# cal_month_roll_ctrl

$ cat config.mk
export PLATFORM = sky130hd
export DESIGN_NAME = cal_month_roll_ctrl
export DESIGN_NICKNAME = d
export VERILOG_FILES = /design/src/rtl/cal_month_roll_ctrl.sv
export SDC_FILE = /design/constraint.sdc
export NUM_CORES = 1
export LEC_CHECK = 0
export CAP_MARGIN = 20
export CORE_MARGIN = 5
export CORE_UTILIZATION = 50
export CTS_BUF_LIST = sky130_fd_sc_hd__clkbuf_4
export CTS_CLUSTER_DIAMETER = 40
export DETAILED_ROUTE_END_ITERATION = 7
export PLACE_DENSITY = 0.79
export SYNTH_ARGS = -nofsm -noshare
export SYNTH_HDL_FRONTEND = slang
export SYNTH_SLANG_ARGS = --single-unit
$ cat constraint.sdc
create_clock -name clk_i -period 8.9 [get_ports clk_i]
set_input_delay 2.67 -clock clk_i [delete_from_list [all_inputs] [get_ports clk_i]]
set_output_delay 2.67 -clock clk_i [all_outputs]
set_load 0.01 [all_outputs]
$ cat src/rtl/cal_month_roll_ctrl.sv
// -----------------------------------------------------------------------------
// cal_month_roll_ctrl
// Display-side sequencer for the month-name pixel memory in the calendar area.
// Maps raster coordinates into window-relative memory coordinates, re-aligns
// the 1-cycle memory read latency, and on a month change plays a frame-paced
// vertical roll: the old name scrolls up and out, then the new name scrolls
// up and in. The name is never swapped partway through a frame.
//
// Ports:
//   clk_i          pixel clock
//   rst_i          synchronous reset, active-high
//   month_i        requested month (level); values >= MONTH_CNT are ignored
//   frame_start_i  one-cycle pulse at the start of each frame
//   pix_x_i/_y_i   raster coordinates
//   pix_de_i       raster data-enable
//   mem_month_o    month select to the pixel memory
//   mem_pos_x_o/_y_o memory coordinates
//   mem_pix_i      memory pixel, valid 1 cycle after address/month presented
//   pix_o          window pixel (0 when blank or outside the window)
//   pix_de_o       pix_de_i delayed by 2 cycles
//   roll_busy_o    high while a roll is in progress
//   disp_month_o   month currently shown
// -----------------------------------------------------------------------------
module cal_month_roll_ctrl #(
  parameter int MONTH_CNT    = 12,
  parameter int MONTH_W      = $clog2(MONTH_CNT),
  parameter int PIX_X_W      = 12,
  parameter int PIX_Y_W      = 12,
  parameter int WIN_X        = 200,
  parameter int WIN_Y        = 40,
  parameter int IMG_W        = 130,
  parameter int IMG_H        = 30,
  parameter int MEM_X_OFFSET = 84,
  parameter int ROLL_STEP    = 3
) (
  input  logic               clk_i,
  input  logic               rst_i,
  input  logic [MONTH_W-1:0] month_i,
  input  logic               frame_start_i,
  input  logic [PIX_X_W-1:0] pix_x_i,
  input  logic [PIX_Y_W-1:0] pix_y_i,
  input  logic               pix_de_i,
  output logic [MONTH_W-1:0] mem_month_o,
  output logic [PIX_X_W-1:0] mem_pos_x_o,
  output logic [PIX_Y_W-1:0] mem_pos_y_o,
  input  logic               mem_pix_i,
  output logic               pix_o,
  output logic               pix_de_o,
  output logic               roll_busy_o,
  output logic [MONTH_W-1:0] disp_month_o
);

  // One extra bit on coordinate math so window bounds and ry + off never wrap.
  localparam int XW  = PIX_X_W + 1;
  localparam int YW  = PIX_Y_W + 1;
  localparam int MW1 = MONTH_W + 1;

  localparam logic [XW-1:0]      X_LO   = XW'(WIN_X);
  localparam logic [XW-1:0]      X_HI   = XW'(WIN_X + IMG_W);
  localparam logic [YW-1:0]      Y_LO   = YW'(WIN_Y);
  localparam logic [YW-1:0]      Y_HI   = YW'(WIN_Y + IMG_H);
  localparam logic [PIX_X_W-1:0] X_LO_N = PIX_X_W'(WIN_X);
  localparam logic [PIX_X_W-1:0] MEM_XO = PIX_X_W'(MEM_X_OFFSET);
  localparam logic [YW-1:0]      IMG_HY = YW'(IMG_H);
  localparam logic [YW-1:0]      STEP_Y = YW'(ROLL_STEP);
  localparam logic [MW1-1:0]     MCNT   = MW1'(MONTH_CNT);

  typedef enum logic [1:0] {
    SHOW     = 2'd0,
    ROLL_OUT = 2'd1,
    ROLL_IN  = 2'd2
  } state_e;

  state_e             state_q, state_d;
  logic [YW-1:0]      off_q, off_d;
  logic [MONTH_W-1:0] disp_q, disp_d;
  logic [MONTH_W-1:0] target_q, target_d;
  logic               busy_q;

  logic [MONTH_W-1:0] tgt_s;
  logic [YW-1:0]      off_up_s;

  logic [YW-1:0]      y_ext_s;
  logic [XW-1:0]      xw_s;
  logic               in_win_s;
  logic [PIX_X_W-1:0] rx_s;
  logic [YW-1:0]      ry_s;
  logic [YW-1:0]      sum_out_s;
  logic [PIX_Y_W-1:0] my_s;
  logic               blank_s;
  logic               vis_s;

  logic [MONTH_W-1:0] mem_month_q;
  logic [PIX_X_W-1:0] mem_x_q;
  logic [PIX_Y_W-1:0] mem_y_q;
  logic               vis_q;
  logic               vis_d_q;
  logic               de1_q;
  logic               de2_q;

  // Target seen by this frame_start: a valid month_i takes effect immediately.
  assign tgt_s    = ({1'b0, month_i} < MCNT) ? month_i : target_q;
  assign off_up_s = off_q + STEP_Y;

  // Roll sequencer next-state: everything advances only on frame_start_i.
  always_comb begin
    state_d  = state_q;
    off_d    = off_q;
    disp_d   = disp_q;
    target_d = target_q;
    if (frame_start_i) begin
      target_d = tgt_s;
      case (state_q)
        SHOW: begin
          if (tgt_s != disp_q) begin
            state_d = ROLL_OUT;
            off_d   = '0;
          end else begin
            state_d = SHOW;
          end
        end
        ROLL_OUT: begin
          // Swap uses whatever target is current at swap time.
          if (off_up_s >= IMG_HY) begin
            off_d   = IMG_HY;
            disp_d  = tgt_s;
            state_d = ROLL_IN;
          end else begin
            off_d   = off_up_s;
          end
        end
        ROLL_IN: begin
          if (off_q <= STEP_Y) begin
            off_d   = '0;
            state_d = (tgt_s != disp_q) ? ROLL_OUT : SHOW;
          end else begin
            off_d   = off_q - STEP_Y;
          end
        end
        default: begin
          state_d = SHOW;
          off_d   = '0;
        end
      endcase
    end else begin
      state_d = state_q;
    end
  end

  // Roll sequencer state registers.
  always_ff @(posedge clk_i) begin
    if (rst_i) begin
      state_q  <= SHOW;
      off_q    <= '0;
      disp_q   <= '0;
      target_q <= '0;
      busy_q   <= 1'b0;
    end else begin
      state_q  <= state_d;
      off_q    <= off_d;
      disp_q   <= disp_d;
      target_q <= target_d;
      busy_q   <= (state_d != SHOW);
    end
  end

  // Window test and row mapping; uses the pre-update state/off on frame_start.
  always_comb begin
    xw_s      = {1'b0, pix_x_i};
    y_ext_s   = {1'b0, pix_y_i};
    in_win_s  = pix_de_i && (xw_s >= X_LO) && (xw_s < X_HI) &&
                (y_ext_s >= Y_LO) && (y_ext_s < Y_HI);
    rx_s      = pix_x_i - X_LO_N;
    ry_s      = y_ext_s - Y_LO;
    sum_out_s = ry_s + off_q;
    blank_s   = 1'b0;
    my_s      = ry_s[PIX_Y_W-1:0];
    case (state_q)
      SHOW: begin
        blank_s = 1'b0;
      end
      ROLL_OUT: begin
        blank_s = (sum_out_s >= IMG_HY);
        my_s    = sum_out_s[PIX_Y_W-1:0];
      end
      ROLL_IN: begin
        blank_s = (ry_s < off_q);
        my_s    = ry_s[PIX_Y_W-1:0] - off_q[PIX_Y_W-1:0];
      end
      default: begin
        blank_s = 1'b1;
      end
    endcase
    vis_s = in_win_s && !blank_s;
  end

  // Stage 1: memory drive (held while not visible) plus vis/de pipeline.
  always_ff @(posedge clk_i) begin
    if (rst_i) begin
      mem_month_q <= '0;
      mem_x_q     <= '0;
      mem_y_q     <= '0;
      vis_q       <= 1'b0;
      de1_q       <= 1'b0;
    end else begin
      if (vis_s) begin
        mem_month_q <= disp_q;
        mem_x_q     <= rx_s + MEM_XO;
        mem_y_q     <= my_s;
      end
      vis_q <= vis_s;
      de1_q <= pix_de_i;
    end
  end

  // Stage 2: align vis and de with the memory's one-cycle read latency.
  always_ff @(posedge clk_i) begin
    if (rst_i) begin
      vis_d_q <= 1'b0;
      de2_q   <= 1'b0;
    end else begin
      vis_d_q <= vis_q;
      de2_q   <= de1_q;
    end
  end

  assign mem_month_o  = mem_month_q;
  assign mem_pos_x_o  = mem_x_q;
  assign mem_pos_y_o  = mem_y_q;
  assign pix_o        = vis_d_q & mem_pix_i;
  assign pix_de_o     = de2_q;
  assign roll_busy_o  = busy_q;
  assign disp_month_o = disp_q;

endmodule

# mac_sched_flat

File: config.mk
export PLATFORM = sky130hd
export DESIGN_NAME = mac_sched_flat
export DESIGN_NICKNAME = d
export VERILOG_FILES = /design/src/rtl/mac_sched_if.sv /design/src/rtl/mac_sched.sv /design/src/flat_wrapper.sv
export SDC_FILE = /design/constraint.sdc
export NUM_CORES = 1
export LEC_CHECK = 0
export ABC_AREA = 1
export CAP_MARGIN = 20
export CORE_MARGIN = 10
export CORE_UTILIZATION = 45
export CTS_BUF_LIST = sky130_fd_sc_hd__clkbuf_16
export DETAILED_ROUTE_END_ITERATION = 10
export DONT_BUFFER_PORTS = 1
export PLACE_DENSITY_LB_ADDON = 0.1
export REMOVE_ABC_BUFFERS = 1
export SYNTH_ARGS = -nofsm -noshare
export SYNTH_HDL_FRONTEND = slang
export SYNTH_SLANG_ARGS = --single-unit
File: constraint.sdc
create_clock -name i_clk -period 2.2 [get_ports i_clk]
set_input_delay 0.44 -clock i_clk [delete_from_list [all_inputs] [get_ports i_clk]]
set_output_delay 0.44 -clock i_clk [all_outputs]
set_load 0.01 [all_outputs]
File: src/rtl/mac_sched_if.sv
// Nonzero input stream, vector-memory read port and mac write/result port of mac_sched.
// slave is the scheduler side; master is the environment (source, memory, mac) side.
interface mac_sched_if #(
  parameter int ROW_W = 10,
  parameter int COL_W = 20
);
  logic             in_valid;
  logic             in_ready;
  logic [ROW_W-1:0] in_row;
  logic [COL_W-1:0] in_col;
  logic [63:0]      in_val;

  logic             vec_rd_en;
  logic [COL_W-1:0] vec_rd_addr;
  logic [63:0]      vec_rd_data;

  logic             mac_wr;
  logic [ROW_W-1:0] mac_row;
  logic [63:0]      mac_v0;
  logic [63:0]      mac_v1;
  logic             mac_eof;
  logic             mac_push;

  modport master (
    output in_valid, in_row, in_col, in_val, vec_rd_data, mac_push,
    input  in_ready, vec_rd_en, vec_rd_addr, mac_wr, mac_row, mac_v0, mac_v1, mac_eof
  );

  modport slave (
    input  in_valid, in_row, in_col, in_val, vec_rd_data, mac_push,
    output in_ready, vec_rd_en, vec_rd_addr, mac_wr, mac_row, mac_v0, mac_v1, mac_eof
  );
endinterface

File: src/rtl/mac_sched.sv
// mac_sched: feeds one sparse-matrix block into the mac -- issues x[col] reads, pairs each
// read with its nonzero, then drains, strobes eof and waits for the mac to go quiet.
module mac_sched #(
  parameter int INTERMEDIATOR_DEPTH      = 1024,
  parameter int LOG2_INTERMEDIATOR_DEPTH = $clog2(INTERMEDIATOR_DEPTH - 1),
  parameter int COL_WIDTH                = 20,
  parameter int VEC_LATENCY              = 3,
  parameter int FLUSH_CYCLES             = 64
) (
  input  logic        i_clk,
  input  logic        i_rst,
  input  logic        i_start,
  input  logic [31:0] i_nnz_count,
  mac_sched_if.slave  bus,
  output logic        o_busy,
  output logic        o_done,
  output logic [31:0] o_out_count
);
  localparam int RW = LOG2_INTERMEDIATOR_DEPTH;
  localparam int QW = $clog2(FLUSH_CYCLES + 1);
  localparam logic [QW-1:0] QUIET_LAST = QW'(FLUSH_CYCLES - 1);

  typedef enum logic [2:0] {
    S_IDLE  = 3'd0,
    S_RUN   = 3'd1,
    S_DRAIN = 3'd2,
    S_EOF   = 3'd3,
    S_FLUSH = 3'd4,
    S_DONE  = 3'd5
  } state_t;

  state_t          r_state;
  state_t          w_state_nxt;
  logic [31:0]     r_remaining;
  logic [31:0]     r_out_count;
  logic [QW-1:0]   r_quiet;

  logic [VEC_LATENCY-1:0] r_pipe_vld;
  logic [RW-1:0]          r_pipe_row [VEC_LATENCY];
  logic [63:0]            r_pipe_val [VEC_LATENCY];

  logic            r_mac_wr;
  logic [RW-1:0]   r_mac_row;
  logic [63:0]     r_mac_v0;
  logic [63:0]     r_mac_v1;

  logic            w_in_ready;
  logic            w_hs;
  logic            w_pipe_busy;
  logic            w_quiet_done;

  // in_ready depends only on state and remaining so the source never sees a combinational loop.
  assign w_in_ready   = (r_state == S_RUN) && (r_remaining != 32'd0);
  assign w_hs         = w_in_ready && bus.in_valid;
  assign w_pipe_busy  = (|r_pipe_vld) || r_mac_wr;
  assign w_quiet_done = !bus.mac_push && (r_quiet == QUIET_LAST);

  always_comb begin
    w_state_nxt = r_state;
    case (r_state)
      S_IDLE: begin
        if (i_start) begin
          if (i_nnz_count != 32'd0) begin
            w_state_nxt = S_RUN;
          end else begin
            w_state_nxt = S_DRAIN;
          end
        end else begin
          w_state_nxt = S_IDLE;
        end
      end
      S_RUN: begin
        if (w_hs && (r_remaining == 32'd1)) begin
          w_state_nxt = S_DRAIN;
        end else begin
          w_state_nxt = S_RUN;
        end
      end
      S_DRAIN: begin
        if (!w_pipe_busy) begin
          w_state_nxt = S_EOF;
        end else begin
          w_state_nxt = S_DRAIN;
        end
      end
      S_EOF:   w_state_nxt = S_FLUSH;
      S_FLUSH: begin
        if (w_quiet_done) begin
          w_state_nxt = S_DONE;
        end else begin
          w_state_nxt = S_FLUSH;
        end
      end
      S_DONE:  w_state_nxt = S_IDLE;
      default: w_state_nxt = S_IDLE;
    endcase
  end

  always_ff @(posedge i_clk) begin
    if (i_rst) begin
      r_state     <= S_IDLE;
      r_remaining <= 32'd0;
      r_out_count <= 32'd0;
      r_quiet     <= '0;
    end else begin
      r_state <= w_state_nxt;
      if (r_state == S_IDLE) begin
        if (i_start) begin
          r_remaining <= i_nnz_count;
          r_out_count <= 32'd0;
        end
      end else begin
        if (w_hs) begin
          r_remaining <= r_remaining - 32'd1;
        end
        if (bus.mac_push && (r_out_count != 32'hFFFF_FFFF)) begin
          r_out_count <= r_out_count + 32'd1;
        end
      end
      // Quiet only advances inside FLUSH; any push restarts the count.
      if ((r_state != S_FLUSH) || bus.mac_push) begin
        r_quiet <= '0;
      end else begin
        r_quiet <= r_quiet + QW'(1);
      end
    end
  end

  always_ff @(posedge i_clk) begin
    if (i_rst) begin
      r_pipe_vld <= '0;
      for (int i = 0; i < VEC_LATENCY; i++) begin
        r_pipe_row[i] <= '0;
        r_pipe_val[i] <= 64'd0;
      end
    end else begin
      r_pipe_vld[0] <= w_hs;
      r_pipe_row[0] <= bus.in_row;
      r_pipe_val[0] <= bus.in_val;
      for (int i = 1; i < VEC_LATENCY; i++) begin
        r_pipe_vld[i] <= r_pipe_vld[i-1];
        r_pipe_row[i] <= r_pipe_row[i-1];
        r_pipe_val[i] <= r_pipe_val[i-1];
      end
    end
  end

  // The tail stage lines up with the memory's read data; capture both into the mac register.
  always_ff @(posedge i_clk) begin
    if (i_rst) begin
      r_mac_wr  <= 1'b0;
      r_mac_row <= '0;
      r_mac_v0  <= 64'd0;
      r_mac_v1  <= 64'd0;
    end else begin
      r_mac_wr <= r_pipe_vld[VEC_LATENCY-1];
      if (r_pipe_vld[VEC_LATENCY-1]) begin
        r_mac_row <= r_pipe_row[VEC_LATENCY-1];
        r_mac_v0  <= r_pipe_val[VEC_LATENCY-1];
        r_mac_v1  <= bus.vec_rd_data;
      end
    end
  end

  assign bus.in_ready    = w_in_ready;
  assign bus.vec_rd_en   = w_hs;
  assign bus.vec_rd_addr = w_hs ? bus.in_col : '0;
  assign bus.mac_wr      = r_mac_wr;
  assign bus.mac_row     = r_mac_row;
  assign bus.mac_v0      = r_mac_v0;
  assign bus.mac_v1      = r_mac_v1;
  assign bus.mac_eof     = (r_state == S_EOF);
  assign o_busy          = (r_state != S_IDLE);
  assign o_done          = (r_state == S_DONE);
  assign o_out_count     = r_out_count;
endmodule

File: src/flat_wrapper.sv
// flat-port wrapper written by rule: the top's interface ports become plain ports
module mac_sched_flat 
#(
  parameter int INTERMEDIATOR_DEPTH      = 1024,
  parameter int LOG2_INTERMEDIATOR_DEPTH = $clog2(INTERMEDIATOR_DEPTH - 1),
  parameter int COL_WIDTH                = 20,
  parameter int VEC_LATENCY              = 3,
  parameter int FLUSH_CYCLES             = 64
)
  (i_clk, i_rst, i_start, i_nnz_count, o_busy, o_done, o_out_count, bus_in_valid, bus_in_row, bus_in_col, bus_in_val, bus_vec_rd_data, bus_mac_push, bus_in_ready, bus_vec_rd_en, bus_vec_rd_addr, bus_mac_wr, bus_mac_row, bus_mac_v0, bus_mac_v1, bus_mac_eof);
  mac_sched_if #(.ROW_W((10)), .COL_W((20))) bus_i ();
  input  logic i_clk;
  input  logic i_rst;
  input  logic i_start;
  input  logic [31:0] i_nnz_count;
  output logic o_busy;
  output logic o_done;
  output logic [31:0] o_out_count;
  input wire logic [$bits(bus_i.in_valid)-1:0] bus_in_valid;
  input wire logic [$bits(bus_i.in_row)-1:0] bus_in_row;
  input wire logic [$bits(bus_i.in_col)-1:0] bus_in_col;
  input wire logic [$bits(bus_i.in_val)-1:0] bus_in_val;
  input wire logic [$bits(bus_i.vec_rd_data)-1:0] bus_vec_rd_data;
  input wire logic [$bits(bus_i.mac_push)-1:0] bus_mac_push;
  output wire logic [$bits(bus_i.in_ready)-1:0] bus_in_ready;
  output wire logic [$bits(bus_i.vec_rd_en)-1:0] bus_vec_rd_en;
  output wire logic [$bits(bus_i.vec_rd_addr)-1:0] bus_vec_rd_addr;
  output wire logic [$bits(bus_i.mac_wr)-1:0] bus_mac_wr;
  output wire logic [$bits(bus_i.mac_row)-1:0] bus_mac_row;
  output wire logic [$bits(bus_i.mac_v0)-1:0] bus_mac_v0;
  output wire logic [$bits(bus_i.mac_v1)-1:0] bus_mac_v1;
  output wire logic [$bits(bus_i.mac_eof)-1:0] bus_mac_eof;
  assign bus_i.in_valid = bus_in_valid;
  assign bus_i.in_row = bus_in_row;
  assign bus_i.in_col = bus_in_col;
  assign bus_i.in_val = bus_in_val;
  assign bus_i.vec_rd_data = bus_vec_rd_data;
  assign bus_i.mac_push = bus_mac_push;
  assign bus_in_ready = bus_i.in_ready;
  assign bus_vec_rd_en = bus_i.vec_rd_en;
  assign bus_vec_rd_addr = bus_i.vec_rd_addr;
  assign bus_mac_wr = bus_i.mac_wr;
  assign bus_mac_row = bus_i.mac_row;
  assign bus_mac_v0 = bus_i.mac_v0;
  assign bus_mac_v1 = bus_i.mac_v1;
  assign bus_mac_eof = bus_i.mac_eof;
  mac_sched #(.INTERMEDIATOR_DEPTH(INTERMEDIATOR_DEPTH), .LOG2_INTERMEDIATOR_DEPTH(LOG2_INTERMEDIATOR_DEPTH), .COL_WIDTH(COL_WIDTH), .VEC_LATENCY(VEC_LATENCY), .FLUSH_CYCLES(FLUSH_CYCLES)) u_core (.i_clk(i_clk), .i_rst(i_rst), .i_start(i_start), .i_nnz_count(i_nnz_count), .bus(bus_i), .o_busy(o_busy), .o_done(o_done), .o_out_count(o_out_count));
endmodule
# split_14out_flat

--- config.mk ---
export PLATFORM = sky130hd
export DESIGN_NAME = split_14out_flat
export DESIGN_NICKNAME = d
export VERILOG_FILES = /design/src/rtl/split_14out_pkg.sv /design/src/rtl/split_14out_if.sv /design/src/rtl/split_14out_fifo.sv /design/src/rtl/split_14out.sv /design/src/flat_wrapper.sv
export SDC_FILE = /design/constraint.sdc
export NUM_CORES = 1
export LEC_CHECK = 0
export CAP_MARGIN = 10
export CORE_MARGIN = 10
export CORE_UTILIZATION = 50
export CTS_BUF_LIST = sky130_fd_sc_hd__clkbuf_4 sky130_fd_sc_hd__clkbuf_8
export CTS_CLUSTER_DIAMETER = 120
export DETAILED_ROUTE_END_ITERATION = 10
export GPL_ROUTABILITY_DRIVEN = 1
export PLACE_DENSITY = 0.91
export SETUP_SLACK_MARGIN = 0.02
export SLEW_MARGIN = 20
export SYNTH_ARGS = -nofsm -noshare
export SYNTH_HDL_FRONTEND = slang
export SYNTH_SLANG_ARGS = --single-unit
--- constraint.sdc ---
create_clock -name clk -period 3.96 [get_ports clk]
set_input_delay 0.396 -clock clk [delete_from_list [all_inputs] [get_ports clk]]
set_output_delay 0.396 -clock clk [all_outputs]
set_load 0.1 [all_outputs]
--- src/rtl/split_14out_pkg.sv ---
// rtl/split_14out_pkg.sv - shared constants, destination type and decode helpers
// Contents:
//   NOUT, DEST_W   channel count and destination field width
//   dest_t         destination field type
//   is_legal_dest  true when a destination maps to an existing channel
//   dest_onehot    channel valid vector for a destination (all zero if illegal)
package split_pkg;

  localparam int NOUT   = 14;
  localparam int DEST_W = 4;

  typedef logic [DEST_W-1:0] dest_t;

  function automatic logic is_legal_dest(dest_t d);
    return d < DEST_W'(NOUT);
  endfunction

  function automatic logic [NOUT-1:0] dest_onehot(dest_t d);
    logic [NOUT-1:0] v;
    v = '0;
    if (is_legal_dest(d)) begin
      v[d] = 1'b1;
    end
    return v;
  endfunction

endpackage

--- src/rtl/split_14out_if.sv ---
// rtl/split_14out_if.sv - input channel, 14 output channels and drop status bundle
// Signals:
//   in_valid/in_ready/in_data     single input channel
//   out_valid/out_ready/out_data  one-hot valid per channel, shared data bus
//   drop_pulse/drop_cnt           illegal-destination discard status
// Modports:
//   slave   router side
//   master  producer/consumer environment side
interface split_14out_if
  import split_pkg::*;
#(
  parameter int WIDTH = 32,
  parameter int CNT_W = 8
);

  logic             in_valid;
  logic             in_ready;
  logic [WIDTH-1:0] in_data;
  logic [NOUT-1:0]  out_valid;
  logic [NOUT-1:0]  out_ready;
  logic [WIDTH-1:0] out_data;
  logic             drop_pulse;
  logic [CNT_W-1:0] drop_cnt;

  modport slave (
    input  in_valid, in_data, out_ready,
    output in_ready, out_valid, out_data, drop_pulse, drop_cnt
  );

  modport master (
    output in_valid, in_data, out_ready,
    input  in_ready, out_valid, out_data, drop_pulse, drop_cnt
  );

endinterface

--- src/rtl/split_14out_fifo.sv ---
// rtl/split_14out_fifo.sv - DEPTH-entry register FIFO with occupancy count and flags
// Ports:
//   clk, rst_n   clock, synchronous active-low reset
//   push, wdata  write request and data; ignored while full, even with a pop
//   pop          read request; ignored while empty
//   rdata        current head entry, combinational from storage
//   full, empty  occupancy flags
module sync_fifo #(
  parameter int WIDTH = 32,
  parameter int DEPTH = 2
) (
  input  logic             clk,
  input  logic             rst_n,
  input  logic             push,
  input  logic             pop,
  input  logic [WIDTH-1:0] wdata,
  output logic [WIDTH-1:0] rdata,
  output logic             full,
  output logic             empty
);

  localparam int PW = (DEPTH > 1) ? $clog2(DEPTH) : 1;
  localparam int CW = $clog2(DEPTH + 1);

  logic [WIDTH-1:0] mem [DEPTH];
  logic [PW-1:0]    wr_ptr;
  logic [PW-1:0]    rd_ptr;
  logic [CW-1:0]    count;
  logic             do_push;
  logic             do_pop;

  // Pointers wrap modulo DEPTH, so non-power-of-two depths work too.
  function automatic logic [PW-1:0] ptr_next(logic [PW-1:0] p);
    return (p == PW'(DEPTH - 1)) ? '0 : p + 1'b1;
  endfunction

  assign full    = (count == CW'(DEPTH));
  assign empty   = (count == '0);
  assign do_push = push && !full;
  assign do_pop  = pop && !empty;
  assign rdata   = mem[rd_ptr];

  always_ff @(posedge clk) begin
    if (!rst_n) begin
      wr_ptr <= '0;
      rd_ptr <= '0;
      count  <= '0;
    end else begin
      if (do_push) begin
        wr_ptr <= ptr_next(wr_ptr);
      end
      if (do_pop) begin
        rd_ptr <= ptr_next(rd_ptr);
      end
      case ({do_push, do_pop})
        2'b10:   count <= count + 1'b1;
        2'b01:   count <= count - 1'b1;
        default: count <= count;
      endcase
    end
  end

  // Storage needs no reset: entries are only read once count says they are valid.
  always_ff @(posedge clk) begin
    if (do_push) begin
      mem[wr_ptr] <= wdata;
    end
  end

endmodule

--- src/rtl/split_14out.sv ---
// rtl/split_14out.sv - clocked 1-to-14 packet router with input FIFO and drop counter
// Ports:
//   clk     single clock, rising edge
//   rst_n   synchronous reset, active-low
//   bus     split_14out_if.slave: input channel, 14 output channels, drop status
// Parameters:
//   WIDTH, DEST_LSB  packet width and position of the 4-bit destination field
//   DEPTH            input FIFO entries (2..8)
//   CNT_W            dropped-packet counter width
module split_14out
  import split_pkg::*;
#(
  parameter int WIDTH    = 32,
  parameter int DEST_LSB = 28,
  parameter int DEPTH    = 2,
  parameter int CNT_W    = 8
) (
  input  logic          clk,
  input  logic          rst_n,
  split_14out_if.slave  bus
);

  logic [WIDTH-1:0] head;
  logic             full;
  logic             empty;
  logic             push;
  logic             pop;
  logic             drop;
  dest_t            dest;
  logic [NOUT-1:0]  out_valid;
  logic             drop_pulse;
  logic [CNT_W-1:0] drop_cnt;

  // in_ready depends only on FIFO occupancy, never on out_ready.
  assign bus.in_ready = rst_n && !full;
  assign push         = bus.in_valid && bus.in_ready;

  sync_fifo #(
    .WIDTH (WIDTH),
    .DEPTH (DEPTH)
  ) u_fifo (
    .clk   (clk),
    .rst_n (rst_n),
    .push  (push),
    .pop   (pop),
    .wdata (bus.in_data),
    .rdata (head),
    .full  (full),
    .empty (empty)
  );

  assign dest = head[DEST_LSB +: DEST_W];

  // Legal head: present on its channel and wait for that consumer only.
  // Illegal head: never presented, discarded on the next edge.
  always_comb begin
    out_valid = '0;
    pop       = 1'b0;
    drop      = 1'b0;
    if (!empty) begin
      if (is_legal_dest(dest)) begin
        out_valid = dest_onehot(dest);
        pop       = bus.out_ready[dest];
      end else begin
        pop  = 1'b1;
        drop = 1'b1;
      end
    end
  end

  assign bus.out_valid = out_valid;
  assign bus.out_data  = head;

  always_ff @(posedge clk) begin
    if (!rst_n) begin
      drop_pulse <= 1'b0;
      drop_cnt   <= '0;
    end else begin
      drop_pulse <= drop;
      if (drop && (drop_cnt != '1)) begin
        drop_cnt <= drop_cnt + 1'b1;
      end
    end
  end

  assign bus.drop_pulse = drop_pulse;
  assign bus.drop_cnt   = drop_cnt;

endmodule

--- src/flat_wrapper.sv ---
// flat-port wrapper written by rule: the top's interface ports become plain ports
module split_14out_flat import split_pkg::*;
#(
  parameter int WIDTH    = 32,
  parameter int DEST_LSB = 28,
  parameter int DEPTH    = 2,
  parameter int CNT_W    = 8
)
  (clk, rst_n, bus_in_valid, bus_in_data, bus_out_ready, bus_in_ready, bus_out_valid, bus_out_data, bus_drop_pulse, bus_drop_cnt);
  split_14out_if #(.WIDTH(WIDTH), .CNT_W(CNT_W)) bus_i ();
  input  logic clk;
  input  logic rst_n;
  input wire logic [$bits(bus_i.in_valid)-1:0] bus_in_valid;
  input wire logic [$bits(bus_i.in_data)-1:0] bus_in_data;
  input wire logic [$bits(bus_i.out_ready)-1:0] bus_out_ready;
  output wire logic [$bits(bus_i.in_ready)-1:0] bus_in_ready;
  output wire logic [$bits(bus_i.out_valid)-1:0] bus_out_valid;
  output wire logic [$bits(bus_i.out_data)-1:0] bus_out_data;
  output wire logic [$bits(bus_i.drop_pulse)-1:0] bus_drop_pulse;
  output wire logic [$bits(bus_i.drop_cnt)-1:0] bus_drop_cnt;
  assign bus_i.in_valid = bus_in_valid;
  assign bus_i.in_data = bus_in_data;
  assign bus_i.out_ready = bus_out_ready;
  assign bus_in_ready = bus_i.in_ready;
  assign bus_out_valid = bus_i.out_valid;
  assign bus_out_data = bus_i.out_data;
  assign bus_drop_pulse = bus_i.drop_pulse;
  assign bus_drop_cnt = bus_i.drop_cnt;
  split_14out #(.WIDTH(WIDTH), .DEST_LSB(DEST_LSB), .DEPTH(DEPTH), .CNT_W(CNT_W)) u_core (.clk(clk), .rst_n(rst_n), .bus(bus_i));
endmodule

==> notes/layouts.md <==
Pictures saved along the way, in no particular order.

Clock nets.
(a)
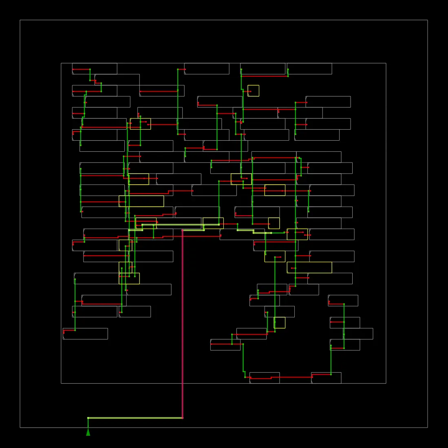
(b)
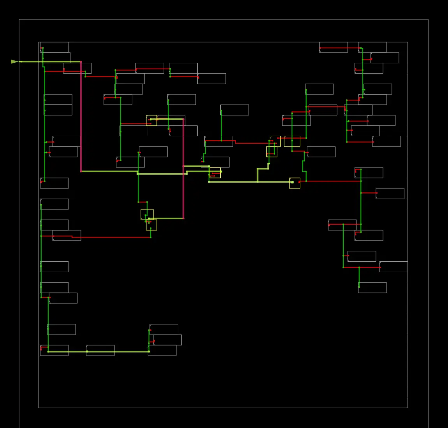
(c)
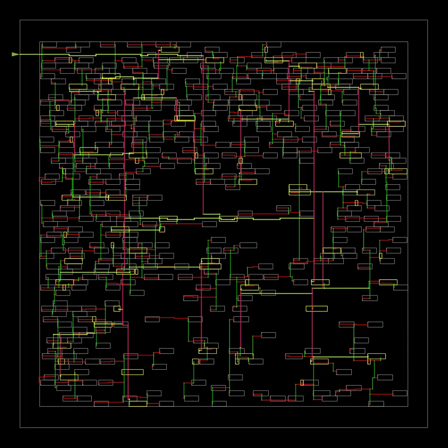
- mac_sched_flat = (c)
- cal_month_roll_ctrl = (b)
- split_14out_flat = (a)

Figure 1. Clock wires, drivers and flops (split_14out_flat).
Scale bar: 20 um.
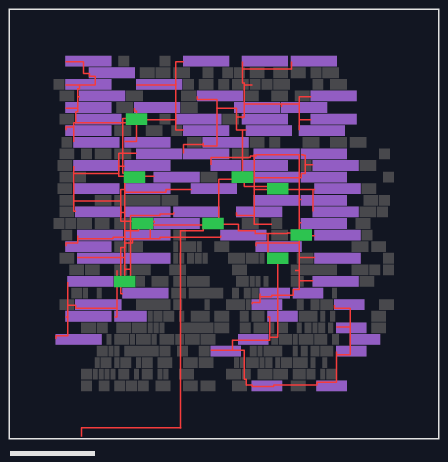
[red] clock wires | length: 893 um
[green] clock drivers | count: 9
[purple] flip-flops | count: 78
routed clock nets: 10
Clock Latency Late Sink: 330 ps
clock network power share: 0.197
worst-case clock skew: 8.974 ps
P_clk: 664 uW

==> deck_impl_summary.md, split_14out_flat <==
Synthesis and Place & Route Summary

Logic synthesis
  – Flops after synth: 78
  – AO/OA Area Share: 0.03523
  – Asr flop ratio synth: 0
  – Area figure in the yosys stat output: around 3200 um^2
  – Fa+ha+maj area frac: 0.007743
  – Cell count in the Yosys report: around 220
  – Cell count after synthesis: 219

Status
  – Status: finished, final reports clean

Layout
  – Filler cells: 452
  – Most numerous logic cell after layout: edfxtp_1
  – Commonest non-fill, non-tap cells in the layout: edfxtp_1 (64), clkdlybuf4s50_1 (57), buf_4 (48)
  – Flops: 78

Setup path
  – Worst Path Buf+Inv: 1
  – FF-to-FF setup slack: about 1300 ps
  – CP Max Fanout: 17
  – Number of cells on the critical path: 8

Clock network
  – Reg clk slew, reported paths: 80 ps

Die
  – DIE AREA: 10080 um^2
  – Rows: 29

Power
  – Peak VDD IR: between 0.0006 and 0.0007 V

GRT
  – Largest net degree at the start of global routing: 33
  – First-pass GRT wire length: ~12 mm

Routing
  – Antenna-violating nets left: 0
  – WL final: 7.355 mm

Min path
  – Hold_sp: u_core.bus.drop_cnt[7]$_SDFFE_PN0P_

Place
  – Hpwl dp: between 5 and 6 mm
## split_14out_flat: routing by layer
layer / GRT usage / vias up / part of all wire / wire length [um]
met2: 0.2611 / 64 / 0.55 / 4053
met4: 0.04891 / 0 / 0.0088 / 65
met5: 0 / - / 0 / 0
met1: 0.1578 / 1018 / 0.39 / 2887
li1: - / 1036 / - / -
met3: 0.03777 / 4 / 0.047 / 348
## split_14out_flat: per-stage QoR
step | TNS, ps | hold WS, ps | power (mW) | util | cell area [um^2]
6_report | 0 | 498.6 | 3.370 | 0.7083 | 4472
5_1_grt | 0 | 543.9 | 3.496 | 0.7083 | 4472
4_1_cts | 0 | 499.6 | 3.394 | 0.7083 | 4472
3_5_place_dp | 0 | 485.0 | 2.734 | 0.6728 | 4248
3_3_place_gp | 0 | 479.9 | 2.714 | 0.6728 | 4248
2_1_floorplan | -16320 | 451.6 | 2.390 | - | 3232
## split_14out_flat: power by group
part,internal (mW),total (mW),leakage (nW),switching [mW]
combinational,0.430,1.68,0.773,1.25
sequential,0.968,1.03,0.701,0.0619
clock,0.367,0.664,0.107,0.297
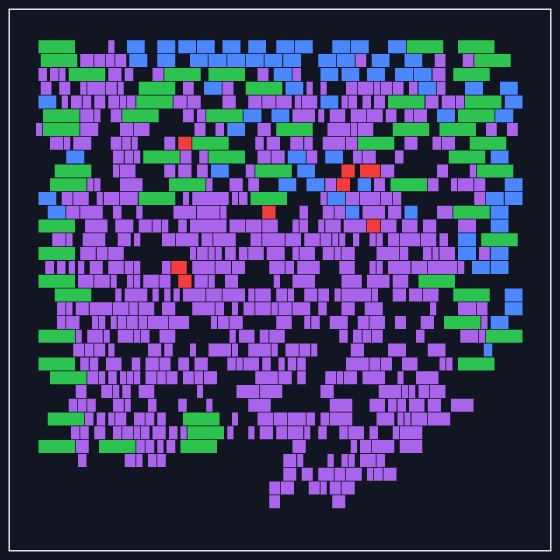
Figure 2: cal_month_roll_ctrl, cells colored by class.
[red] clock drivers and dummy loads | cells: 8 | share of their area: 1.2%
[purple] combinational and other logic | cells: 508 | share of their area: 64%
[green] sequential cells | cells: 56 | share of their area: 21%
[blue] remaining buffers and delay cells | cells: 70 | share of their area: 13%
Core Box Area: 9153 um^2
post-route cell area: 5409 um^2

==> deck_impl_summary.md, cal_month_roll_ctrl <==
Synthesis and Place & Route Summary

Clock network
  – Number of CTS-inserted buffers: 5
  – Setup repair bufs after CTS: 0
  – Hold Buf Count CTS: 0
  – Root Driver: clkbuf_4

Logic synthesis
  – Flip-flops with a built-in enable: 0
  – Cell area leaders: dfxtp_1 (24%), ha_1 (11%), a21oi_1 (5.5%), xnor2_1 (3.9%), nor2_1 (3.9%)
  – Area figure in the yosys stat output: 4661 um^2
  – Xor+xnor area frac: 0.05826
  – Cell type with the largest total area: dfxtp_1
  – Most frequent cell after synthesis: dfxtp_1
  – Avg Synthesized Cell Area: 7.755 um^2
  – Distinct lib cells: between 60 and 70

Setup path
  – Critical-path cell list: clkdlybuf4s50_1 > inv_1 > ha_1 > nor2b_1 > nor2_1 > xor2_1 > ha_1 > inv_2 > or4_1 > o32a_1 > a211oi_1 > or4b_1 > o41a_1 > or3_1 > o41ai_2
  – Number of cells on the critical path: 15
  – Worst path slowest cell: o41a_1
  – Critical Path AT: approximately 7700 ps
  – WS Path Type: input pin to flop

Timing
  – Final hold vios: 0
  – Worst-margin pin slew: 933.1 ps
  – Fmax: ~140 MHz

Layout
  – Filler cells: between 800 and 900
  – Layout cells sized above 1: 0.04517

Routing
  – Antenna-violating nets left: 0
  – Routed len/inst: approximately 18 um
  – First-pass iteration count of the detailed router: 5

Die
  – I/O pin total: a little under 70

GRT
  – Total grt overflow: 0

Power
  – Sw Ratio: 0.3392

Status
  – Status: finished, final reports clean
[cal_month_roll_ctrl: final cells by class]
cell class	count	area share
Clock inverter	3	0.005089
Multi-Input combinational cell	469	0.6007
Sequential cell	56	0.2073
Inverter	39	0.02706
Tap cell	111	0.02568
Timing Repair Buffer	70	0.1272
Clock buffer	5	0.006940
[cal_month_roll_ctrl: through the flow]
step                power, mW  utilization  hold slack (ps)  area [um^2]  setup slack (ps)
finish                 0.5192       0.5910            464.1         5409              1529
detailed placement     0.3988       0.5839            435.7         5344              1160
floorplan              0.3532            -            413.8         4661              2378
global placement       0.3961       0.5839            427.2         5344              1251
CTS                    0.5218       0.5910            469.9         5409              1579
global route           0.5473       0.5910            489.3         5409              1311
[cal_month_roll_ctrl: worst reg2reg max path: cells and delay by family, from the launching register on]
kind / cells / cell delay [ps]
AND-OR/OR-AND: 5 / 2170
buffers and inverters: 1 / 180
adder cells (fa/ha/maj): 1 / 420
flip-flops: 1 / 630
AND/OR/NAND/NOR: 3 / 1300
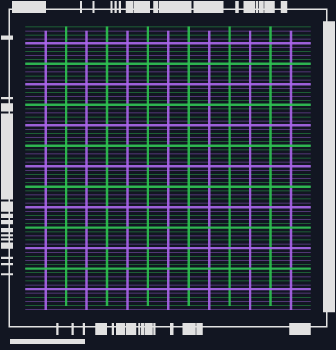
Figure 3: mac_sched_flat, power grid.
Scale bar: 50 um. Pins as bars on the die edge.
[purple] VSS
[green] VDD
rows: 69
met5 straps: 13
met4 straps: 13
Peak VDD IR: 0.0007764 V
Die H: 209.8 um

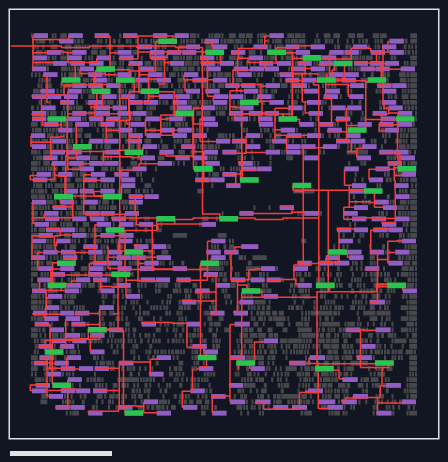
Figure 4: mac_sched_flat, clock wires, drivers and flops.
Scale bar: 50 um.
[purple] flip-flops | count: 438
[green] clock drivers | count: 47
[red] clock wires | length: 5470 um
flops lie: spread over the die
routed clock nets: 48
worst-case clock skew: 18.01 ps
P_clk: 7.64 mW
clock network power share: 0.427
Clock Latency Late Sink: 580 ps

==> deck_impl_summary.md, mac_sched_flat <==
Synthesis and Place & Route Summary

Status
  – Status: complete, but fails checks
  – Failing checks: negative setup slack

Timing
  – Final worst slack: -216.3 ps
  – Tcrit/Tclk final: 1.098
  – Hold slack: ~27 ps
  – Setup violators final: 23

Layout
  – Logic area: 6187 um^2
  – Area delta synth->final: 34.60%

Setup path
  – CP Max Fanout: 8
  – Crit path to: bus_vec_rd_addr[9]

Routing
  – DRT met1 WL: between 15 and 20 mm

GRT
  – Total grt overflow: 0

Clock network
  – Clk sinks: roughly 440
  – H-tree levels: 2
  – Reg clk slew, reported paths: 60 ps

Power
  – Final Power: around 18 mW

Logic synthesis
  – Cell type with the largest total area: dfxtp_1

Die
  – Die W: approximately 210 um
-- mac_sched_flat: layout make-up --
class	instances	share of cell area
inverters	327	0.05730
clock buffers	47	0.05391
repair inverters	1	0.0007456
well taps	461	0.02644
multi-input cells	1372	0.2836
diodes	3	0.0003441
flip-flops and latches	438	0.4036
repair buffers	351	0.1593
clock inverters	40	0.01480
-- mac_sched_flat: power breakdown --
group / switching [mW] / internal, mW / leakage (nW)
sequential: 0.200 / 8.22 / 3.59
combinational: 0.990 / 0.830 / 5.73
clock: 3.26 / 4.38 / 0.771
total: 4.45 / 13.4 / 10.1
-- mac_sched_flat: per-stage QoR --
| stage | instance area (um^2) | setup slack (ps) | cells | TNS [ps] |
|---|---|---|---|---|
| final | 21820 | -216.3 | 3040 | -3813 |
| after CTS | 21300 | -218.9 | 3020 | -3909 |
| after detailed placement | 16770 | 88.98 | 2643 | 0 |
| after global routing | 21810 | -322.9 | 3039 | -7613 |
| after global placement | 16770 | 183.9 | 2643 | 0 |
| after floorplan | 15790 | -2690 | 2135 | -390840 |

# sram_port_arbiter

===== src/rtl/c0_sram_pkg.sv =====
`default_nettype none
// ============================================================================
// Module   : c0_sram_pkg
// Brief    : Shared types and constants for the two-requester SRAM port
//            arbiter (owner state, requester ids, SRAM data/mask widths).
// Revision : 1.0 - initial release
// ============================================================================
package c0_sram_pkg;

    localparam int c_SRAM_DATA_W = 32;
    localparam int c_SRAM_MASK_W = 4;

    localparam logic c_REQ_ID_CORE   = 1'b0;
    localparam logic c_REQ_ID_LOADER = 1'b1;

    typedef enum logic [1:0] {
        OWNER_IDLE = 2'd0,
        OWNER_M0   = 2'd1,
        OWNER_M1   = 2'd2
    } owner_e;

    // rd marks a read whose data must be returned; id selects the requester
    typedef struct packed {
        logic rd;
        logic id;
    } rsp_tag_t;

endpackage
`default_nettype wire


===== src/rtl/sram_port_arbiter.sv =====
`default_nettype none
// ============================================================================
// Module   : sram_port_arbiter
// Brief    : Arbitrates a core (m0) and a loader (m1) onto one SRAM port with
//            burst-limited ownership, registered SRAM command and a 2-stage
//            response tag. Define SRAM_ARB_FIXED_PRIO_EN for fixed m0 priority.
// Revision : 1.0 - initial release
// ============================================================================
module sram_port_arbiter
    import c0_sram_pkg::*;
#(
    parameter int ADDR_W    = 9,
    parameter int BURST_MAX = 4
) (
    input  logic                     clk_g,
    input  logic                     rst_g,

    input  logic                     m0_valid,
    output logic                     m0_ready,
    input  logic                     m0_we,
    input  logic [c_SRAM_MASK_W-1:0] m0_wmask,
    input  logic [ADDR_W-1:0]        m0_addr,
    input  logic [c_SRAM_DATA_W-1:0] m0_wdata,
    output logic                     m0_rvalid,
    output logic [c_SRAM_DATA_W-1:0] m0_rdata,

    input  logic                     m1_valid,
    output logic                     m1_ready,
    input  logic                     m1_we,
    input  logic [c_SRAM_MASK_W-1:0] m1_wmask,
    input  logic [ADDR_W-1:0]        m1_addr,
    input  logic [c_SRAM_DATA_W-1:0] m1_wdata,
    output logic                     m1_rvalid,
    output logic [c_SRAM_DATA_W-1:0] m1_rdata,

    output logic                     sram_csb0,
    output logic                     sram_web0,
    output logic [c_SRAM_MASK_W-1:0] sram_wmask0,
    output logic [ADDR_W-1:0]        sram_addr0,
    output logic [c_SRAM_DATA_W-1:0] sram_din0,
    input  logic [c_SRAM_DATA_W-1:0] sram_dout0
);

    logic                     w_grant0;
    logic                     w_grant1;
    logic                     w_accept;
    logic                     w_sel_we;
    logic [c_SRAM_MASK_W-1:0] w_sel_wmask;
    logic [ADDR_W-1:0]        w_sel_addr;
    logic [c_SRAM_DATA_W-1:0] w_sel_wdata;

    logic                     r_csb;
    logic                     r_web;
    logic [c_SRAM_MASK_W-1:0] r_wmask;
    logic [ADDR_W-1:0]        r_addr;
    logic [c_SRAM_DATA_W-1:0] r_din;
    rsp_tag_t                 r_tag1;
    rsp_tag_t                 r_tag2;

`ifdef SRAM_ARB_FIXED_PRIO_EN
    // Fixed priority: the core always wins, so no ownership history is kept.
    always_comb begin
        w_grant0 = m0_valid;
        w_grant1 = m1_valid && !m0_valid;
    end
`else
    localparam int         c_CNT_W     = (BURST_MAX < 1) ? 1 : $clog2(BURST_MAX + 1);
    localparam logic [1:0] c_ST_IDLE   = OWNER_IDLE;
    localparam logic [1:0] c_ST_OWN0   = OWNER_M0;
    localparam logic [1:0] c_ST_OWN1   = OWNER_M1;
    localparam logic [c_CNT_W-1:0] c_CNT_MAX = c_CNT_W'(BURST_MAX);
    localparam logic [c_CNT_W-1:0] c_CNT_ONE = c_CNT_W'(1);

    logic [1:0]         r_state;
    logic [c_CNT_W-1:0] r_cnt;
    logic               w_burst_done;

    assign w_burst_done = (r_cnt >= c_CNT_MAX);

    always_comb begin
        w_grant0 = 1'b0;
        w_grant1 = 1'b0;
        if (m0_valid && !m1_valid) begin
            w_grant0 = 1'b1;
        end else if (m1_valid && !m0_valid) begin
            w_grant1 = 1'b1;
        end else if (m0_valid && m1_valid) begin
            // The current owner keeps the port until its burst budget is spent.
            case (r_state)
                c_ST_OWN0: begin
                    w_grant0 = !w_burst_done;
                    w_grant1 = w_burst_done;
                end
                c_ST_OWN1: begin
                    w_grant1 = !w_burst_done;
                    w_grant0 = w_burst_done;
                end
                default: begin
                    w_grant0 = 1'b1;
                end
            endcase
        end
    end

    always_ff @(posedge clk_g or posedge rst_g) begin
        if (rst_g) begin
            r_state <= c_ST_IDLE;
            r_cnt   <= '0;
        end else if (w_grant0) begin
            if (r_state != c_ST_OWN0) begin
                r_state <= c_ST_OWN0;
                r_cnt   <= c_CNT_ONE;
            end else if (!w_burst_done) begin
                r_cnt <= r_cnt + c_CNT_ONE;
            end
        end else if (w_grant1) begin
            if (r_state != c_ST_OWN1) begin
                r_state <= c_ST_OWN1;
                r_cnt   <= c_CNT_ONE;
            end else if (!w_burst_done) begin
                r_cnt <= r_cnt + c_CNT_ONE;
            end
        end else begin
            r_state <= c_ST_IDLE;
            r_cnt   <= '0;
        end
    end
`endif

    assign m0_ready = w_grant0;
    assign m1_ready = w_grant1;
    assign w_accept = w_grant0 || w_grant1;

    always_comb begin
        w_sel_we    = m0_we;
        w_sel_wmask = m0_wmask;
        w_sel_addr  = m0_addr;
        w_sel_wdata = m0_wdata;
        if (w_grant1) begin
            w_sel_we    = m1_we;
            w_sel_wmask = m1_wmask;
            w_sel_addr  = m1_addr;
            w_sel_wdata = m1_wdata;
        end
    end

    // Address/data/mask hold their last value when idle; only csb/web return high.
    always_ff @(posedge clk_g or posedge rst_g) begin
        if (rst_g) begin
            r_csb   <= 1'b1;
            r_web   <= 1'b1;
            r_wmask <= '0;
            r_addr  <= '0;
            r_din   <= '0;
        end else if (w_accept) begin
            r_csb   <= 1'b0;
            r_web   <= !w_sel_we;
            r_wmask <= w_sel_wmask;
            r_addr  <= w_sel_addr;
            r_din   <= w_sel_wdata;
        end else begin
            r_csb <= 1'b1;
            r_web <= 1'b1;
        end
    end

    // Tag stage 1 travels with the SRAM command, stage 2 with the SRAM data.
    always_ff @(posedge clk_g or posedge rst_g) begin
        if (rst_g) begin
            r_tag1 <= '0;
            r_tag2 <= '0;
        end else begin
            r_tag1.rd <= w_accept && !w_sel_we;
            r_tag1.id <= w_grant1 ? c_REQ_ID_LOADER : c_REQ_ID_CORE;
            r_tag2    <= r_tag1;
        end
    end

    assign sram_csb0   = r_csb;
    assign sram_web0   = r_web;
    assign sram_wmask0 = r_wmask;
    assign sram_addr0  = r_addr;
    assign sram_din0   = r_din;

    assign m0_rvalid = r_tag2.rd && (r_tag2.id == c_REQ_ID_CORE);
    assign m1_rvalid = r_tag2.rd && (r_tag2.id == c_REQ_ID_LOADER);
    assign m0_rdata  = sram_dout0;
    assign m1_rdata  = sram_dout0;

endmodule
`default_nettype wire


===== config.mk =====
export PLATFORM = sky130hd
export DESIGN_NAME = sram_port_arbiter
export DESIGN_NICKNAME = d
export VERILOG_FILES = /design/src/rtl/c0_sram_pkg.sv /design/src/rtl/sram_port_arbiter.sv
export SDC_FILE = /design/constraint.sdc
export NUM_CORES = 1
export LEC_CHECK = 0
export ABC_CLOCK_PERIOD_IN_PS = 4200
export CAP_MARGIN = 15
export CORE_MARGIN = 2
export CORE_UTILIZATION = 37
export CTS_CLUSTER_DIAMETER = 100
export DETAILED_ROUTE_END_ITERATION = 8
export PLACE_DENSITY = 0.88
export SLEW_MARGIN = 20
export SYNTH_ARGS = -nofsm -noshare
export SYNTH_HDL_FRONTEND = slang
export SYNTH_SLANG_ARGS = --single-unit

===== constraint.sdc =====
create_clock -name clk_g -period 4.2 [get_ports clk_g]
set_clock_uncertainty 0.1 [all_clocks]
set_input_delay 0.84 -clock clk_g [delete_from_list [all_inputs] [get_ports clk_g]]
set_output_delay 0.84 -clock clk_g [all_outputs]
set_load 0.1 [all_outputs]

# syn_fifo_fwft

==> src/rtl/syn_fifo_fwft_pkg.sv <==
// Shared constants and elaboration helpers for the syn_fifo_fwft family.
package syn_fifo_fwft_pkg;

   localparam int unsigned FIFO_STD  = 0;
   localparam int unsigned FIFO_FWFT = 1;

   function automatic int unsigned clog2(input int unsigned value);
      int unsigned result;
      result = 0;
      while ((32'd1 << result) < value) begin
         result = result + 1;
      end
      return result;
   endfunction

   function automatic bit params_legal(input int unsigned addr_width,
                                       input int unsigned fwft,
                                       input int unsigned afull_th,
                                       input int unsigned aempty_th);
      int unsigned depth;
      depth = 32'd1 << addr_width;
      return (afull_th >= 1) && (afull_th <= depth) && (aempty_th <= depth - 1) &&
             (fwft <= FIFO_FWFT);
   endfunction

endpackage

==> src/rtl/syn_dp_ram.sv <==
// Simple dual-port RAM: one write port, one registered read port with enable.
module syn_dp_ram #(
   parameter int unsigned DATA_WIDTH = 8,
   parameter int unsigned ADDR_WIDTH = 4
) (
   input  logic                  clk,
   input  logic                  wr_en,
   input  logic [ADDR_WIDTH-1:0] wr_addr,
   input  logic [DATA_WIDTH-1:0] wr_data,
   input  logic                  rd_en,
   input  logic [ADDR_WIDTH-1:0] rd_addr,
   output logic [DATA_WIDTH-1:0] rd_data
);

   localparam int unsigned DEPTH = 1 << ADDR_WIDTH;

   logic [DATA_WIDTH-1:0] mem [DEPTH];

   always_ff @(posedge clk) begin
      if (wr_en) begin
         mem[wr_addr] <= wr_data;
      end
   end

   always_ff @(posedge clk) begin
      if (rd_en) begin
         rd_data <= mem[rd_addr];
      end
   end

endmodule

==> src/rtl/syn_fifo_fwft.sv <==
// Single-clock FIFO with standard or first-word-fall-through read mode,
// fill level, threshold flags and overflow/underflow pulses.
module syn_fifo_fwft
   import syn_fifo_fwft_pkg::*;
#(
   parameter int unsigned DATA_WIDTH = 8,
   parameter int unsigned ADDR_WIDTH = 4,
   parameter int unsigned FWFT       = FIFO_STD,
   parameter int unsigned AFULL_TH   = (1 << ADDR_WIDTH) - 2,
   parameter int unsigned AEMPTY_TH  = 1
) (
   input  logic                  clk,
   input  logic                  rst_n,
   input  logic                  sclr,
   input  logic                  wr_en,
   input  logic [DATA_WIDTH-1:0] din,
   input  logic                  rd_en,
   output logic [DATA_WIDTH-1:0] dout,
   output logic                  dout_valid,
   output logic                  full,
   output logic                  empty,
   output logic                  almost_full,
   output logic                  almost_empty,
   output logic [ADDR_WIDTH:0]   count,
   output logic                  overflow,
   output logic                  underflow
);

   if (!params_legal(ADDR_WIDTH, FWFT, AFULL_TH, AEMPTY_TH)) begin : g_bad_params
      $error("syn_fifo_fwft: FWFT, AFULL_TH or AEMPTY_TH out of range");
   end

   localparam bit                  IS_FWFT  = (FWFT == FIFO_FWFT);
   localparam logic [ADDR_WIDTH:0] DEPTH_C  = {1'b1, {ADDR_WIDTH{1'b0}}};
   localparam logic [ADDR_WIDTH:0] AFULL_C  = AFULL_TH[ADDR_WIDTH:0];
   localparam logic [ADDR_WIDTH:0] AEMPTY_C = AEMPTY_TH[ADDR_WIDTH:0];

   logic [ADDR_WIDTH:0]   wr_ptr_q, wr_ptr_d;
   logic [ADDR_WIDTH:0]   rd_ptr_q, rd_ptr_d;
   logic [ADDR_WIDTH:0]   count_q, count_d;
   logic                  valid_q, valid_d;
   logic                  zero_q;
   logic                  overflow_q, underflow_q;
   logic                  wr_acc, rd_acc, mem_has, ram_re;
   logic [DATA_WIDTH-1:0] ram_rdata;

   // rd_ptr addresses the next word still in the array; in FWFT mode the
   // head may already sit in the RAM output register and is counted there.
   always_comb begin
      full         = (count_q == DEPTH_C);
      almost_full  = (count_q >= AFULL_C);
      almost_empty = (count_q <= AEMPTY_C);
      empty        = IS_FWFT ? !valid_q : (count_q == '0);
      mem_has      = (wr_ptr_q != rd_ptr_q);
      wr_acc       = wr_en & !full;
      rd_acc       = rd_en & !empty;
      ram_re       = IS_FWFT ? ((!valid_q | rd_acc) & mem_has) : (rd_acc & mem_has);
      valid_d      = IS_FWFT ? (ram_re | (valid_q & !rd_acc)) : rd_acc;
      wr_ptr_d     = wr_ptr_q + (ADDR_WIDTH+1)'(wr_acc);
      rd_ptr_d     = rd_ptr_q + (ADDR_WIDTH+1)'(ram_re);
      case ({wr_acc, rd_acc})
         2'b10:   count_d = count_q + 1'b1;
         2'b01:   count_d = count_q - 1'b1;
         default: count_d = count_q;
      endcase
   end

   always_ff @(posedge clk or negedge rst_n) begin
      if (!rst_n) begin
         wr_ptr_q    <= '0;
         rd_ptr_q    <= '0;
         count_q     <= '0;
         valid_q     <= 1'b0;
         zero_q      <= 1'b1;
         overflow_q  <= 1'b0;
         underflow_q <= 1'b0;
      end else if (sclr) begin
         wr_ptr_q    <= '0;
         rd_ptr_q    <= '0;
         count_q     <= '0;
         valid_q     <= 1'b0;
         zero_q      <= 1'b1;
         overflow_q  <= 1'b0;
         underflow_q <= 1'b0;
      end else begin
         wr_ptr_q    <= wr_ptr_d;
         rd_ptr_q    <= rd_ptr_d;
         count_q     <= count_d;
         valid_q     <= valid_d;
         overflow_q  <= wr_en & full;
         underflow_q <= rd_en & empty;
         if (ram_re) begin
            zero_q <= 1'b0;
         end
      end
   end

   syn_dp_ram #(
      .DATA_WIDTH(DATA_WIDTH),
      .ADDR_WIDTH(ADDR_WIDTH)
   ) u_ram (
      .clk    (clk),
      .wr_en  (wr_acc & !sclr),
      .wr_addr(wr_ptr_q[ADDR_WIDTH-1:0]),
      .wr_data(din),
      .rd_en  (ram_re & !sclr),
      .rd_addr(rd_ptr_q[ADDR_WIDTH-1:0]),
      .rd_data(ram_rdata)
   );

   // The RAM output register is unreset, so mask it until the first read.
   assign dout       = zero_q ? '0 : ram_rdata;
   assign dout_valid = valid_q;
   assign count      = count_q;
   assign overflow   = overflow_q;
   assign underflow  = underflow_q;

endmodule

==> config.mk <==
export PLATFORM = sky130hd
export DESIGN_NAME = syn_fifo_fwft
export DESIGN_NICKNAME = d
export VERILOG_FILES = /design/src/rtl/syn_fifo_fwft_pkg.sv /design/src/rtl/syn_dp_ram.sv /design/src/rtl/syn_fifo_fwft.sv
export SDC_FILE = /design/constraint.sdc
export NUM_CORES = 1
export LEC_CHECK = 0
export CAP_MARGIN = 10
export CORE_MARGIN = 2
export CORE_UTILIZATION = 59
export DETAILED_ROUTE_END_ITERATION = 7
export GPL_ROUTABILITY_DRIVEN = 0
export PLACE_DENSITY = 0.9
export SKIP_LAST_GASP = 1
export SLEW_MARGIN = 0
export SYNTH_ARGS = -nofsm -noshare
export SYNTH_HDL_FRONTEND = slang
export SYNTH_SLANG_ARGS = --single-unit
==> constraint.sdc <==
create_clock -name clk -period 2.79 [get_ports clk]
set_input_delay 0.4185 -clock clk [delete_from_list [all_inputs] [get_ports clk]]
set_output_delay 0.4185 -clock clk [all_outputs]
set_load 0.02 [all_outputs]
# neuron_updater

**config.mk**
```make
export PLATFORM = sky130hd
export DESIGN_NAME = neuron_updater
export DESIGN_NICKNAME = d
export VERILOG_FILES = /design/src/rtl/neuron_pkg.sv /design/src/rtl/neuron_lif_core.sv /design/src/rtl/neuron_updater.sv
export SDC_FILE = /design/constraint.sdc
export NUM_CORES = 1
export LEC_CHECK = 0
export ABC_CLOCK_PERIOD_IN_PS = 9400
export CAP_MARGIN = 20
export CORE_MARGIN = 5
export CORE_UTILIZATION = 36
export CTS_BUF_LIST = sky130_fd_sc_hd__clkbuf_16
export DETAILED_ROUTE_END_ITERATION = 16
export PLACE_DENSITY = 0.67
export SYNTH_ARGS = -nofsm -noshare
export SYNTH_HDL_FRONTEND = slang
export SYNTH_SLANG_ARGS = --single-unit
```
**constraint.sdc**
```tcl
create_clock -name clk_i -period 9.4 [get_ports clk_i]
set_input_delay 0.94 -clock clk_i [delete_from_list [all_inputs] [get_ports clk_i]]
set_output_delay 0.94 -clock clk_i [all_outputs]
set_load 0.05 [all_outputs]
```
**src/rtl/neuron_pkg.sv**
```systemverilog
// Shared types for the neuron time-step updater: packed neuron word layout,
// field offsets/widths and the sequencer state encoding.
package neuron_pkg;

  localparam int NR_WIDTH    = 56;
  localparam int NR_I_WIDTH  = 16;
  localparam int NR_V_WIDTH  = 16;
  localparam int NR_TH_WIDTH = 16;
  localparam int NR_LK_WIDTH = 4;
  localparam int NR_RF_WIDTH = 4;

  localparam int NR_I_LSB  = 0;
  localparam int NR_V_LSB  = 16;
  localparam int NR_TH_LSB = 32;
  localparam int NR_LK_LSB = 48;
  localparam int NR_RF_LSB = 52;

  // Arithmetic width: two guard bits so leak+integrate never overflows
  localparam int NR_ACC_WIDTH = NR_V_WIDTH + 2;

  typedef struct packed {
    logic [NR_RF_WIDTH-1:0] rf;
    logic [NR_LK_WIDTH-1:0] lk;
    logic [NR_TH_WIDTH-1:0] th;
    logic [NR_V_WIDTH-1:0]  v;
    logic [NR_I_WIDTH-1:0]  i;
  } neuron_state_t;

  typedef enum logic [2:0] {
    ST_IDLE,
    ST_READ,
    ST_UPDATE,
    ST_SPIKE,
    ST_DONE
  } upd_state_t;

endpackage

```
**src/rtl/neuron_lif_core.sv**
```systemverilog
// Combinational leaky integrate-and-fire step for one neuron word.
// NEURON_UPDATE_SAT_EN selects saturating (defined) or wrapping (undefined) V'.
module neuron_lif_core
  import neuron_pkg::*;
#(
  parameter int REFRAC_STEPS = 2
) (
  input  neuron_state_t state_i,
  output neuron_state_t state_o,
  output logic          spike_o
);

  localparam logic signed [NR_ACC_WIDTH-1:0] V_MAX = NR_ACC_WIDTH'((2 ** (NR_V_WIDTH - 1)) - 1);
  localparam logic signed [NR_ACC_WIDTH-1:0] V_MIN = -NR_ACC_WIDTH'(2 ** (NR_V_WIDTH - 1));

  logic signed [NR_ACC_WIDTH-1:0] v_ext;
  logic signed [NR_ACC_WIDTH-1:0] i_ext;
  logic signed [NR_ACC_WIDTH-1:0] th_ext;
  logic signed [NR_ACC_WIDTH-1:0] v_shr;
  logic signed [NR_ACC_WIDTH-1:0] v_leak;
  logic signed [NR_ACC_WIDTH-1:0] v_sum;
  logic        [NR_V_WIDTH-1:0]   v_next;

  always_comb begin
    v_ext  = {{(NR_ACC_WIDTH - NR_V_WIDTH){state_i.v[NR_V_WIDTH-1]}}, state_i.v};
    i_ext  = {{(NR_ACC_WIDTH - NR_I_WIDTH){state_i.i[NR_I_WIDTH-1]}}, state_i.i};
    th_ext = {{(NR_ACC_WIDTH - NR_TH_WIDTH){state_i.th[NR_TH_WIDTH-1]}}, state_i.th};
    v_shr  = v_ext >>> state_i.lk;
    // LK==0 means "no leak", not "leak everything"
    v_leak = (state_i.lk != '0) ? (v_ext - v_shr) : v_ext;
    v_sum  = v_leak + i_ext;
  end

`ifdef NEURON_UPDATE_SAT_EN
  always_comb begin
    if (v_sum > V_MAX)      v_next = V_MAX[NR_V_WIDTH-1:0];
    else if (v_sum < V_MIN) v_next = V_MIN[NR_V_WIDTH-1:0];
    else                    v_next = v_sum[NR_V_WIDTH-1:0];
  end
`else
  always_comb begin
    v_next = v_sum[NR_V_WIDTH-1:0];
  end
`endif

  // Threshold uses the full-width sum, before any wrap or clamp
  always_comb begin
    state_o   = state_i;
    state_o.i = '0;
    spike_o   = 1'b0;
    if (state_i.rf != '0) begin
      state_o.v  = '0;
      state_o.rf = state_i.rf - 1'b1;
    end else if (v_sum >= th_ext) begin
      spike_o    = 1'b1;
      state_o.v  = '0;
      state_o.rf = NR_RF_WIDTH'(REFRAC_STEPS);
    end else begin
      state_o.v  = v_next;
      state_o.rf = '0;
    end
  end

endmodule

```
**src/rtl/neuron_updater.sv**
```systemverilog
// Time-step sweep over the neuron state memory: read, LIF update, write back,
// emit spike events. Saturation of V' is selected by NEURON_UPDATE_SAT_EN.
//
// state     | meaning
// ST_IDLE   | waiting for start_i
// ST_READ   | read strobe for neuron addr_q
// ST_UPDATE | rdata valid, write back updated word
// ST_SPIKE  | spike event offered, held until spike_ready_i
// ST_DONE   | one-cycle done pulse
module neuron_updater
  import neuron_pkg::*;
#(
  parameter int N_NEURONS    = 256,
  parameter int ADDR_WIDTH   = (N_NEURONS > 1) ? $clog2(N_NEURONS) : 1,
  parameter int REFRAC_STEPS = 2
) (
  input  logic                  clk_i,
  input  logic                  rst_i,
  input  logic                  start_i,
  output logic                  busy_o,
  output logic                  done_o,
  output logic                  mem_rd_en_o,
  output logic [ADDR_WIDTH-1:0] mem_addr_o,
  input  logic [NR_WIDTH-1:0]   mem_rdata_i,
  output logic                  mem_wr_en_o,
  output logic [NR_WIDTH-1:0]   mem_wdata_o,
  output logic                  spike_valid_o,
  output logic [ADDR_WIDTH-1:0] spike_addr_o,
  input  logic                  spike_ready_i
);

  localparam logic [ADDR_WIDTH-1:0] LAST_ADDR = ADDR_WIDTH'(N_NEURONS - 1);

  upd_state_t            state_q, state_d;
  logic [ADDR_WIDTH-1:0] addr_q, addr_d;
  neuron_state_t         core_out;
  logic                  core_spike;
  logic                  last;

  neuron_lif_core #(
    .REFRAC_STEPS(REFRAC_STEPS)
  ) u_core (
    .state_i(neuron_state_t'(mem_rdata_i)),
    .state_o(core_out),
    .spike_o(core_spike)
  );

  assign last = (addr_q == LAST_ADDR);

  always_ff @(posedge clk_i or posedge rst_i) begin
    if (rst_i) begin
      state_q <= ST_IDLE;
      addr_q  <= '0;
    end else begin
      state_q <= state_d;
      addr_q  <= addr_d;
    end
  end

  always_comb begin
    state_d       = state_q;
    addr_d        = addr_q;
    busy_o        = 1'b0;
    done_o        = 1'b0;
    mem_rd_en_o   = 1'b0;
    mem_wr_en_o   = 1'b0;
    mem_wdata_o   = '0;
    spike_valid_o = 1'b0;
    spike_addr_o  = '0;
    unique case (state_q)
      ST_IDLE: begin
        if (start_i) begin
          state_d = ST_READ;
          addr_d  = '0;
        end
      end
      ST_READ: begin
        busy_o      = 1'b1;
        mem_rd_en_o = 1'b1;
        state_d     = ST_UPDATE;
      end
      ST_UPDATE: begin
        busy_o      = 1'b1;
        mem_wr_en_o = 1'b1;
        mem_wdata_o = core_out;
        if (core_spike) begin
          state_d = ST_SPIKE;
        end else if (last) begin
          state_d = ST_DONE;
        end else begin
          addr_d  = addr_q + 1'b1;
          state_d = ST_READ;
        end
      end
      ST_SPIKE: begin
        busy_o        = 1'b1;
        spike_valid_o = 1'b1;
        spike_addr_o  = addr_q;
        if (spike_ready_i) begin
          if (last) begin
            state_d = ST_DONE;
          end else begin
            addr_d  = addr_q + 1'b1;
            state_d = ST_READ;
          end
        end
      end
      ST_DONE: begin
        done_o  = 1'b1;
        state_d = ST_IDLE;
      end
      default: state_d = ST_IDLE;
    endcase
  end

  // Address is held in the counter between strobes; it stays 0 out of reset
  assign mem_addr_o = addr_q;

endmodule

```
# sysid_timeout_ctr

## config.mk

```make
export PLATFORM = sky130hd
export DESIGN_NAME = sysid_timeout_ctr
export DESIGN_NICKNAME = d
export VERILOG_FILES = /design/src/rtl/sysid_timeout_ctr.sv
export SDC_FILE = /design/constraint.sdc
export NUM_CORES = 1
export LEC_CHECK = 0
export CORE_AREA = 3 3 40 42
export CTS_CLUSTER_DIAMETER = 200
export CTS_CLUSTER_SIZE = 12
export DETAILED_ROUTE_END_ITERATION = 7
export DIE_AREA = 0 0 43 45
export MAX_ROUTING_LAYER = met4
export RECOVER_POWER = 50
export SYNTH_ARGS = -nofsm -noshare
export SYNTH_HDL_FRONTEND = slang
export SYNTH_SLANG_ARGS = --single-unit
```

## constraint.sdc

```tcl
create_clock -name clock -period 2.6 [get_ports clock]
set_input_delay 0.52 -clock clock [delete_from_list [all_inputs] [get_ports clock]]
set_output_delay 0.52 -clock clock [all_outputs]
set_load 0.005 [all_outputs]
```

## src/rtl/sysid_timeout_ctr.sv

```systemverilog
// Per-read watchdog for the system-ID checker.
//   clock, reset : clock and asynchronous active-high reset
//   clear        : zero the count (asserted on the edge entering a read state)
//   enable       : count this cycle (high while a read is outstanding)
//   expired      : high during the TIMEOUT_CYCLES-th enabled cycle since clear
module sysid_timeout_ctr #(
  parameter int unsigned TIMEOUT_CYCLES = 255
) (
  input  logic clock,
  input  logic reset,
  input  logic clear,
  input  logic enable,
  output logic expired
);

  localparam int unsigned CntW = $clog2(TIMEOUT_CYCLES + 1);
  localparam logic [CntW-1:0] LastCnt = CntW'(TIMEOUT_CYCLES - 1);

  logic [CntW-1:0] count_q;

  // Saturates on the last cycle so expired stays high until the read is abandoned.
  always_ff @(posedge clock or posedge reset) begin
    if (reset) begin
      count_q <= '0;
    end else if (clear) begin
      count_q <= '0;
    end else if (enable && (count_q != LastCnt)) begin
      count_q <= count_q + 1'b1;
    end
  end

  assign expired = enable && (count_q == LastCnt);

endmodule

```

Figure 5. Cells colored by class (sysid_timeout_ctr).
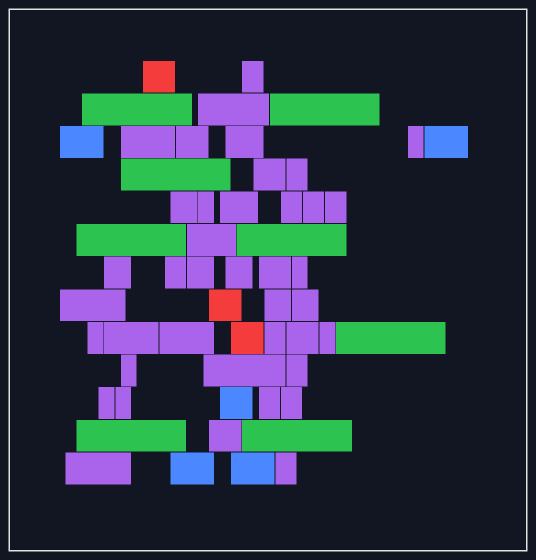
[red] clock drivers | cells: 3 | share of their area: 4.0%
[purple] combinational and other logic | cells: 40 | share of their area: 52%
[green] sequential cells | cells: 8 | share of their area: 36%
[blue] remaining buffers and delay cells | cells: 5 | share of their area: 8.5%
Seq area share: 0.3448
post-route cell area: 580.6 um^2
Layout Utilization: 0.4518
Rows: 13
Core Box Area: 1285 um^2

==> deck_impl_summary.md, sysid_timeout_ctr <==
Synthesis and Place & Route Summary

Status
  – Status: finished, final reports clean

GRT
  – Initial antenna violation count: 0
  – First-pass GRT wire length: between 1.5 and 2 mm

Layout
  – Area delta synth->final: 14.57%

Power
  – Leakage: roughly 0.24 nW
  – Clock network power share: 0.381

Place
  – RePlAce Congestion: around 0.8

Logic synthesis
  – Area figure in the yosys stat output: about 500 um^2
  – Cell type with the largest total area: dfrtp_1
  – Distinct lib cells: 23

Routing
  – Via count: just over 400
  – Routed len/inst: between 10 and 15 um

Clock network
  – Clock buffer depth: 2
  – Root Driver: clkbuf_4

Setup path
  – CP Max Fanout: 5

Timing
  – RSZ-0062 raised after global routing: false

Min path
  – HP Class: flop to flop
## sysid_timeout_ctr: through the flow
step / util / setup WS, ps / cells
after floorplan: - / 976.8 / 50
after global placement: 0.4343 / 411.5 / 68
after detailed placement: 0.4343 / 416.2 / 68
after CTS: 0.4518 / 136.4 / 71
after global routing: 0.4518 / 46.58 / 71
final: 0.4518 / 142.8 / 71
## sysid_timeout_ctr: logic make-up (layout without fill, tap and decap cells)
group                    after synthesis  count (layout)  share of synthesized area
AND/OR/NAND/NOR                       19              19                     0.2074
flip-flops                             8               8                     0.3951
adder cells (fa/ha/maj)                2               2                    0.04937
multiplexers                           2               2                    0.05926
buffers and inverters                  5              11                    0.05184
AND-OR/OR-AND                         14              14                     0.2370
## sysid_timeout_ctr: routing by layer
metal	vias to the layer above	GRT usage
li1	202	-
met1	194	0.1453
met2	5	0.2066
met3	4	0.03586
met4	0	0.1084
met5	-	-
## sysid_timeout_ctr: layout make-up
class	instances	area, um^2
fill	130	704.4
tap	15	18.77
timing repair buffer	5	47.55
sequential	8	200.2
clock buffer	3	22.52
inverter	3	11.26
multi-input combinational	37	280.3
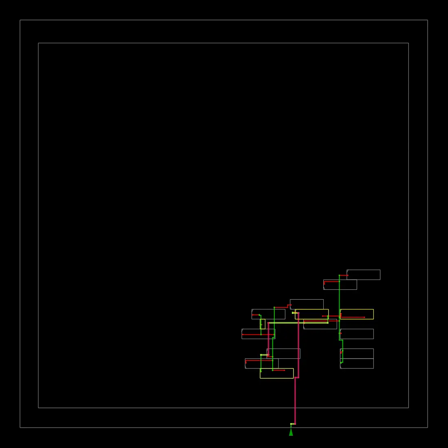
Figure 6: neuron_updater, clock nets.
Clock Latency Late Sink: 240 ps
clk sinks: 11
# clk buffers: 3
worst-case clock skew: 0.9213 ps

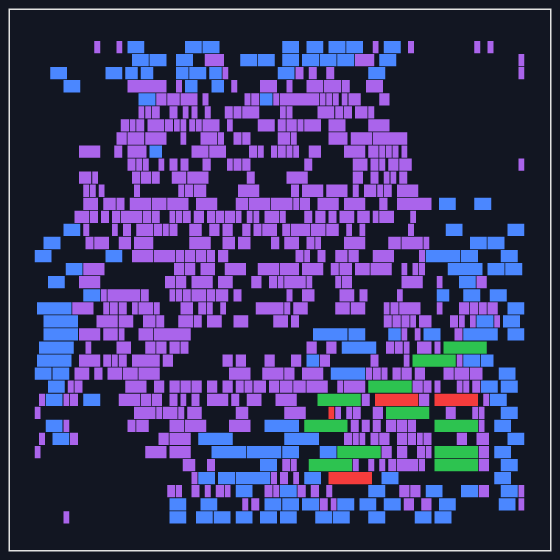
Figure 7: neuron_updater, cells colored by class.
[blue] remaining buffers and delay cells | cells: 132 | share of their area: 28%
[green] sequential cells | cells: 11 | share of their area: 5.3%
[purple] combinational and other logic | cells: 512 | share of their area: 65%
[red] clock drivers and dummy loads | cells: 4 | share of their area: 1.5%
post-route cell area: 5339 um^2
Layout Utilization: 0.5195
Seq area share: 0.05156
Core Box Area: 10280 um^2

==> deck_impl_summary.md, neuron_updater <==
Synthesis and Place & Route Summary

Status
  – Status: finished, final reports clean

Layout
  – Filler cells: around 1000
  – Final cell count without fillers: around 800

Logic synthesis
  – Register area share after synthesis: 0.07287
  – Most frequent cells after synthesis: nand2_1 (56), ha_1 (54), nor2_1 (48)
  – Distinct lib cells: between 50 and 60
  – Area figure in the yosys stat output: approximately 3800 um^2
  – Flops after synth: 11
  – Cell count in the Yosys report: between 500 and 600

Setup path
  – Crit-path max cell delay: between 500 and 600 ps
  – CP startpoint kind: input pin
  – Worst path slowest cell: clkdlybuf4s50_1

Power
  – Sw power: slightly below 600 uW
  – Final Power: 1.056 mW
  – Comb power frac: 0.855
  – Internal Power: roughly 460 uW

Die
  – DIE AREA: about 13000 um^2

Routing
  – Met3 Wirelength: between 400 and 500 um

Timing
  – Final hold vios: 0
  – Slew headroom: 0.6019

GRT
  – Total grt overflow: 0
  – Initial antenna violation count: 0
-- neuron_updater: layout by cell type (no fill, tap or decap), types with 4 or more instances in the layout --
cell type,n
buf_12,17
nor2_1,48
buf_4,12
clkdlybuf4s50_1,103
mux2i_1,16
nand4_1,6
a31oi_1,5
xor2_1,9
a21oi_1,45
a21boi_0,4
mux2_2,5
inv_1,36
nand2b_1,8
o21a_1,6
dfrtp_1,11
nand2_1,56
xnor2_1,17
and3_1,32
nor2b_1,9
o21ai_0,42
o211ai_1,5
a21o_1,8
nor3_1,31
nand3_1,4
and2_1,4
conb_1,16
ha_1,54
-- neuron_updater: cells by family (layout without fill, tap and decap cells) --
| group | after synthesis | count (layout) | share of synthesized area |
|---|---|---|---|
| AND-OR/OR-AND | 148 | 148 | 0.2488 |
| other | 1 | 16 | 0.0009928 |
| flip-flops | 11 | 11 | 0.07287 |
| adder cells (fa/ha/maj) | 56 | 56 | 0.1895 |
| multiplexers | 23 | 23 | 0.06923 |
| AND/OR/NAND/NOR | 205 | 205 | 0.2613 |
| buffers and inverters | 76 | 173 | 0.09275 |
| XOR/XNOR | 27 | 27 | 0.06459 |
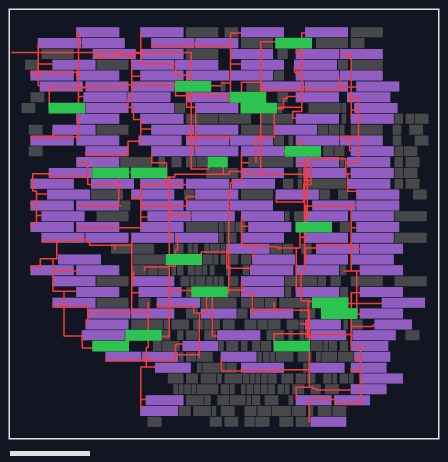
Figure 8: syn_fifo_fwft, clock wires, drivers and flops.
Scale bar: 20 um.
[red] clock wires | length: 1660 um
[purple] flip-flops | count: 155
[green] clock drivers | count: 17
routed clock nets: 18
Clock Latency Late Sink: 530 ps
P_clk: 2.20 mW

==> deck_impl_summary.md, syn_fifo_fwft <==
Synthesis and Place & Route Summary

Setup path
  – Crit-path max cell delay: 510 ps
  – CP startpoint kind: flop
  – Critical Path Start: count[0]$_DFFE_PN0P_

Timing
  – Setup TNS: 0 ps
  – Worst-case clock skew: roughly 6.3 ps
  – Setup violators final: 0
  – Worst-margin pin slew: around 860 ps

GRT
  – First-pass GRT wire length: between 20 and 25 mm
  – Gr usage total: 0.2541
  – Vias in the first global route: between 3000 and 4000

Routing
  – Vias per inst: 6.275

Status
  – Status: finished, final reports clean

Clock network
  – Reg clk slew, reported paths: around 70 ps
  – Root Driver: clkbuf_8

Run
  – Max-Cap Viols: 0
  – Tool warning count: 30

Die
  – DIE AREA: 11580 um^2

Logic synthesis
  – Cell area leaders: edfxtp_1 (64%), mux4_2 (11%), dfrtp_1 (7.1%), a22oi_1 (1.9%), ha_1 (1.8%)
  – Top-area cell share: 0.6448
  – Register area share after synthesis: 0.7201
==> syn_fifo_fwft: metal layers <==
layer  up-vias  share of wire  wire (um)
li1       1503              -          -
met5         -              0          0
met2       214           0.50       6715
met3        23          0.085       1146
met1      1774           0.40       5341
met4         0          0.017        232
==> syn_fifo_fwft: report_power, final <==
part | switching, mW | total (mW) | internal [mW] | leakage, nW
sequential | 0.138 | 2.78 | 2.64 | 1.48
combinational | 0.666 | 1.32 | 0.652 | 0.805
clock | 0.927 | 2.20 | 1.27 | 0.275
==> syn_fifo_fwft: kinds of logic after synthesis <==
| kind of cell | Yosys count | share of synthesized area |
|---|---|---|
| AND/OR/NAND/NOR | 89 | 0.07191 |
| XOR/XNOR | 12 | 0.01659 |
| buffers and inverters | 27 | 0.01896 |
| multiplexers | 36 | 0.1209 |
| flip-flops | 155 | 0.7201 |
| AND-OR/OR-AND | 29 | 0.03201 |
| adder cells (fa/ha/maj) | 10 | 0.01956 |
==> syn_fifo_fwft: final cells by class <==
class                           instances  area, um^2
Clock buffer                           17       414.1
Clock inverter                         14       146.4
Fill cell                             602        2898
Inverter                                9       33.78
Multi-Input combinational cell        176        1655
Sequential cell                       155        4564
Tap cell                              136       170.2
Timing Repair Buffer                   53       488.0
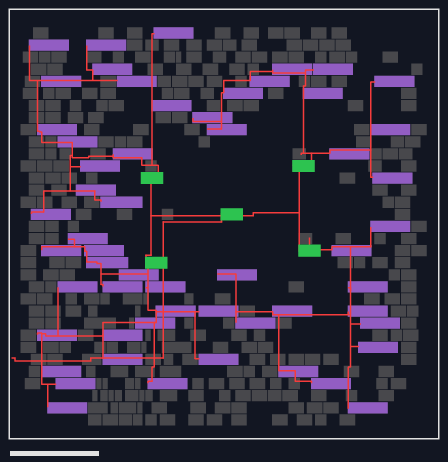
Figure 9: sram_port_arbiter, clock wires, drivers and flops.
Scale bar: 20 um.
[purple] flip-flops | count: 56
[green] clock drivers | count: 5
[red] clock wires | length: 701 um
routed clock nets: 6
clock network power share: 0.153
Clock Latency Late Sink: 310 ps
P_clk: 309 uW

==> deck_impl_summary.md, sram_port_arbiter <==
Synthesis and Place & Route Summary

Status
  – Status: finished, final reports clean

Routing
  – Top Metal Used: met4

Setup path
  – Number of cells on the critical path: 5
  – Critical path's top delay family: buffers and inverters

Layout
  – Multi-Input Combinational: 126
  – Nonclk buf count: approximately 150
  – Area delta synth->final: 34.06%
  – Register area: roughly 1400 um^2

Min path
  – HP Class: flop to flop

GRT
  – Initial antenna violation count: 0

Timing
  – Tmin final: 3170 ps
  – Pins Over Slew Limit: 0
  – Final hold vios: 0
  – Slew headroom: 0.2971

Logic synthesis
  – Most frequent cell after synthesis: buf_4
## sram_port_arbiter: power groups by stage
stage | clock network, mW | registers, mW | logic, mW
detailed placement | 0 | 0.685 | 1.04
global placement | 0 | 0.680 | 1.03
finish | 0.309 | 0.675 | 1.04
CTS | 0.330 | 0.676 | 1.05
floorplan | 0 | 1.16 | 0.577
global route | 0.350 | 0.686 | 1.08
## sram_port_arbiter: worst min-delay path by stage
| stage | slack [ps] | cells past startpoint | to | startpoint |
|---|---|---|---|---|
| finish | 260 | 0 | r_tag2[1]$_DFF_PP0_ | r_tag1[1]$_DFF_PP0_ |
| global route | 270 | 0 | r_tag2[1]$_DFF_PP0_ | r_tag1[1]$_DFF_PP0_ |
| CTS | 260 | 0 | r_tag2[1]$_DFF_PP0_ | r_tag1[1]$_DFF_PP0_ |
| detailed placement | 240 | 0 | r_tag2[1]$_DFF_PP0_ | r_tag1[1]$_DFF_PP0_ |
| global placement | 230 | 0 | r_tag2[1]$_DFF_PP0_ | r_tag1[1]$_DFF_PP0_ |
| floorplan | 230 | 0 | r_tag2[0]$_DFF_PP0_ | r_tag1[0]$_DFF_PP0_ |

==> layout pictures side by side <==
Power grid.
picture 1
Scale bar: 20 um. Pins as bars on the die edge.
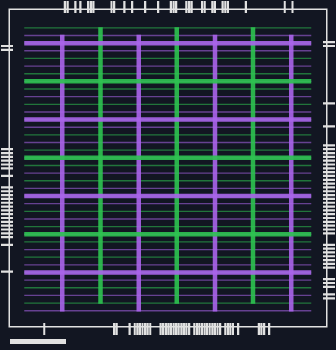
picture 2
Scale bar: 10 um. Pins as bars on the die edge.
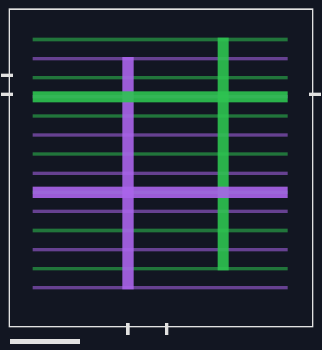
picture 3
Scale bar: 20 um. Pins as bars on the die edge.
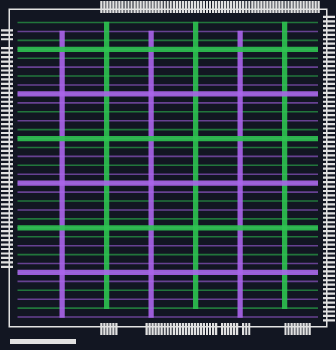
picture 4
Scale bar: 20 um. Pins as bars on the die edge.
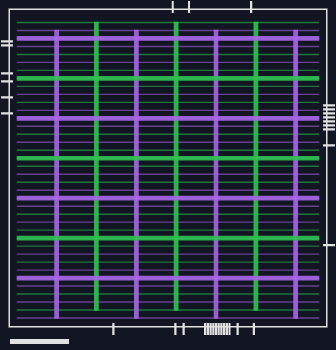
syn_fifo_fwft: picture 4
neuron_updater: picture 1
sram_port_arbiter: picture 3
sysid_timeout_ctr: picture 2
Of these, fewest pins: picture 2


# instr_fetch

Figure 10. Cells colored by class (instr_fetch).
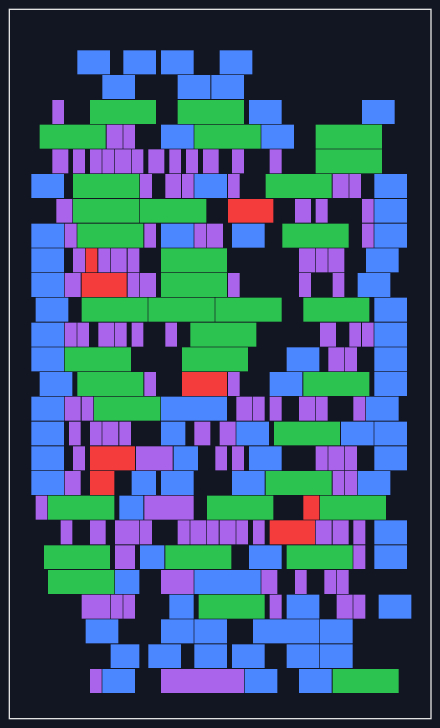

--- src/rtl/instr_fetch_pkg.sv ---
// Shared fetch-stage types and default widths for the PC, fetch and decode stages.
package instr_fetch_pkg;

    localparam int ADDR_W_DEF  = 8;
    localparam int INSTR_W_DEF = 16;

    typedef enum logic [1:0] {
        IDLE = 2'd0,
        REQ  = 2'd1,
        HOLD = 2'd2,
        DROP = 2'd3
    } fetch_state_t;

    // True while a memory read is outstanding.
    function automatic logic waits_mem(fetch_state_t s);
        return (s == REQ) || (s == DROP);
    endfunction

endpackage

--- src/rtl/fetch_timeout_ctr.sv ---
// Cycle counter for an outstanding fetch; flags expiry on the LIMIT-th waiting cycle.
module fetch_timeout_ctr #(
    parameter int LIMIT = 15
) (
    input  logic clk,
    input  logic reset,
    input  logic clr_i,
    input  logic en_i,
    output logic expire_o
);

    localparam int CW = (LIMIT < 2) ? 1 : $clog2(LIMIT + 1);

    logic [CW-1:0] cnt_q;
    logic [CW-1:0] cnt_d;

    always_comb begin
        cnt_d = cnt_q;
        if (clr_i) begin
            cnt_d = '0;
        end else if (en_i) begin
            cnt_d = cnt_q + CW'(1);
        end
    end

    always_ff @(posedge clk) begin
        if (reset) begin
            cnt_q <= '0;
        end else begin
            cnt_q <= cnt_d;
        end
    end

    assign expire_o = en_i && (cnt_q == CW'(LIMIT - 1));

endmodule

--- src/rtl/instr_fetch.sv ---
// Instruction fetch stage: PC sample, memory read, IR hold with decode handshake.
// Optional fetch timeout with sticky error is enabled by FETCH_TIMEOUT_EN.
module instr_fetch
    import instr_fetch_pkg::*;
#(
    parameter int ADDR_W      = ADDR_W_DEF,
    parameter int INSTR_W     = INSTR_W_DEF,
    parameter int TIMEOUT_CYC = 15
) (
    input  logic               clk,
    input  logic               reset,
    input  logic [ADDR_W-1:0]  pc_addr,
    input  logic               fetch_en,
    input  logic               flush,
    output logic               mem_req,
    output logic [ADDR_W-1:0]  mem_addr,
    input  logic               mem_ack,
    input  logic [INSTR_W-1:0] mem_rdata,
    output logic               ir_valid,
    input  logic               ir_ready,
    output logic [INSTR_W-1:0] ir_data,
    output logic [ADDR_W-1:0]  ir_pc,
    output logic               pc_advance,
    output logic               fetch_err
);

    fetch_state_t state_q, state_d;

    logic [ADDR_W-1:0]  mem_addr_q, mem_addr_d;
    logic [INSTR_W-1:0] ir_data_q, ir_data_d;
    logic [ADDR_W-1:0]  ir_pc_q, ir_pc_d;
    logic               pc_adv_q, pc_adv_d;
    logic               ctr_clr;
    logic               err_set;
    logic               tmo;

    always_comb begin
        state_d    = state_q;
        mem_addr_d = mem_addr_q;
        ir_data_d  = ir_data_q;
        ir_pc_d    = ir_pc_q;
        pc_adv_d   = 1'b0;
        ctr_clr    = 1'b0;
        err_set    = 1'b0;
        unique case (state_q)
            IDLE: begin
                if (fetch_en && !flush) begin
                    state_d    = REQ;
                    mem_addr_d = pc_addr;
                    ctr_clr    = 1'b1;
                end
            end
            REQ: begin
                if (mem_ack) begin
                    if (flush) begin
                        state_d = IDLE;
                    end else begin
                        state_d   = HOLD;
                        ir_data_d = mem_rdata;
                        ir_pc_d   = mem_addr_q;
                        pc_adv_d  = 1'b1;
                    end
                end else if (flush) begin
                    state_d = DROP;
                    ctr_clr = 1'b1;
                end else if (tmo) begin
                    state_d = IDLE;
                    err_set = 1'b1;
                end
            end
            HOLD: begin
                // Flush wins over a simultaneous decode accept.
                if (flush || ir_ready) begin
                    state_d = IDLE;
                end
            end
            DROP: begin
                if (mem_ack) begin
                    state_d = IDLE;
                end else if (tmo) begin
                    state_d = IDLE;
                    err_set = 1'b1;
                end
            end
            default: state_d = IDLE;
        endcase
    end

    always_ff @(posedge clk) begin
        if (reset) begin
            state_q    <= IDLE;
            mem_addr_q <= '0;
            ir_data_q  <= '0;
            ir_pc_q    <= '0;
            pc_adv_q   <= 1'b0;
        end else begin
            state_q    <= state_d;
            mem_addr_q <= mem_addr_d;
            ir_data_q  <= ir_data_d;
            ir_pc_q    <= ir_pc_d;
            pc_adv_q   <= pc_adv_d;
        end
    end

    assign mem_req    = waits_mem(state_q);
    assign mem_addr   = mem_addr_q;
    assign ir_valid   = (state_q == HOLD);
    assign ir_data    = ir_data_q;
    assign ir_pc      = ir_pc_q;
    assign pc_advance = pc_adv_q;

`ifdef FETCH_TIMEOUT_EN
    logic err_q;

    fetch_timeout_ctr #(
        .LIMIT(TIMEOUT_CYC)
    ) u_tmo (
        .clk     (clk),
        .reset   (reset),
        .clr_i   (ctr_clr),
        .en_i    (mem_req),
        .expire_o(tmo)
    );

    always_ff @(posedge clk) begin
        if (reset) begin
            err_q <= 1'b0;
        end else if (err_set) begin
            err_q <= 1'b1;
        end
    end

    assign fetch_err = err_q;
`else
    logic unused_tmo_cfg;

    assign tmo            = 1'b0;
    assign fetch_err      = 1'b0;
    assign unused_tmo_cfg = ^{err_set, ctr_clr, TIMEOUT_CYC[0]};
`endif

endmodule

--- config.mk ---
export PLATFORM = sky130hd
export DESIGN_NAME = instr_fetch
export DESIGN_NICKNAME = d
export VERILOG_FILES = /design/src/rtl/instr_fetch_pkg.sv /design/src/rtl/fetch_timeout_ctr.sv /design/src/rtl/instr_fetch.sv
export SDC_FILE = /design/constraint.sdc
export NUM_CORES = 1
export LEC_CHECK = 0
export CAP_MARGIN = 20
export CORE_ASPECT_RATIO = 1.75
export CORE_MARGIN = 2
export CORE_UTILIZATION = 41
export DETAILED_ROUTE_END_ITERATION = 16
export PLACE_DENSITY = 0.85
export SYNTH_ARGS = -nofsm -noshare
export SYNTH_HDL_FRONTEND = slang
export SYNTH_SLANG_ARGS = --single-unit
--- constraint.sdc ---
create_clock -name clk -period 1.95 [get_ports clk]
set_input_delay 0.585 -clock clk [delete_from_list [all_inputs] [get_ports clk]]
set_output_delay 0.585 -clock clk [all_outputs]
set_load 0.02 [all_outputs]
# tx_line_buf

===== src/rtl/txb_pkg.sv =====
`default_nettype none
// +-------------------------------------------------------------------------+
// | txb_pkg : shared state encoding and line-ending bytes for tx_line_buf   |
// | Rev 1.0 : initial release                                               |
// +-------------------------------------------------------------------------+
package txb_pkg;

    typedef enum logic [1:0] {
        ST_IDLE  = 2'd0,
        ST_DRAIN = 2'd1,
        ST_CR    = 2'd2,
        ST_LF    = 2'd3
    } state_t;

    localparam logic [7:0] ASCII_CR = 8'h0D;
    localparam logic [7:0] ASCII_LF = 8'h0A;

endpackage
`default_nettype wire


===== src/rtl/txb_fifo.sv =====
`default_nettype none
// +-------------------------------------------------------------------------+
// | txb_fifo : byte FIFO with combinational head and separate occupancy ctr |
// | Rev 1.0 : initial release                                               |
// +-------------------------------------------------------------------------+
module txb_fifo #(
    parameter int DEPTH = 32,
    parameter int AW    = 5
) (
    input  logic          clk,
    input  logic          rst,
    input  logic          push,
    input  logic [7:0]    push_data,
    input  logic          pop,
    output logic [7:0]    head,
    output logic [AW:0]   count,
    output logic          full,
    output logic          empty
);

    localparam logic [AW:0] c_full_count = (AW+1)'(DEPTH);

    logic [7:0]    r_mem [DEPTH];
    logic [AW-1:0] r_wr_ptr;
    logic [AW-1:0] r_rd_ptr;
    logic [AW:0]   r_count;

    always_ff @(posedge clk) begin
        if (rst) begin
            r_wr_ptr <= '0;
            r_rd_ptr <= '0;
            r_count  <= '0;
        end else begin
            if (push) r_wr_ptr <= r_wr_ptr + 1'b1;
            if (pop)  r_rd_ptr <= r_rd_ptr + 1'b1;
            case ({push, pop})
                2'b10:   r_count <= r_count + 1'b1;
                2'b01:   r_count <= r_count - 1'b1;
                default: r_count <= r_count;
            endcase
        end
    end

    // Storage carries no reset; stale entries are unreachable once pointers clear.
    always_ff @(posedge clk) begin
        if (push) r_mem[r_wr_ptr] <= push_data;
    end

    assign head  = r_mem[r_rd_ptr];
    assign count = r_count;
    assign full  = (r_count == c_full_count);
    assign empty = (r_count == '0);

endmodule
`default_nettype wire


===== src/rtl/tx_line_buf.sv =====
`default_nettype none
// +-------------------------------------------------------------------------+
// | tx_line_buf : line buffer draining a byte snapshot to the UART on print |
// | Optional CR/LF trailer per drain when TXBUF_CRLF_EN is defined.         |
// | Rev 1.0 : initial release                                               |
// +-------------------------------------------------------------------------+
module tx_line_buf
    import txb_pkg::*;
#(
    parameter int DEPTH = 32,
    parameter int AW    = 5
) (
    input  logic          clk,
    input  logic          rst,
    input  logic [7:0]    wr_data,
    input  logic          wr_en,
    input  logic          print,
    input  logic          tx_ready,
    output logic [7:0]    tx_data,
    output logic          tx_valid,
    output logic [AW:0]   count,
    output logic          full,
    output logic          empty,
    output logic          busy,
    output logic          overflow
);

    localparam logic [AW:0] c_one = {{AW{1'b0}}, 1'b1};
`ifdef TXBUF_CRLF_EN
    localparam state_t c_drain_done = ST_CR;
`else
    localparam state_t c_drain_done = ST_IDLE;
`endif

    state_t      r_state;
    state_t      w_state_nxt;
    logic [AW:0] r_remaining;
    logic [AW:0] w_remaining_nxt;
    logic        r_overflow;
    logic        w_push;
    logic        w_pop;
    logic [7:0]  w_head;

    // Admission uses the pre-edge full flag, so a same-cycle pop never frees room.
    assign w_push = wr_en & ~full;

    txb_fifo #(
        .DEPTH (DEPTH),
        .AW    (AW)
    ) u_fifo (
        .clk       (clk),
        .rst       (rst),
        .push      (w_push),
        .push_data (wr_data),
        .pop       (w_pop),
        .head      (w_head),
        .count     (count),
        .full      (full),
        .empty     (empty)
    );

    always_ff @(posedge clk) begin
        if (rst) begin
            r_state     <= ST_IDLE;
            r_remaining <= '0;
            r_overflow  <= 1'b0;
        end else begin
            r_state     <= w_state_nxt;
            r_remaining <= w_remaining_nxt;
            if (wr_en && full) r_overflow <= 1'b1;
        end
    end

    always_comb begin
        w_state_nxt     = r_state;
        w_remaining_nxt = r_remaining;
        w_pop           = 1'b0;
        tx_valid        = 1'b0;
        tx_data         = 8'h00;
        case (r_state)
            ST_IDLE: begin
                if (print) begin
                    w_remaining_nxt = count + {{AW{1'b0}}, w_push};
                    if ((count != '0) || w_push)
                        w_state_nxt = ST_DRAIN;
`ifdef TXBUF_CRLF_EN
                    else
                        w_state_nxt = ST_CR;
`endif
                end
            end
            ST_DRAIN: begin
                tx_valid = 1'b1;
                tx_data  = w_head;
                if (tx_ready) begin
                    w_pop           = 1'b1;
                    w_remaining_nxt = r_remaining - c_one;
                    if (r_remaining == c_one) w_state_nxt = c_drain_done;
                end
            end
`ifdef TXBUF_CRLF_EN
            ST_CR: begin
                tx_valid = 1'b1;
                tx_data  = ASCII_CR;
                if (tx_ready) w_state_nxt = ST_LF;
            end
            ST_LF: begin
                tx_valid = 1'b1;
                tx_data  = ASCII_LF;
                if (tx_ready) w_state_nxt = ST_IDLE;
            end
`endif
            default: w_state_nxt = ST_IDLE;
        endcase
    end

    assign busy     = (r_state != ST_IDLE);
    assign overflow = r_overflow;

endmodule
`default_nettype wire

===== config.mk =====
export PLATFORM = sky130hd
export DESIGN_NAME = tx_line_buf
export DESIGN_NICKNAME = d
export VERILOG_FILES = /design/src/rtl/txb_pkg.sv /design/src/rtl/txb_fifo.sv /design/src/rtl/tx_line_buf.sv
export SDC_FILE = /design/constraint.sdc
export NUM_CORES = 1
export LEC_CHECK = 0
export CORE_MARGIN = 3
export CORE_UTILIZATION = 45
export DETAILED_ROUTE_END_ITERATION = 8
export GPL_TIMING_DRIVEN = 1
export PLACE_DENSITY = 0.71
export SYNTH_ARGS = -nofsm -noshare
export SYNTH_HDL_FRONTEND = slang
export SYNTH_HIERARCHICAL = 1
export SYNTH_SLANG_ARGS = --single-unit

===== constraint.sdc =====
create_clock -name clk -period 6.4 [get_ports clk]
set_input_delay 1.28 -clock clk [delete_from_list [all_inputs] [get_ports clk]]
set_output_delay 1.28 -clock clk [all_outputs]
set_load 0.005 [all_outputs]

# gcd_job_arbiter_flat

<file path="config.mk">
export PLATFORM = sky130hd
export DESIGN_NAME = gcd_job_arbiter_flat
export DESIGN_NICKNAME = d
export VERILOG_FILES = /design/src/rtl/gcd_pkg.sv /design/src/rtl/gcd_job_arbiter_if.sv /design/src/rtl/gcd_job_arbiter_rr_picker.sv /design/src/rtl/gcd_job_arbiter.sv /design/src/flat_wrapper.sv
export SDC_FILE = /design/constraint.sdc
export NUM_CORES = 1
export LEC_CHECK = 0
export CAP_MARGIN = 20
export CORE_MARGIN = 10
export CORE_UTILIZATION = 35
export DETAILED_ROUTE_END_ITERATION = 7
export DONT_BUFFER_PORTS = 1
export GPL_TIMING_DRIVEN = 0
export HOLD_SLACK_MARGIN = 0.05
export PLACE_DENSITY = 0.52
export SLEW_MARGIN = 20
export SYNTH_ARGS = -nofsm -noshare
export SYNTH_HDL_FRONTEND = slang
export SYNTH_SLANG_ARGS = --single-unit
</file>
<file path="constraint.sdc">
create_clock -name clk -period 3.9 [get_ports clk]
set_input_delay 0.975 -clock clk [delete_from_list [all_inputs] [get_ports clk]]
set_output_delay 0.975 -clock clk [all_outputs]
set_load 0.02 [all_outputs]
</file>
<file path="src/rtl/gcd_pkg.sv">
// Shared types and defaults for the GCD job arbiter: FSM state encoding,
// default geometry and the requester-index width helper.
package gcd_pkg;

  localparam int DEF_NUM_REQ = 4;
  localparam int DEF_WIDTH   = 8;
  localparam int DEF_WDT_CYC = 255;

  typedef enum logic [2:0] {
    IDLE   = 3'd0,
    GRANT  = 3'd1,
    LAUNCH = 3'd2,
    WAIT   = 3'd3,
    RESP   = 3'd4
  } state_e;

  // Index width of a requester ID; never narrower than one bit.
  function automatic int id_width(input int n);
    return (n <= 2) ? 1 : $clog2(n);
  endfunction

endpackage

</file>
<file path="src/rtl/gcd_job_arbiter_if.sv">
// Bundle of client-side and datapath-side signals of the GCD job arbiter.
// The arbiter uses the slave modport; the environment (clients + datapath) uses master.
interface gcd_job_arbiter_if
  import gcd_pkg::*;
#(
  parameter int NUM_REQ = DEF_NUM_REQ,
  parameter int WIDTH   = DEF_WIDTH
);
  localparam int IDW = id_width(NUM_REQ);

  // Handshakes: req[i] is a level held until gnt[i] pulses (operands captured
  // on that pulse). rsp_valid is held with rsp_id/rsp_result/rsp_err stable
  // until a cycle with rsp_valid && rsp_ready, which is the transfer cycle.
  // dp_start is a one-cycle pulse; dp_done/dp_result are sampled only while
  // the arbiter is waiting on the datapath.
  logic [NUM_REQ-1:0]       req;
  logic [NUM_REQ*WIDTH-1:0] a_in;
  logic [NUM_REQ*WIDTH-1:0] b_in;
  logic [NUM_REQ-1:0]       gnt;
  logic                     rsp_valid;
  logic                     rsp_ready;
  logic [IDW-1:0]           rsp_id;
  logic [WIDTH-1:0]         rsp_result;
  logic                     rsp_err;
  logic                     dp_start;
  logic [WIDTH-1:0]         dp_a;
  logic [WIDTH-1:0]         dp_b;
  logic                     dp_done;
  logic [WIDTH-1:0]         dp_result;

  modport slave (
    input  req, a_in, b_in, rsp_ready, dp_done, dp_result,
    output gnt, rsp_valid, rsp_id, rsp_result, rsp_err, dp_start, dp_a, dp_b
  );

  modport master (
    output req, a_in, b_in, rsp_ready, dp_done, dp_result,
    input  gnt, rsp_valid, rsp_id, rsp_result, rsp_err, dp_start, dp_a, dp_b
  );

endinterface

</file>
<file path="src/rtl/gcd_job_arbiter_rr_picker.sv">
// Combinational round-robin pick: first set request at or after rr_ptr,
// wrapping, returned as a one-hot vector and an index.
module rr_picker
  import gcd_pkg::*;
#(
  parameter int NUM_REQ = DEF_NUM_REQ,
  parameter int IDW     = id_width(NUM_REQ)
) (
  input  logic [NUM_REQ-1:0] req,
  input  logic [IDW-1:0]     rr_ptr,
  output logic [NUM_REQ-1:0] gnt_oh,
  output logic [IDW-1:0]     gnt_idx,
  output logic               gnt_any
);

  logic [IDW-1:0] cand [NUM_REQ];

  // cand[k] is the k-th requester in priority order starting from rr_ptr.
  always_comb begin
    for (int k = 0; k < NUM_REQ; k++) begin
      cand[k] = IDW'((int'(rr_ptr) + k) % NUM_REQ);
    end
  end

  always_comb begin
    gnt_oh  = '0;
    gnt_idx = '0;
    gnt_any = 1'b0;
    for (int k = 0; k < NUM_REQ; k++) begin
      if (!gnt_any && req[cand[k]]) begin
        gnt_any          = 1'b1;
        gnt_idx          = cand[k];
        gnt_oh[cand[k]]  = 1'b1;
      end
    end
  end

endmodule

</file>
<file path="src/rtl/gcd_job_arbiter.sv">
// Shares one GCD datapath among NUM_REQ requesters, one job in flight at a time.
// Define GCD_WDT_EN to add a WAIT-state watchdog that reports rsp_err after WDT_CYC cycles.
module gcd_job_arbiter
  import gcd_pkg::*;
#(
  parameter int NUM_REQ = DEF_NUM_REQ,
  parameter int WIDTH   = DEF_WIDTH,
  parameter int WDT_CYC = DEF_WDT_CYC
) (
  input  logic              clk,
  input  logic              rst_n,
  gcd_job_arbiter_if.slave  bus,
  output logic              busy,
  output state_e            dbg_state
);

  localparam int IDW = id_width(NUM_REQ);

  state_e               state_q, state_d;
  logic [IDW-1:0]       rr_ptr_q, rr_ptr_d;
  logic [NUM_REQ-1:0]   gnt_q, gnt_d;
  logic [WIDTH-1:0]     dp_a_q, dp_a_d;
  logic [WIDTH-1:0]     dp_b_q, dp_b_d;
  logic                 dp_start_q, dp_start_d;
  logic                 rsp_valid_q, rsp_valid_d;
  logic [IDW-1:0]       rsp_id_q, rsp_id_d;
  logic [WIDTH-1:0]     rsp_result_q, rsp_result_d;
  logic                 rsp_err_q, rsp_err_d;
  logic                 busy_q, busy_d;

  logic [NUM_REQ-1:0]   pick_oh;
  logic [IDW-1:0]       pick_idx;
  logic                 pick_any;

`ifdef GCD_WDT_EN
  localparam int WCW = $clog2(WDT_CYC + 1);
  logic [WCW-1:0]       wdt_cnt_q, wdt_cnt_d;
`endif

  rr_picker #(
    .NUM_REQ (NUM_REQ),
    .IDW     (IDW)
  ) u_picker (
    .req     (bus.req),
    .rr_ptr  (rr_ptr_q),
    .gnt_oh  (pick_oh),
    .gnt_idx (pick_idx),
    .gnt_any (pick_any)
  );

  always_comb begin
    state_d      = state_q;
    rr_ptr_d     = rr_ptr_q;
    gnt_d        = '0;
    dp_a_d       = dp_a_q;
    dp_b_d       = dp_b_q;
    dp_start_d   = 1'b0;
    rsp_valid_d  = rsp_valid_q;
    rsp_id_d     = rsp_id_q;
    rsp_result_d = rsp_result_q;
    rsp_err_d    = rsp_err_q;
`ifdef GCD_WDT_EN
    wdt_cnt_d    = wdt_cnt_q;
`endif

    case (state_q)
      IDLE: begin
        if (|bus.req) state_d = GRANT;
      end

      // A request that vanished between IDLE and GRANT is simply dropped.
      GRANT: begin
        if (pick_any) begin
          gnt_d     = pick_oh;
          dp_a_d    = bus.a_in[int'(pick_idx)*WIDTH +: WIDTH];
          dp_b_d    = bus.b_in[int'(pick_idx)*WIDTH +: WIDTH];
          rsp_id_d  = pick_idx;
          rsp_err_d = 1'b0;
          rr_ptr_d  = (pick_idx == IDW'(NUM_REQ - 1)) ? '0 : pick_idx + 1'b1;
          state_d   = LAUNCH;
        end else begin
          state_d   = IDLE;
        end
      end

      // A zero operand makes the answer the other operand; skip the datapath.
      LAUNCH: begin
        if (dp_a_q == '0 || dp_b_q == '0) begin
          rsp_result_d = dp_a_q | dp_b_q;
          state_d      = RESP;
        end else begin
          dp_start_d   = 1'b1;
          state_d      = WAIT;
`ifdef GCD_WDT_EN
          wdt_cnt_d    = '0;
`endif
        end
      end

      WAIT: begin
        if (bus.dp_done) begin
          rsp_result_d = bus.dp_result;
          rsp_valid_d  = 1'b1;
          state_d      = RESP;
        end
`ifdef GCD_WDT_EN
        else if (wdt_cnt_q + 1'b1 == WCW'(WDT_CYC)) begin
          rsp_result_d = '0;
          rsp_err_d    = 1'b1;
          rsp_valid_d  = 1'b1;
          state_d      = RESP;
        end else begin
          wdt_cnt_d    = wdt_cnt_q + 1'b1;
        end
`endif
      end

      // Bypass enters RESP with rsp_valid still low; it rises one cycle later.
      RESP: begin
        if (rsp_valid_q && bus.rsp_ready) begin
          rsp_valid_d = 1'b0;
          rsp_err_d   = 1'b0;
          state_d     = IDLE;
        end else begin
          rsp_valid_d = 1'b1;
        end
      end

      default: state_d = IDLE;
    endcase

    busy_d = (state_d != IDLE);
  end

  always_ff @(posedge clk or negedge rst_n) begin
    if (!rst_n) begin
      state_q      <= IDLE;
      rr_ptr_q     <= '0;
      gnt_q        <= '0;
      dp_a_q       <= '0;
      dp_b_q       <= '0;
      dp_start_q   <= 1'b0;
      rsp_valid_q  <= 1'b0;
      rsp_id_q     <= '0;
      rsp_result_q <= '0;
      rsp_err_q    <= 1'b0;
      busy_q       <= 1'b0;
    end else begin
      state_q      <= state_d;
      rr_ptr_q     <= rr_ptr_d;
      gnt_q        <= gnt_d;
      dp_a_q       <= dp_a_d;
      dp_b_q       <= dp_b_d;
      dp_start_q   <= dp_start_d;
      rsp_valid_q  <= rsp_valid_d;
      rsp_id_q     <= rsp_id_d;
      rsp_result_q <= rsp_result_d;
      rsp_err_q    <= rsp_err_d;
      busy_q       <= busy_d;
    end
  end

`ifdef GCD_WDT_EN
  always_ff @(posedge clk or negedge rst_n) begin
    if (!rst_n) wdt_cnt_q <= '0;
    else        wdt_cnt_q <= wdt_cnt_d;
  end
`endif

  assign bus.gnt        = gnt_q;
  assign bus.dp_a       = dp_a_q;
  assign bus.dp_b       = dp_b_q;
  assign bus.dp_start   = dp_start_q;
  assign bus.rsp_valid  = rsp_valid_q;
  assign bus.rsp_id     = rsp_id_q;
  assign bus.rsp_result = rsp_result_q;
  assign bus.rsp_err    = rsp_err_q;
  assign busy           = busy_q;
  assign dbg_state      = state_q;

endmodule

</file>
<file path="src/flat_wrapper.sv">
// flat-port wrapper written by rule: the top's interface ports become plain ports
module gcd_job_arbiter_flat import gcd_pkg::*;
#(
  parameter int NUM_REQ = DEF_NUM_REQ,
  parameter int WIDTH   = DEF_WIDTH,
  parameter int WDT_CYC = DEF_WDT_CYC
)
  (clk, rst_n, busy, dbg_state, bus_req, bus_a_in, bus_b_in, bus_rsp_ready, bus_dp_done, bus_dp_result, bus_gnt, bus_rsp_valid, bus_rsp_id, bus_rsp_result, bus_rsp_err, bus_dp_start, bus_dp_a, bus_dp_b);
  gcd_job_arbiter_if #(.NUM_REQ(NUM_REQ), .WIDTH(WIDTH)) bus_i ();
  input  logic clk;
  input  logic rst_n;
  output logic busy;
  output state_e dbg_state;
  input wire logic [$bits(bus_i.req)-1:0] bus_req;
  input wire logic [$bits(bus_i.a_in)-1:0] bus_a_in;
  input wire logic [$bits(bus_i.b_in)-1:0] bus_b_in;
  input wire logic [$bits(bus_i.rsp_ready)-1:0] bus_rsp_ready;
  input wire logic [$bits(bus_i.dp_done)-1:0] bus_dp_done;
  input wire logic [$bits(bus_i.dp_result)-1:0] bus_dp_result;
  output wire logic [$bits(bus_i.gnt)-1:0] bus_gnt;
  output wire logic [$bits(bus_i.rsp_valid)-1:0] bus_rsp_valid;
  output wire logic [$bits(bus_i.rsp_id)-1:0] bus_rsp_id;
  output wire logic [$bits(bus_i.rsp_result)-1:0] bus_rsp_result;
  output wire logic [$bits(bus_i.rsp_err)-1:0] bus_rsp_err;
  output wire logic [$bits(bus_i.dp_start)-1:0] bus_dp_start;
  output wire logic [$bits(bus_i.dp_a)-1:0] bus_dp_a;
  output wire logic [$bits(bus_i.dp_b)-1:0] bus_dp_b;
  assign bus_i.req = bus_req;
  assign bus_i.a_in = bus_a_in;
  assign bus_i.b_in = bus_b_in;
  assign bus_i.rsp_ready = bus_rsp_ready;
  assign bus_i.dp_done = bus_dp_done;
  assign bus_i.dp_result = bus_dp_result;
  assign bus_gnt = bus_i.gnt;
  assign bus_rsp_valid = bus_i.rsp_valid;
  assign bus_rsp_id = bus_i.rsp_id;
  assign bus_rsp_result = bus_i.rsp_result;
  assign bus_rsp_err = bus_i.rsp_err;
  assign bus_dp_start = bus_i.dp_start;
  assign bus_dp_a = bus_i.dp_a;
  assign bus_dp_b = bus_i.dp_b;
  gcd_job_arbiter #(.NUM_REQ(NUM_REQ), .WIDTH(WIDTH), .WDT_CYC(WDT_CYC)) u_core (.clk(clk), .rst_n(rst_n), .bus(bus_i), .busy(busy), .dbg_state(dbg_state));
endmodule
</file>
Figure 11. Power grid (instr_fetch).
Scale bar: 10 um. Pins as bars on the die edge.
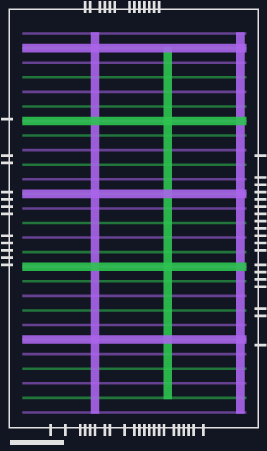
[purple] VSS
[green] VDD
signal pins: 66
met1 rails: 27
rows: 26
met4 straps: 3
met5 straps: 5
Peak VDD IR: 0.0005515 V
Die W: 46.20 um

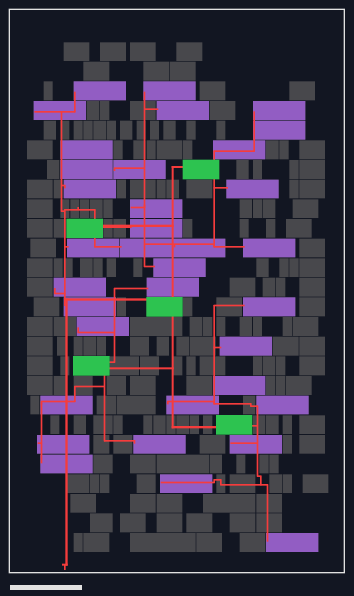
Figure 12: instr_fetch, clock wires, drivers and flops.
Scale bar: 10 um.
[purple] flip-flops | count: 35
[green] clock drivers | count: 5
[red] clock wires | length: 386 um
routed clock nets: 6
P_clk: 498 uW
worst-case clock skew: 2.893 ps
clock network power share: 0.350

## Picture notes: Figure 10
[red] clock drivers and dummy loads | cells: 8 | share of their area: 4.2%
[green] sequential cells | cells: 35 | share of their area: 34%
[blue] remaining buffers and delay cells | cells: 74 | share of their area: 37%
[purple] combinational and other logic | cells: 110 | share of their area: 25%
Core Box Area: 2960 um^2
Layout Utilization: 0.7101
Rows: 26
post-route cell area: 2102 um^2

==> deck_impl_summary.md, instr_fetch <==
Synthesis and Place & Route Summary

Status
  – Status: finished, final reports clean

Power
  – Sw Ratio: 0.2364
  – Sw power: 336.2 uW

Logic synthesis
  – Avg Synthesized Cell Area: between 8 and 9 um^2
  – Cell count in the Yosys report: ~160
  – Area figure in the yosys stat output: 1277 um^2
  – Register area share after synthesis: 0.5485
  – Mapped cell area: 1277 um^2

Routing
  – Via count: 1245

Setup path
  – R2r worst-path depth: 5
  – Crit path DRT: 1360 ps
  – Critical R2R Launch: state_q[0]$_SDFFE_PP0P_
  – Setup crit end kind: output port
  – FF-to-FF setup slack: around 520 ps
  – Worst Path Buf+Inv: 1
  – Critical path's top delay family: buffers and inverters
  – Crit path to: mem_req
  – Number of cells on the critical path: 1

Clock network
  – Hold Buf Count CTS: 0
  – Root Driver: clkbuf_8

Layout
  – Logic share of the area: 0.2417
  – # clk buffers: 6
  – Nonclk buf count: ~74
  – Seq area share: 0.3333

Run
  – Tool warning count: 26

Timing
  – Final worst slack: 102.1 ps

Die
  – # Taps: 42
-- instr_fetch: metal layers --
layer | GRT usage | wire [um]
met1 | 0.1837 | 1137
met2 | 0.3556 | 1816
met3 | 0.04419 | 148
met4 | 0.1086 | 106
met5 | 0 | 0
-- instr_fetch: power groups by stage --
stage / Sequential (mW) / Clock [mW] / Combinational [mW]
6_report: 0.740 / 0.498 / 0.184
5_1_grt: 0.742 / 0.535 / 0.200
4_1_cts: 0.740 / 0.511 / 0.186
3_5_place_dp: 0.757 / 0 / 0.185
3_3_place_gp: 0.756 / 0 / 0.183
2_1_floorplan: 0.774 / 0 / 0.0520
-- instr_fetch: cell families after synthesis --
kind of cell / share of synthesized area
other: 0.002935
AOI/OAI and AO/OA: 0.1401
DFF: 0.5485
buffers and inverters: 0.06561
and+or+nand+nor: 0.2429
-- instr_fetch: metrics by stage --
stage	TNS [ps]	cells
2_1_floorplan	0	158
3_3_place_gp	0	261
3_5_place_dp	-292.5	261
4_1_cts	0	269
5_1_grt	0	269
6_report	0	269
-- instr_fetch: registers in the layout, summed over array words and instances, names as in the netlist --
signal      cells
ir_pc           8
mem_addr        8
ir_data        16
pc_advance      1
state_q         2
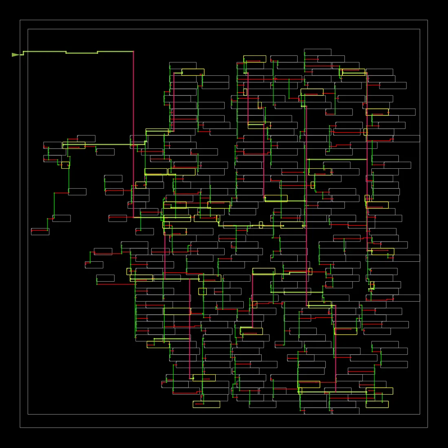
Figure 13: tx_line_buf, clock nets.
clk sinks: 285
# clk buffers: 32
Clock Latency Late Sink: 560 ps
number of CTS-inserted buffers: 28
P_clk: 1.65 mW

==> deck_impl_summary.md, tx_line_buf <==
Synthesis and Place & Route Summary

Layout
  – Commonest non-fill, non-tap cells in the layout: edfxtp_1 (256), mux2i_1 (71), nor2_1 (63)
  – Filler cells: 1976
  – Logic area: between 3000 and 4000 um^2
  – Final cell count without fillers: ~1100
  – Layout cells sized above 1: 0.09383

GRT
  – Gr usage total: 0.1667

Logic synthesis
  – Register area share after synthesis: 0.7095
  – Syn. warnings: 6
  – Most frequent cells after synthesis: edfxtp_1 (256), mux2i_1 (71), nor2_1 (63)
  – Flip-flops with a built-in enable: 256
  – Syn_nets: ~720

Timing
  – RSZ-0062 raised after global routing: false
  – Tmin final: approximately 5000 ps
  – Setup violators final: 0
  – Fmax: slightly above 200 MHz
  – Hold slack: 495.5 ps

Setup path
  – Setup crit end kind: output port
  – Crit path DRT: 5120 ps
  – Crit path to: tx_data[7]
  – Worst R2R End: u_fifo/count[4]$_SDFFE_PP0P_

Place
  – RePlAce Congestion: slightly above 0.8

Routing
  – Antenna-violating nets left: 0
  – Vias per inst: approximately 6

Clock network
  – Setup repair bufs after CTS: 0
  – Clock buffer depth: 3
  – Reg clk slew, reported paths: 60 ps

Run
  – Tool warning count: 31

Power
  – Leakage: about 4.1 nW

Status
  – Status: finished, final reports clean

Die
  – DIE AREA: around 28000 um^2
==> tx_line_buf: worst max-delay path, cell delays in order (launching register included) <==
cell,delay (ps)
dfxtp_2,1070
mux4_1,660
a22o_1,250
a221oi_1,370
nand3_1,150
and2_1,190
clkdlybuf4s50_1,450
==> tx_line_buf: power by group <==
group	internal, mW	switching (mW)
logic	0.121	0.136
registers	2.05	0.0464
clock network	0.971	0.682
==> tx_line_buf: registers in the layout, indices dropped and copies added, names as in the netlist, named ones only <==
name             flops
overflow             1
r_remaining          6
r_state              1
u_fifo/count         6
u_fifo/r_mem       256
u_fifo/r_rd_ptr      5
u_fifo/r_wr_ptr      5
==> tx_line_buf: final cells by class <==
| cell class | count | share of cell area |
|---|---|---|
| sequential | 285 | 0.6285 |
| clock buffer | 32 | 0.05437 |
| inverter | 8 | 0.002281 |
| timing repair buffer | 37 | 0.02700 |
| multi-input combinational | 366 | 0.2394 |
| clock inverter | 18 | 0.01702 |
| tap | 330 | 0.03137 |
==> tx_line_buf: layer usage <==
metal  vias to the layer above  track usage  part of all wire
met1                      3195       0.2313              0.42
met4                         0      0.05344             0.027
li1                       2821            -                 -
met2                       257       0.2704              0.48
met3                        47      0.03014             0.070
met5                         -            0                 0
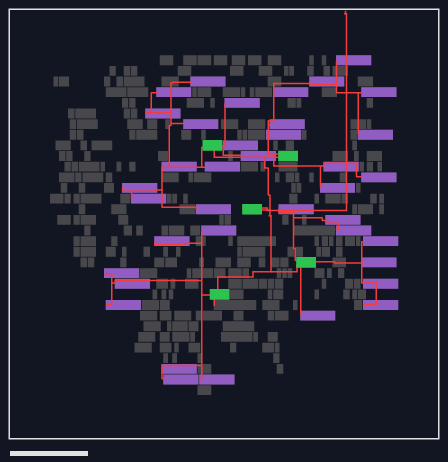
Figure 14: gcd_job_arbiter_flat, clock wires, drivers and flops.
Scale bar: 20 um.
[purple] flip-flops | count: 38
[green] clock drivers | count: 5
[red] clock wires | length: 580 um
routed clock nets: 6
clock network power share: 0.133
worst-case clock skew: 7.076 ps

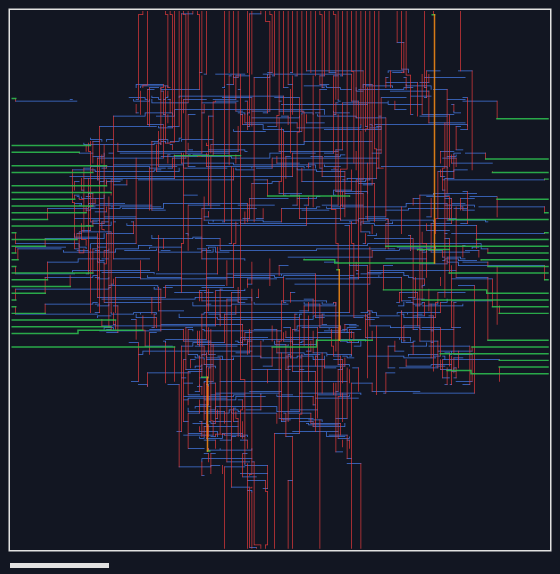
Figure 15: gcd_job_arbiter_flat, routed metal, one color a layer.
Scale bar: 20 um.
[green] metal 3 | wire length: 777 um
[red] metal 2 | wire length: 3990 um
[orange] metal 4 | wire length: 79.6 um
[blue] metal 1 | wire length: 3730 um
gr usage total: 0.1394
via count: 2224
routed len/inst: 21.30 um
WL final: 8.582 mm

==> deck_impl_summary.md, gcd_job_arbiter_flat <==
Synthesis and Place & Route Summary

Status
  – Status: finished, final reports clean

Layout
  – Logic area: 1693 um^2
  – Final cell count without fillers: roughly 400

GRT
  – First-pass GRT wire length: between 10 and 15 mm

Logic synthesis
  – Mux share: 0.2169
  – Most frequent cells after synthesis: dfrtp_1 (38), nand3_1 (35), nor2_1 (34)
  – Avg Synthesized Cell Area: about 9.5 um^2

Place
  – Hpwl dp: roughly 6.9 mm
  – Post-placement cell area: between 2000 and 3000 um^2

Routing
  – Drt first-iter violations: about 94

Timing
  – Tmin final: about 3400 ps
  – Slew headroom: 0.5396

Die
  – FP Core Util: 0.3602

Setup path
  – Worst path slowest cell: mux4_2

Power
  – Sw power: 1.554 mW
gcd_job_arbiter_flat: per-layer routing:
layer	vias to the layer above	share of wire
li1	1076	-
met1	1073	0.43
met2	69	0.47
met3	6	0.090
met4	0	0.0092
met5	-	0
gcd_job_arbiter_flat: logic make-up (layout without fill, tap and decap cells):
| logic type | Yosys count | after routing |
|---|---|---|
| flip-flops | 38 | 38 |
| buffers and inverters | 28 | 36 |
| AND-OR/OR-AND | 53 | 53 |
| XOR/XNOR | 1 | 1 |
| multiplexers | 51 | 51 |
| AND/OR/NAND/NOR | 113 | 113 |
| other | 1 | 1 |
| adder cells (fa/ha/maj) | 8 | 8 |
gcd_job_arbiter_flat: flip-flops by register name, summed over array words and instances (netlist names):
name and flops:
u_core.busy 1, u_core.bus.rsp_valid 1, u_core.bus.rsp_result 8, u_core.bus.gnt 4, u_core.bus.dp_b 8, u_core.dbg_state 3
u_core.bus.rsp_id 2, u_core.rr_ptr_q 2, u_core.bus.dp_a 8, u_core.bus.dp_start 1


==> layout pictures side by side <==
Clock wires, drivers and flops.
shot_01.png
Scale bar: 10 um.
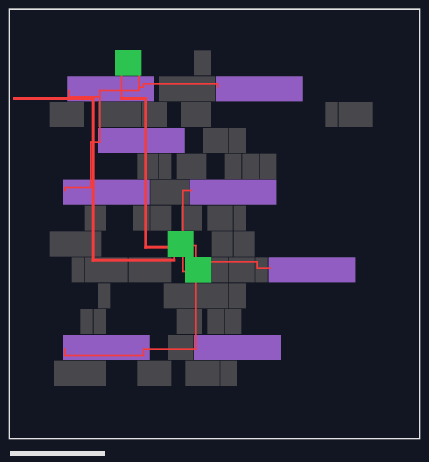
shot_02.png
Scale bar: 20 um.
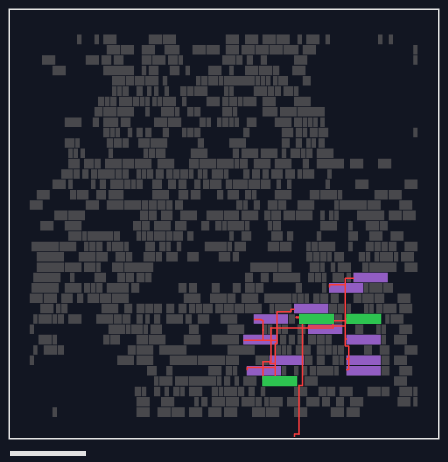
shot_03.png
Scale bar: 20 um.
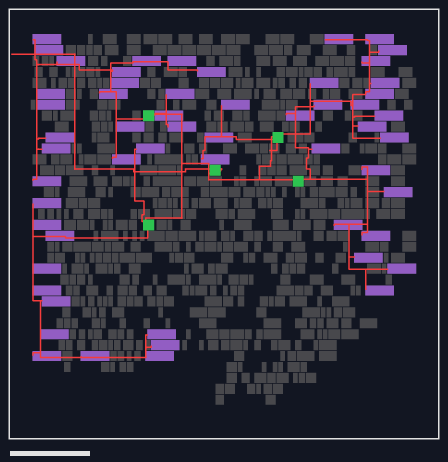
shot_04.png
Scale bar: 50 um.
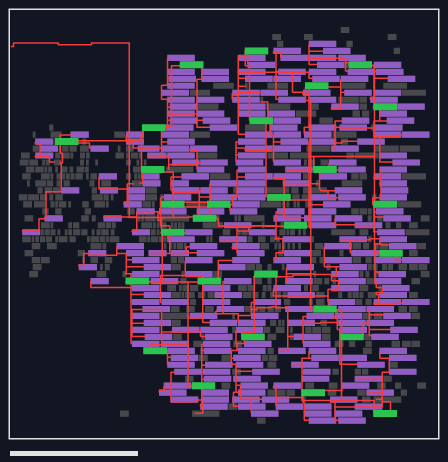
The one with the largest die is shot_04.png.
shot_02.png: neuron_updater
shot_04.png: tx_line_buf
shot_03.png: cal_month_roll_ctrl
shot_01.png: sysid_timeout_ctr

Key to shot_03.png:
[green] clock drivers | count: 5
[red] clock wires | length: 683 um
[purple] flip-flops | count: 56
routed clock nets: 6


==> layout pictures side by side <==
Power grid.
Plate I
Scale bar: 20 um. Pins as bars on the die edge.
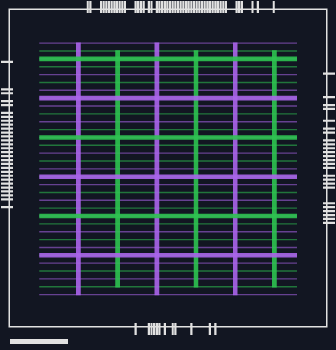
Plate II
Scale bar: 20 um. Pins as bars on the die edge.
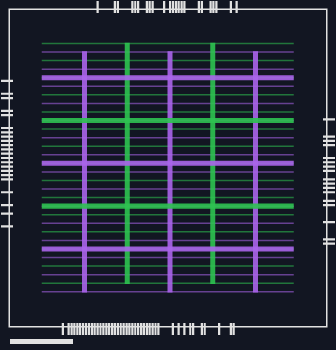
Plate III
Scale bar: 20 um. Pins as bars on the die edge.
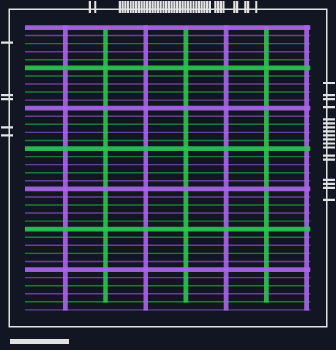
Plate IV
Scale bar: 50 um. Pins as bars on the die edge.
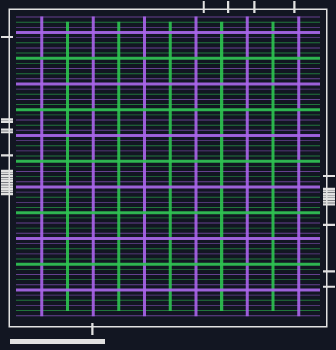
- largest die: Plate IV
- fewest pins: Plate IV
gcd_job_arbiter_flat -> Plate I
tx_line_buf -> Plate IV
split_14out_flat -> Plate II
cal_month_roll_ctrl -> Plate III

Power figures rest on the tool's default switching activity, not on a simulated workload.
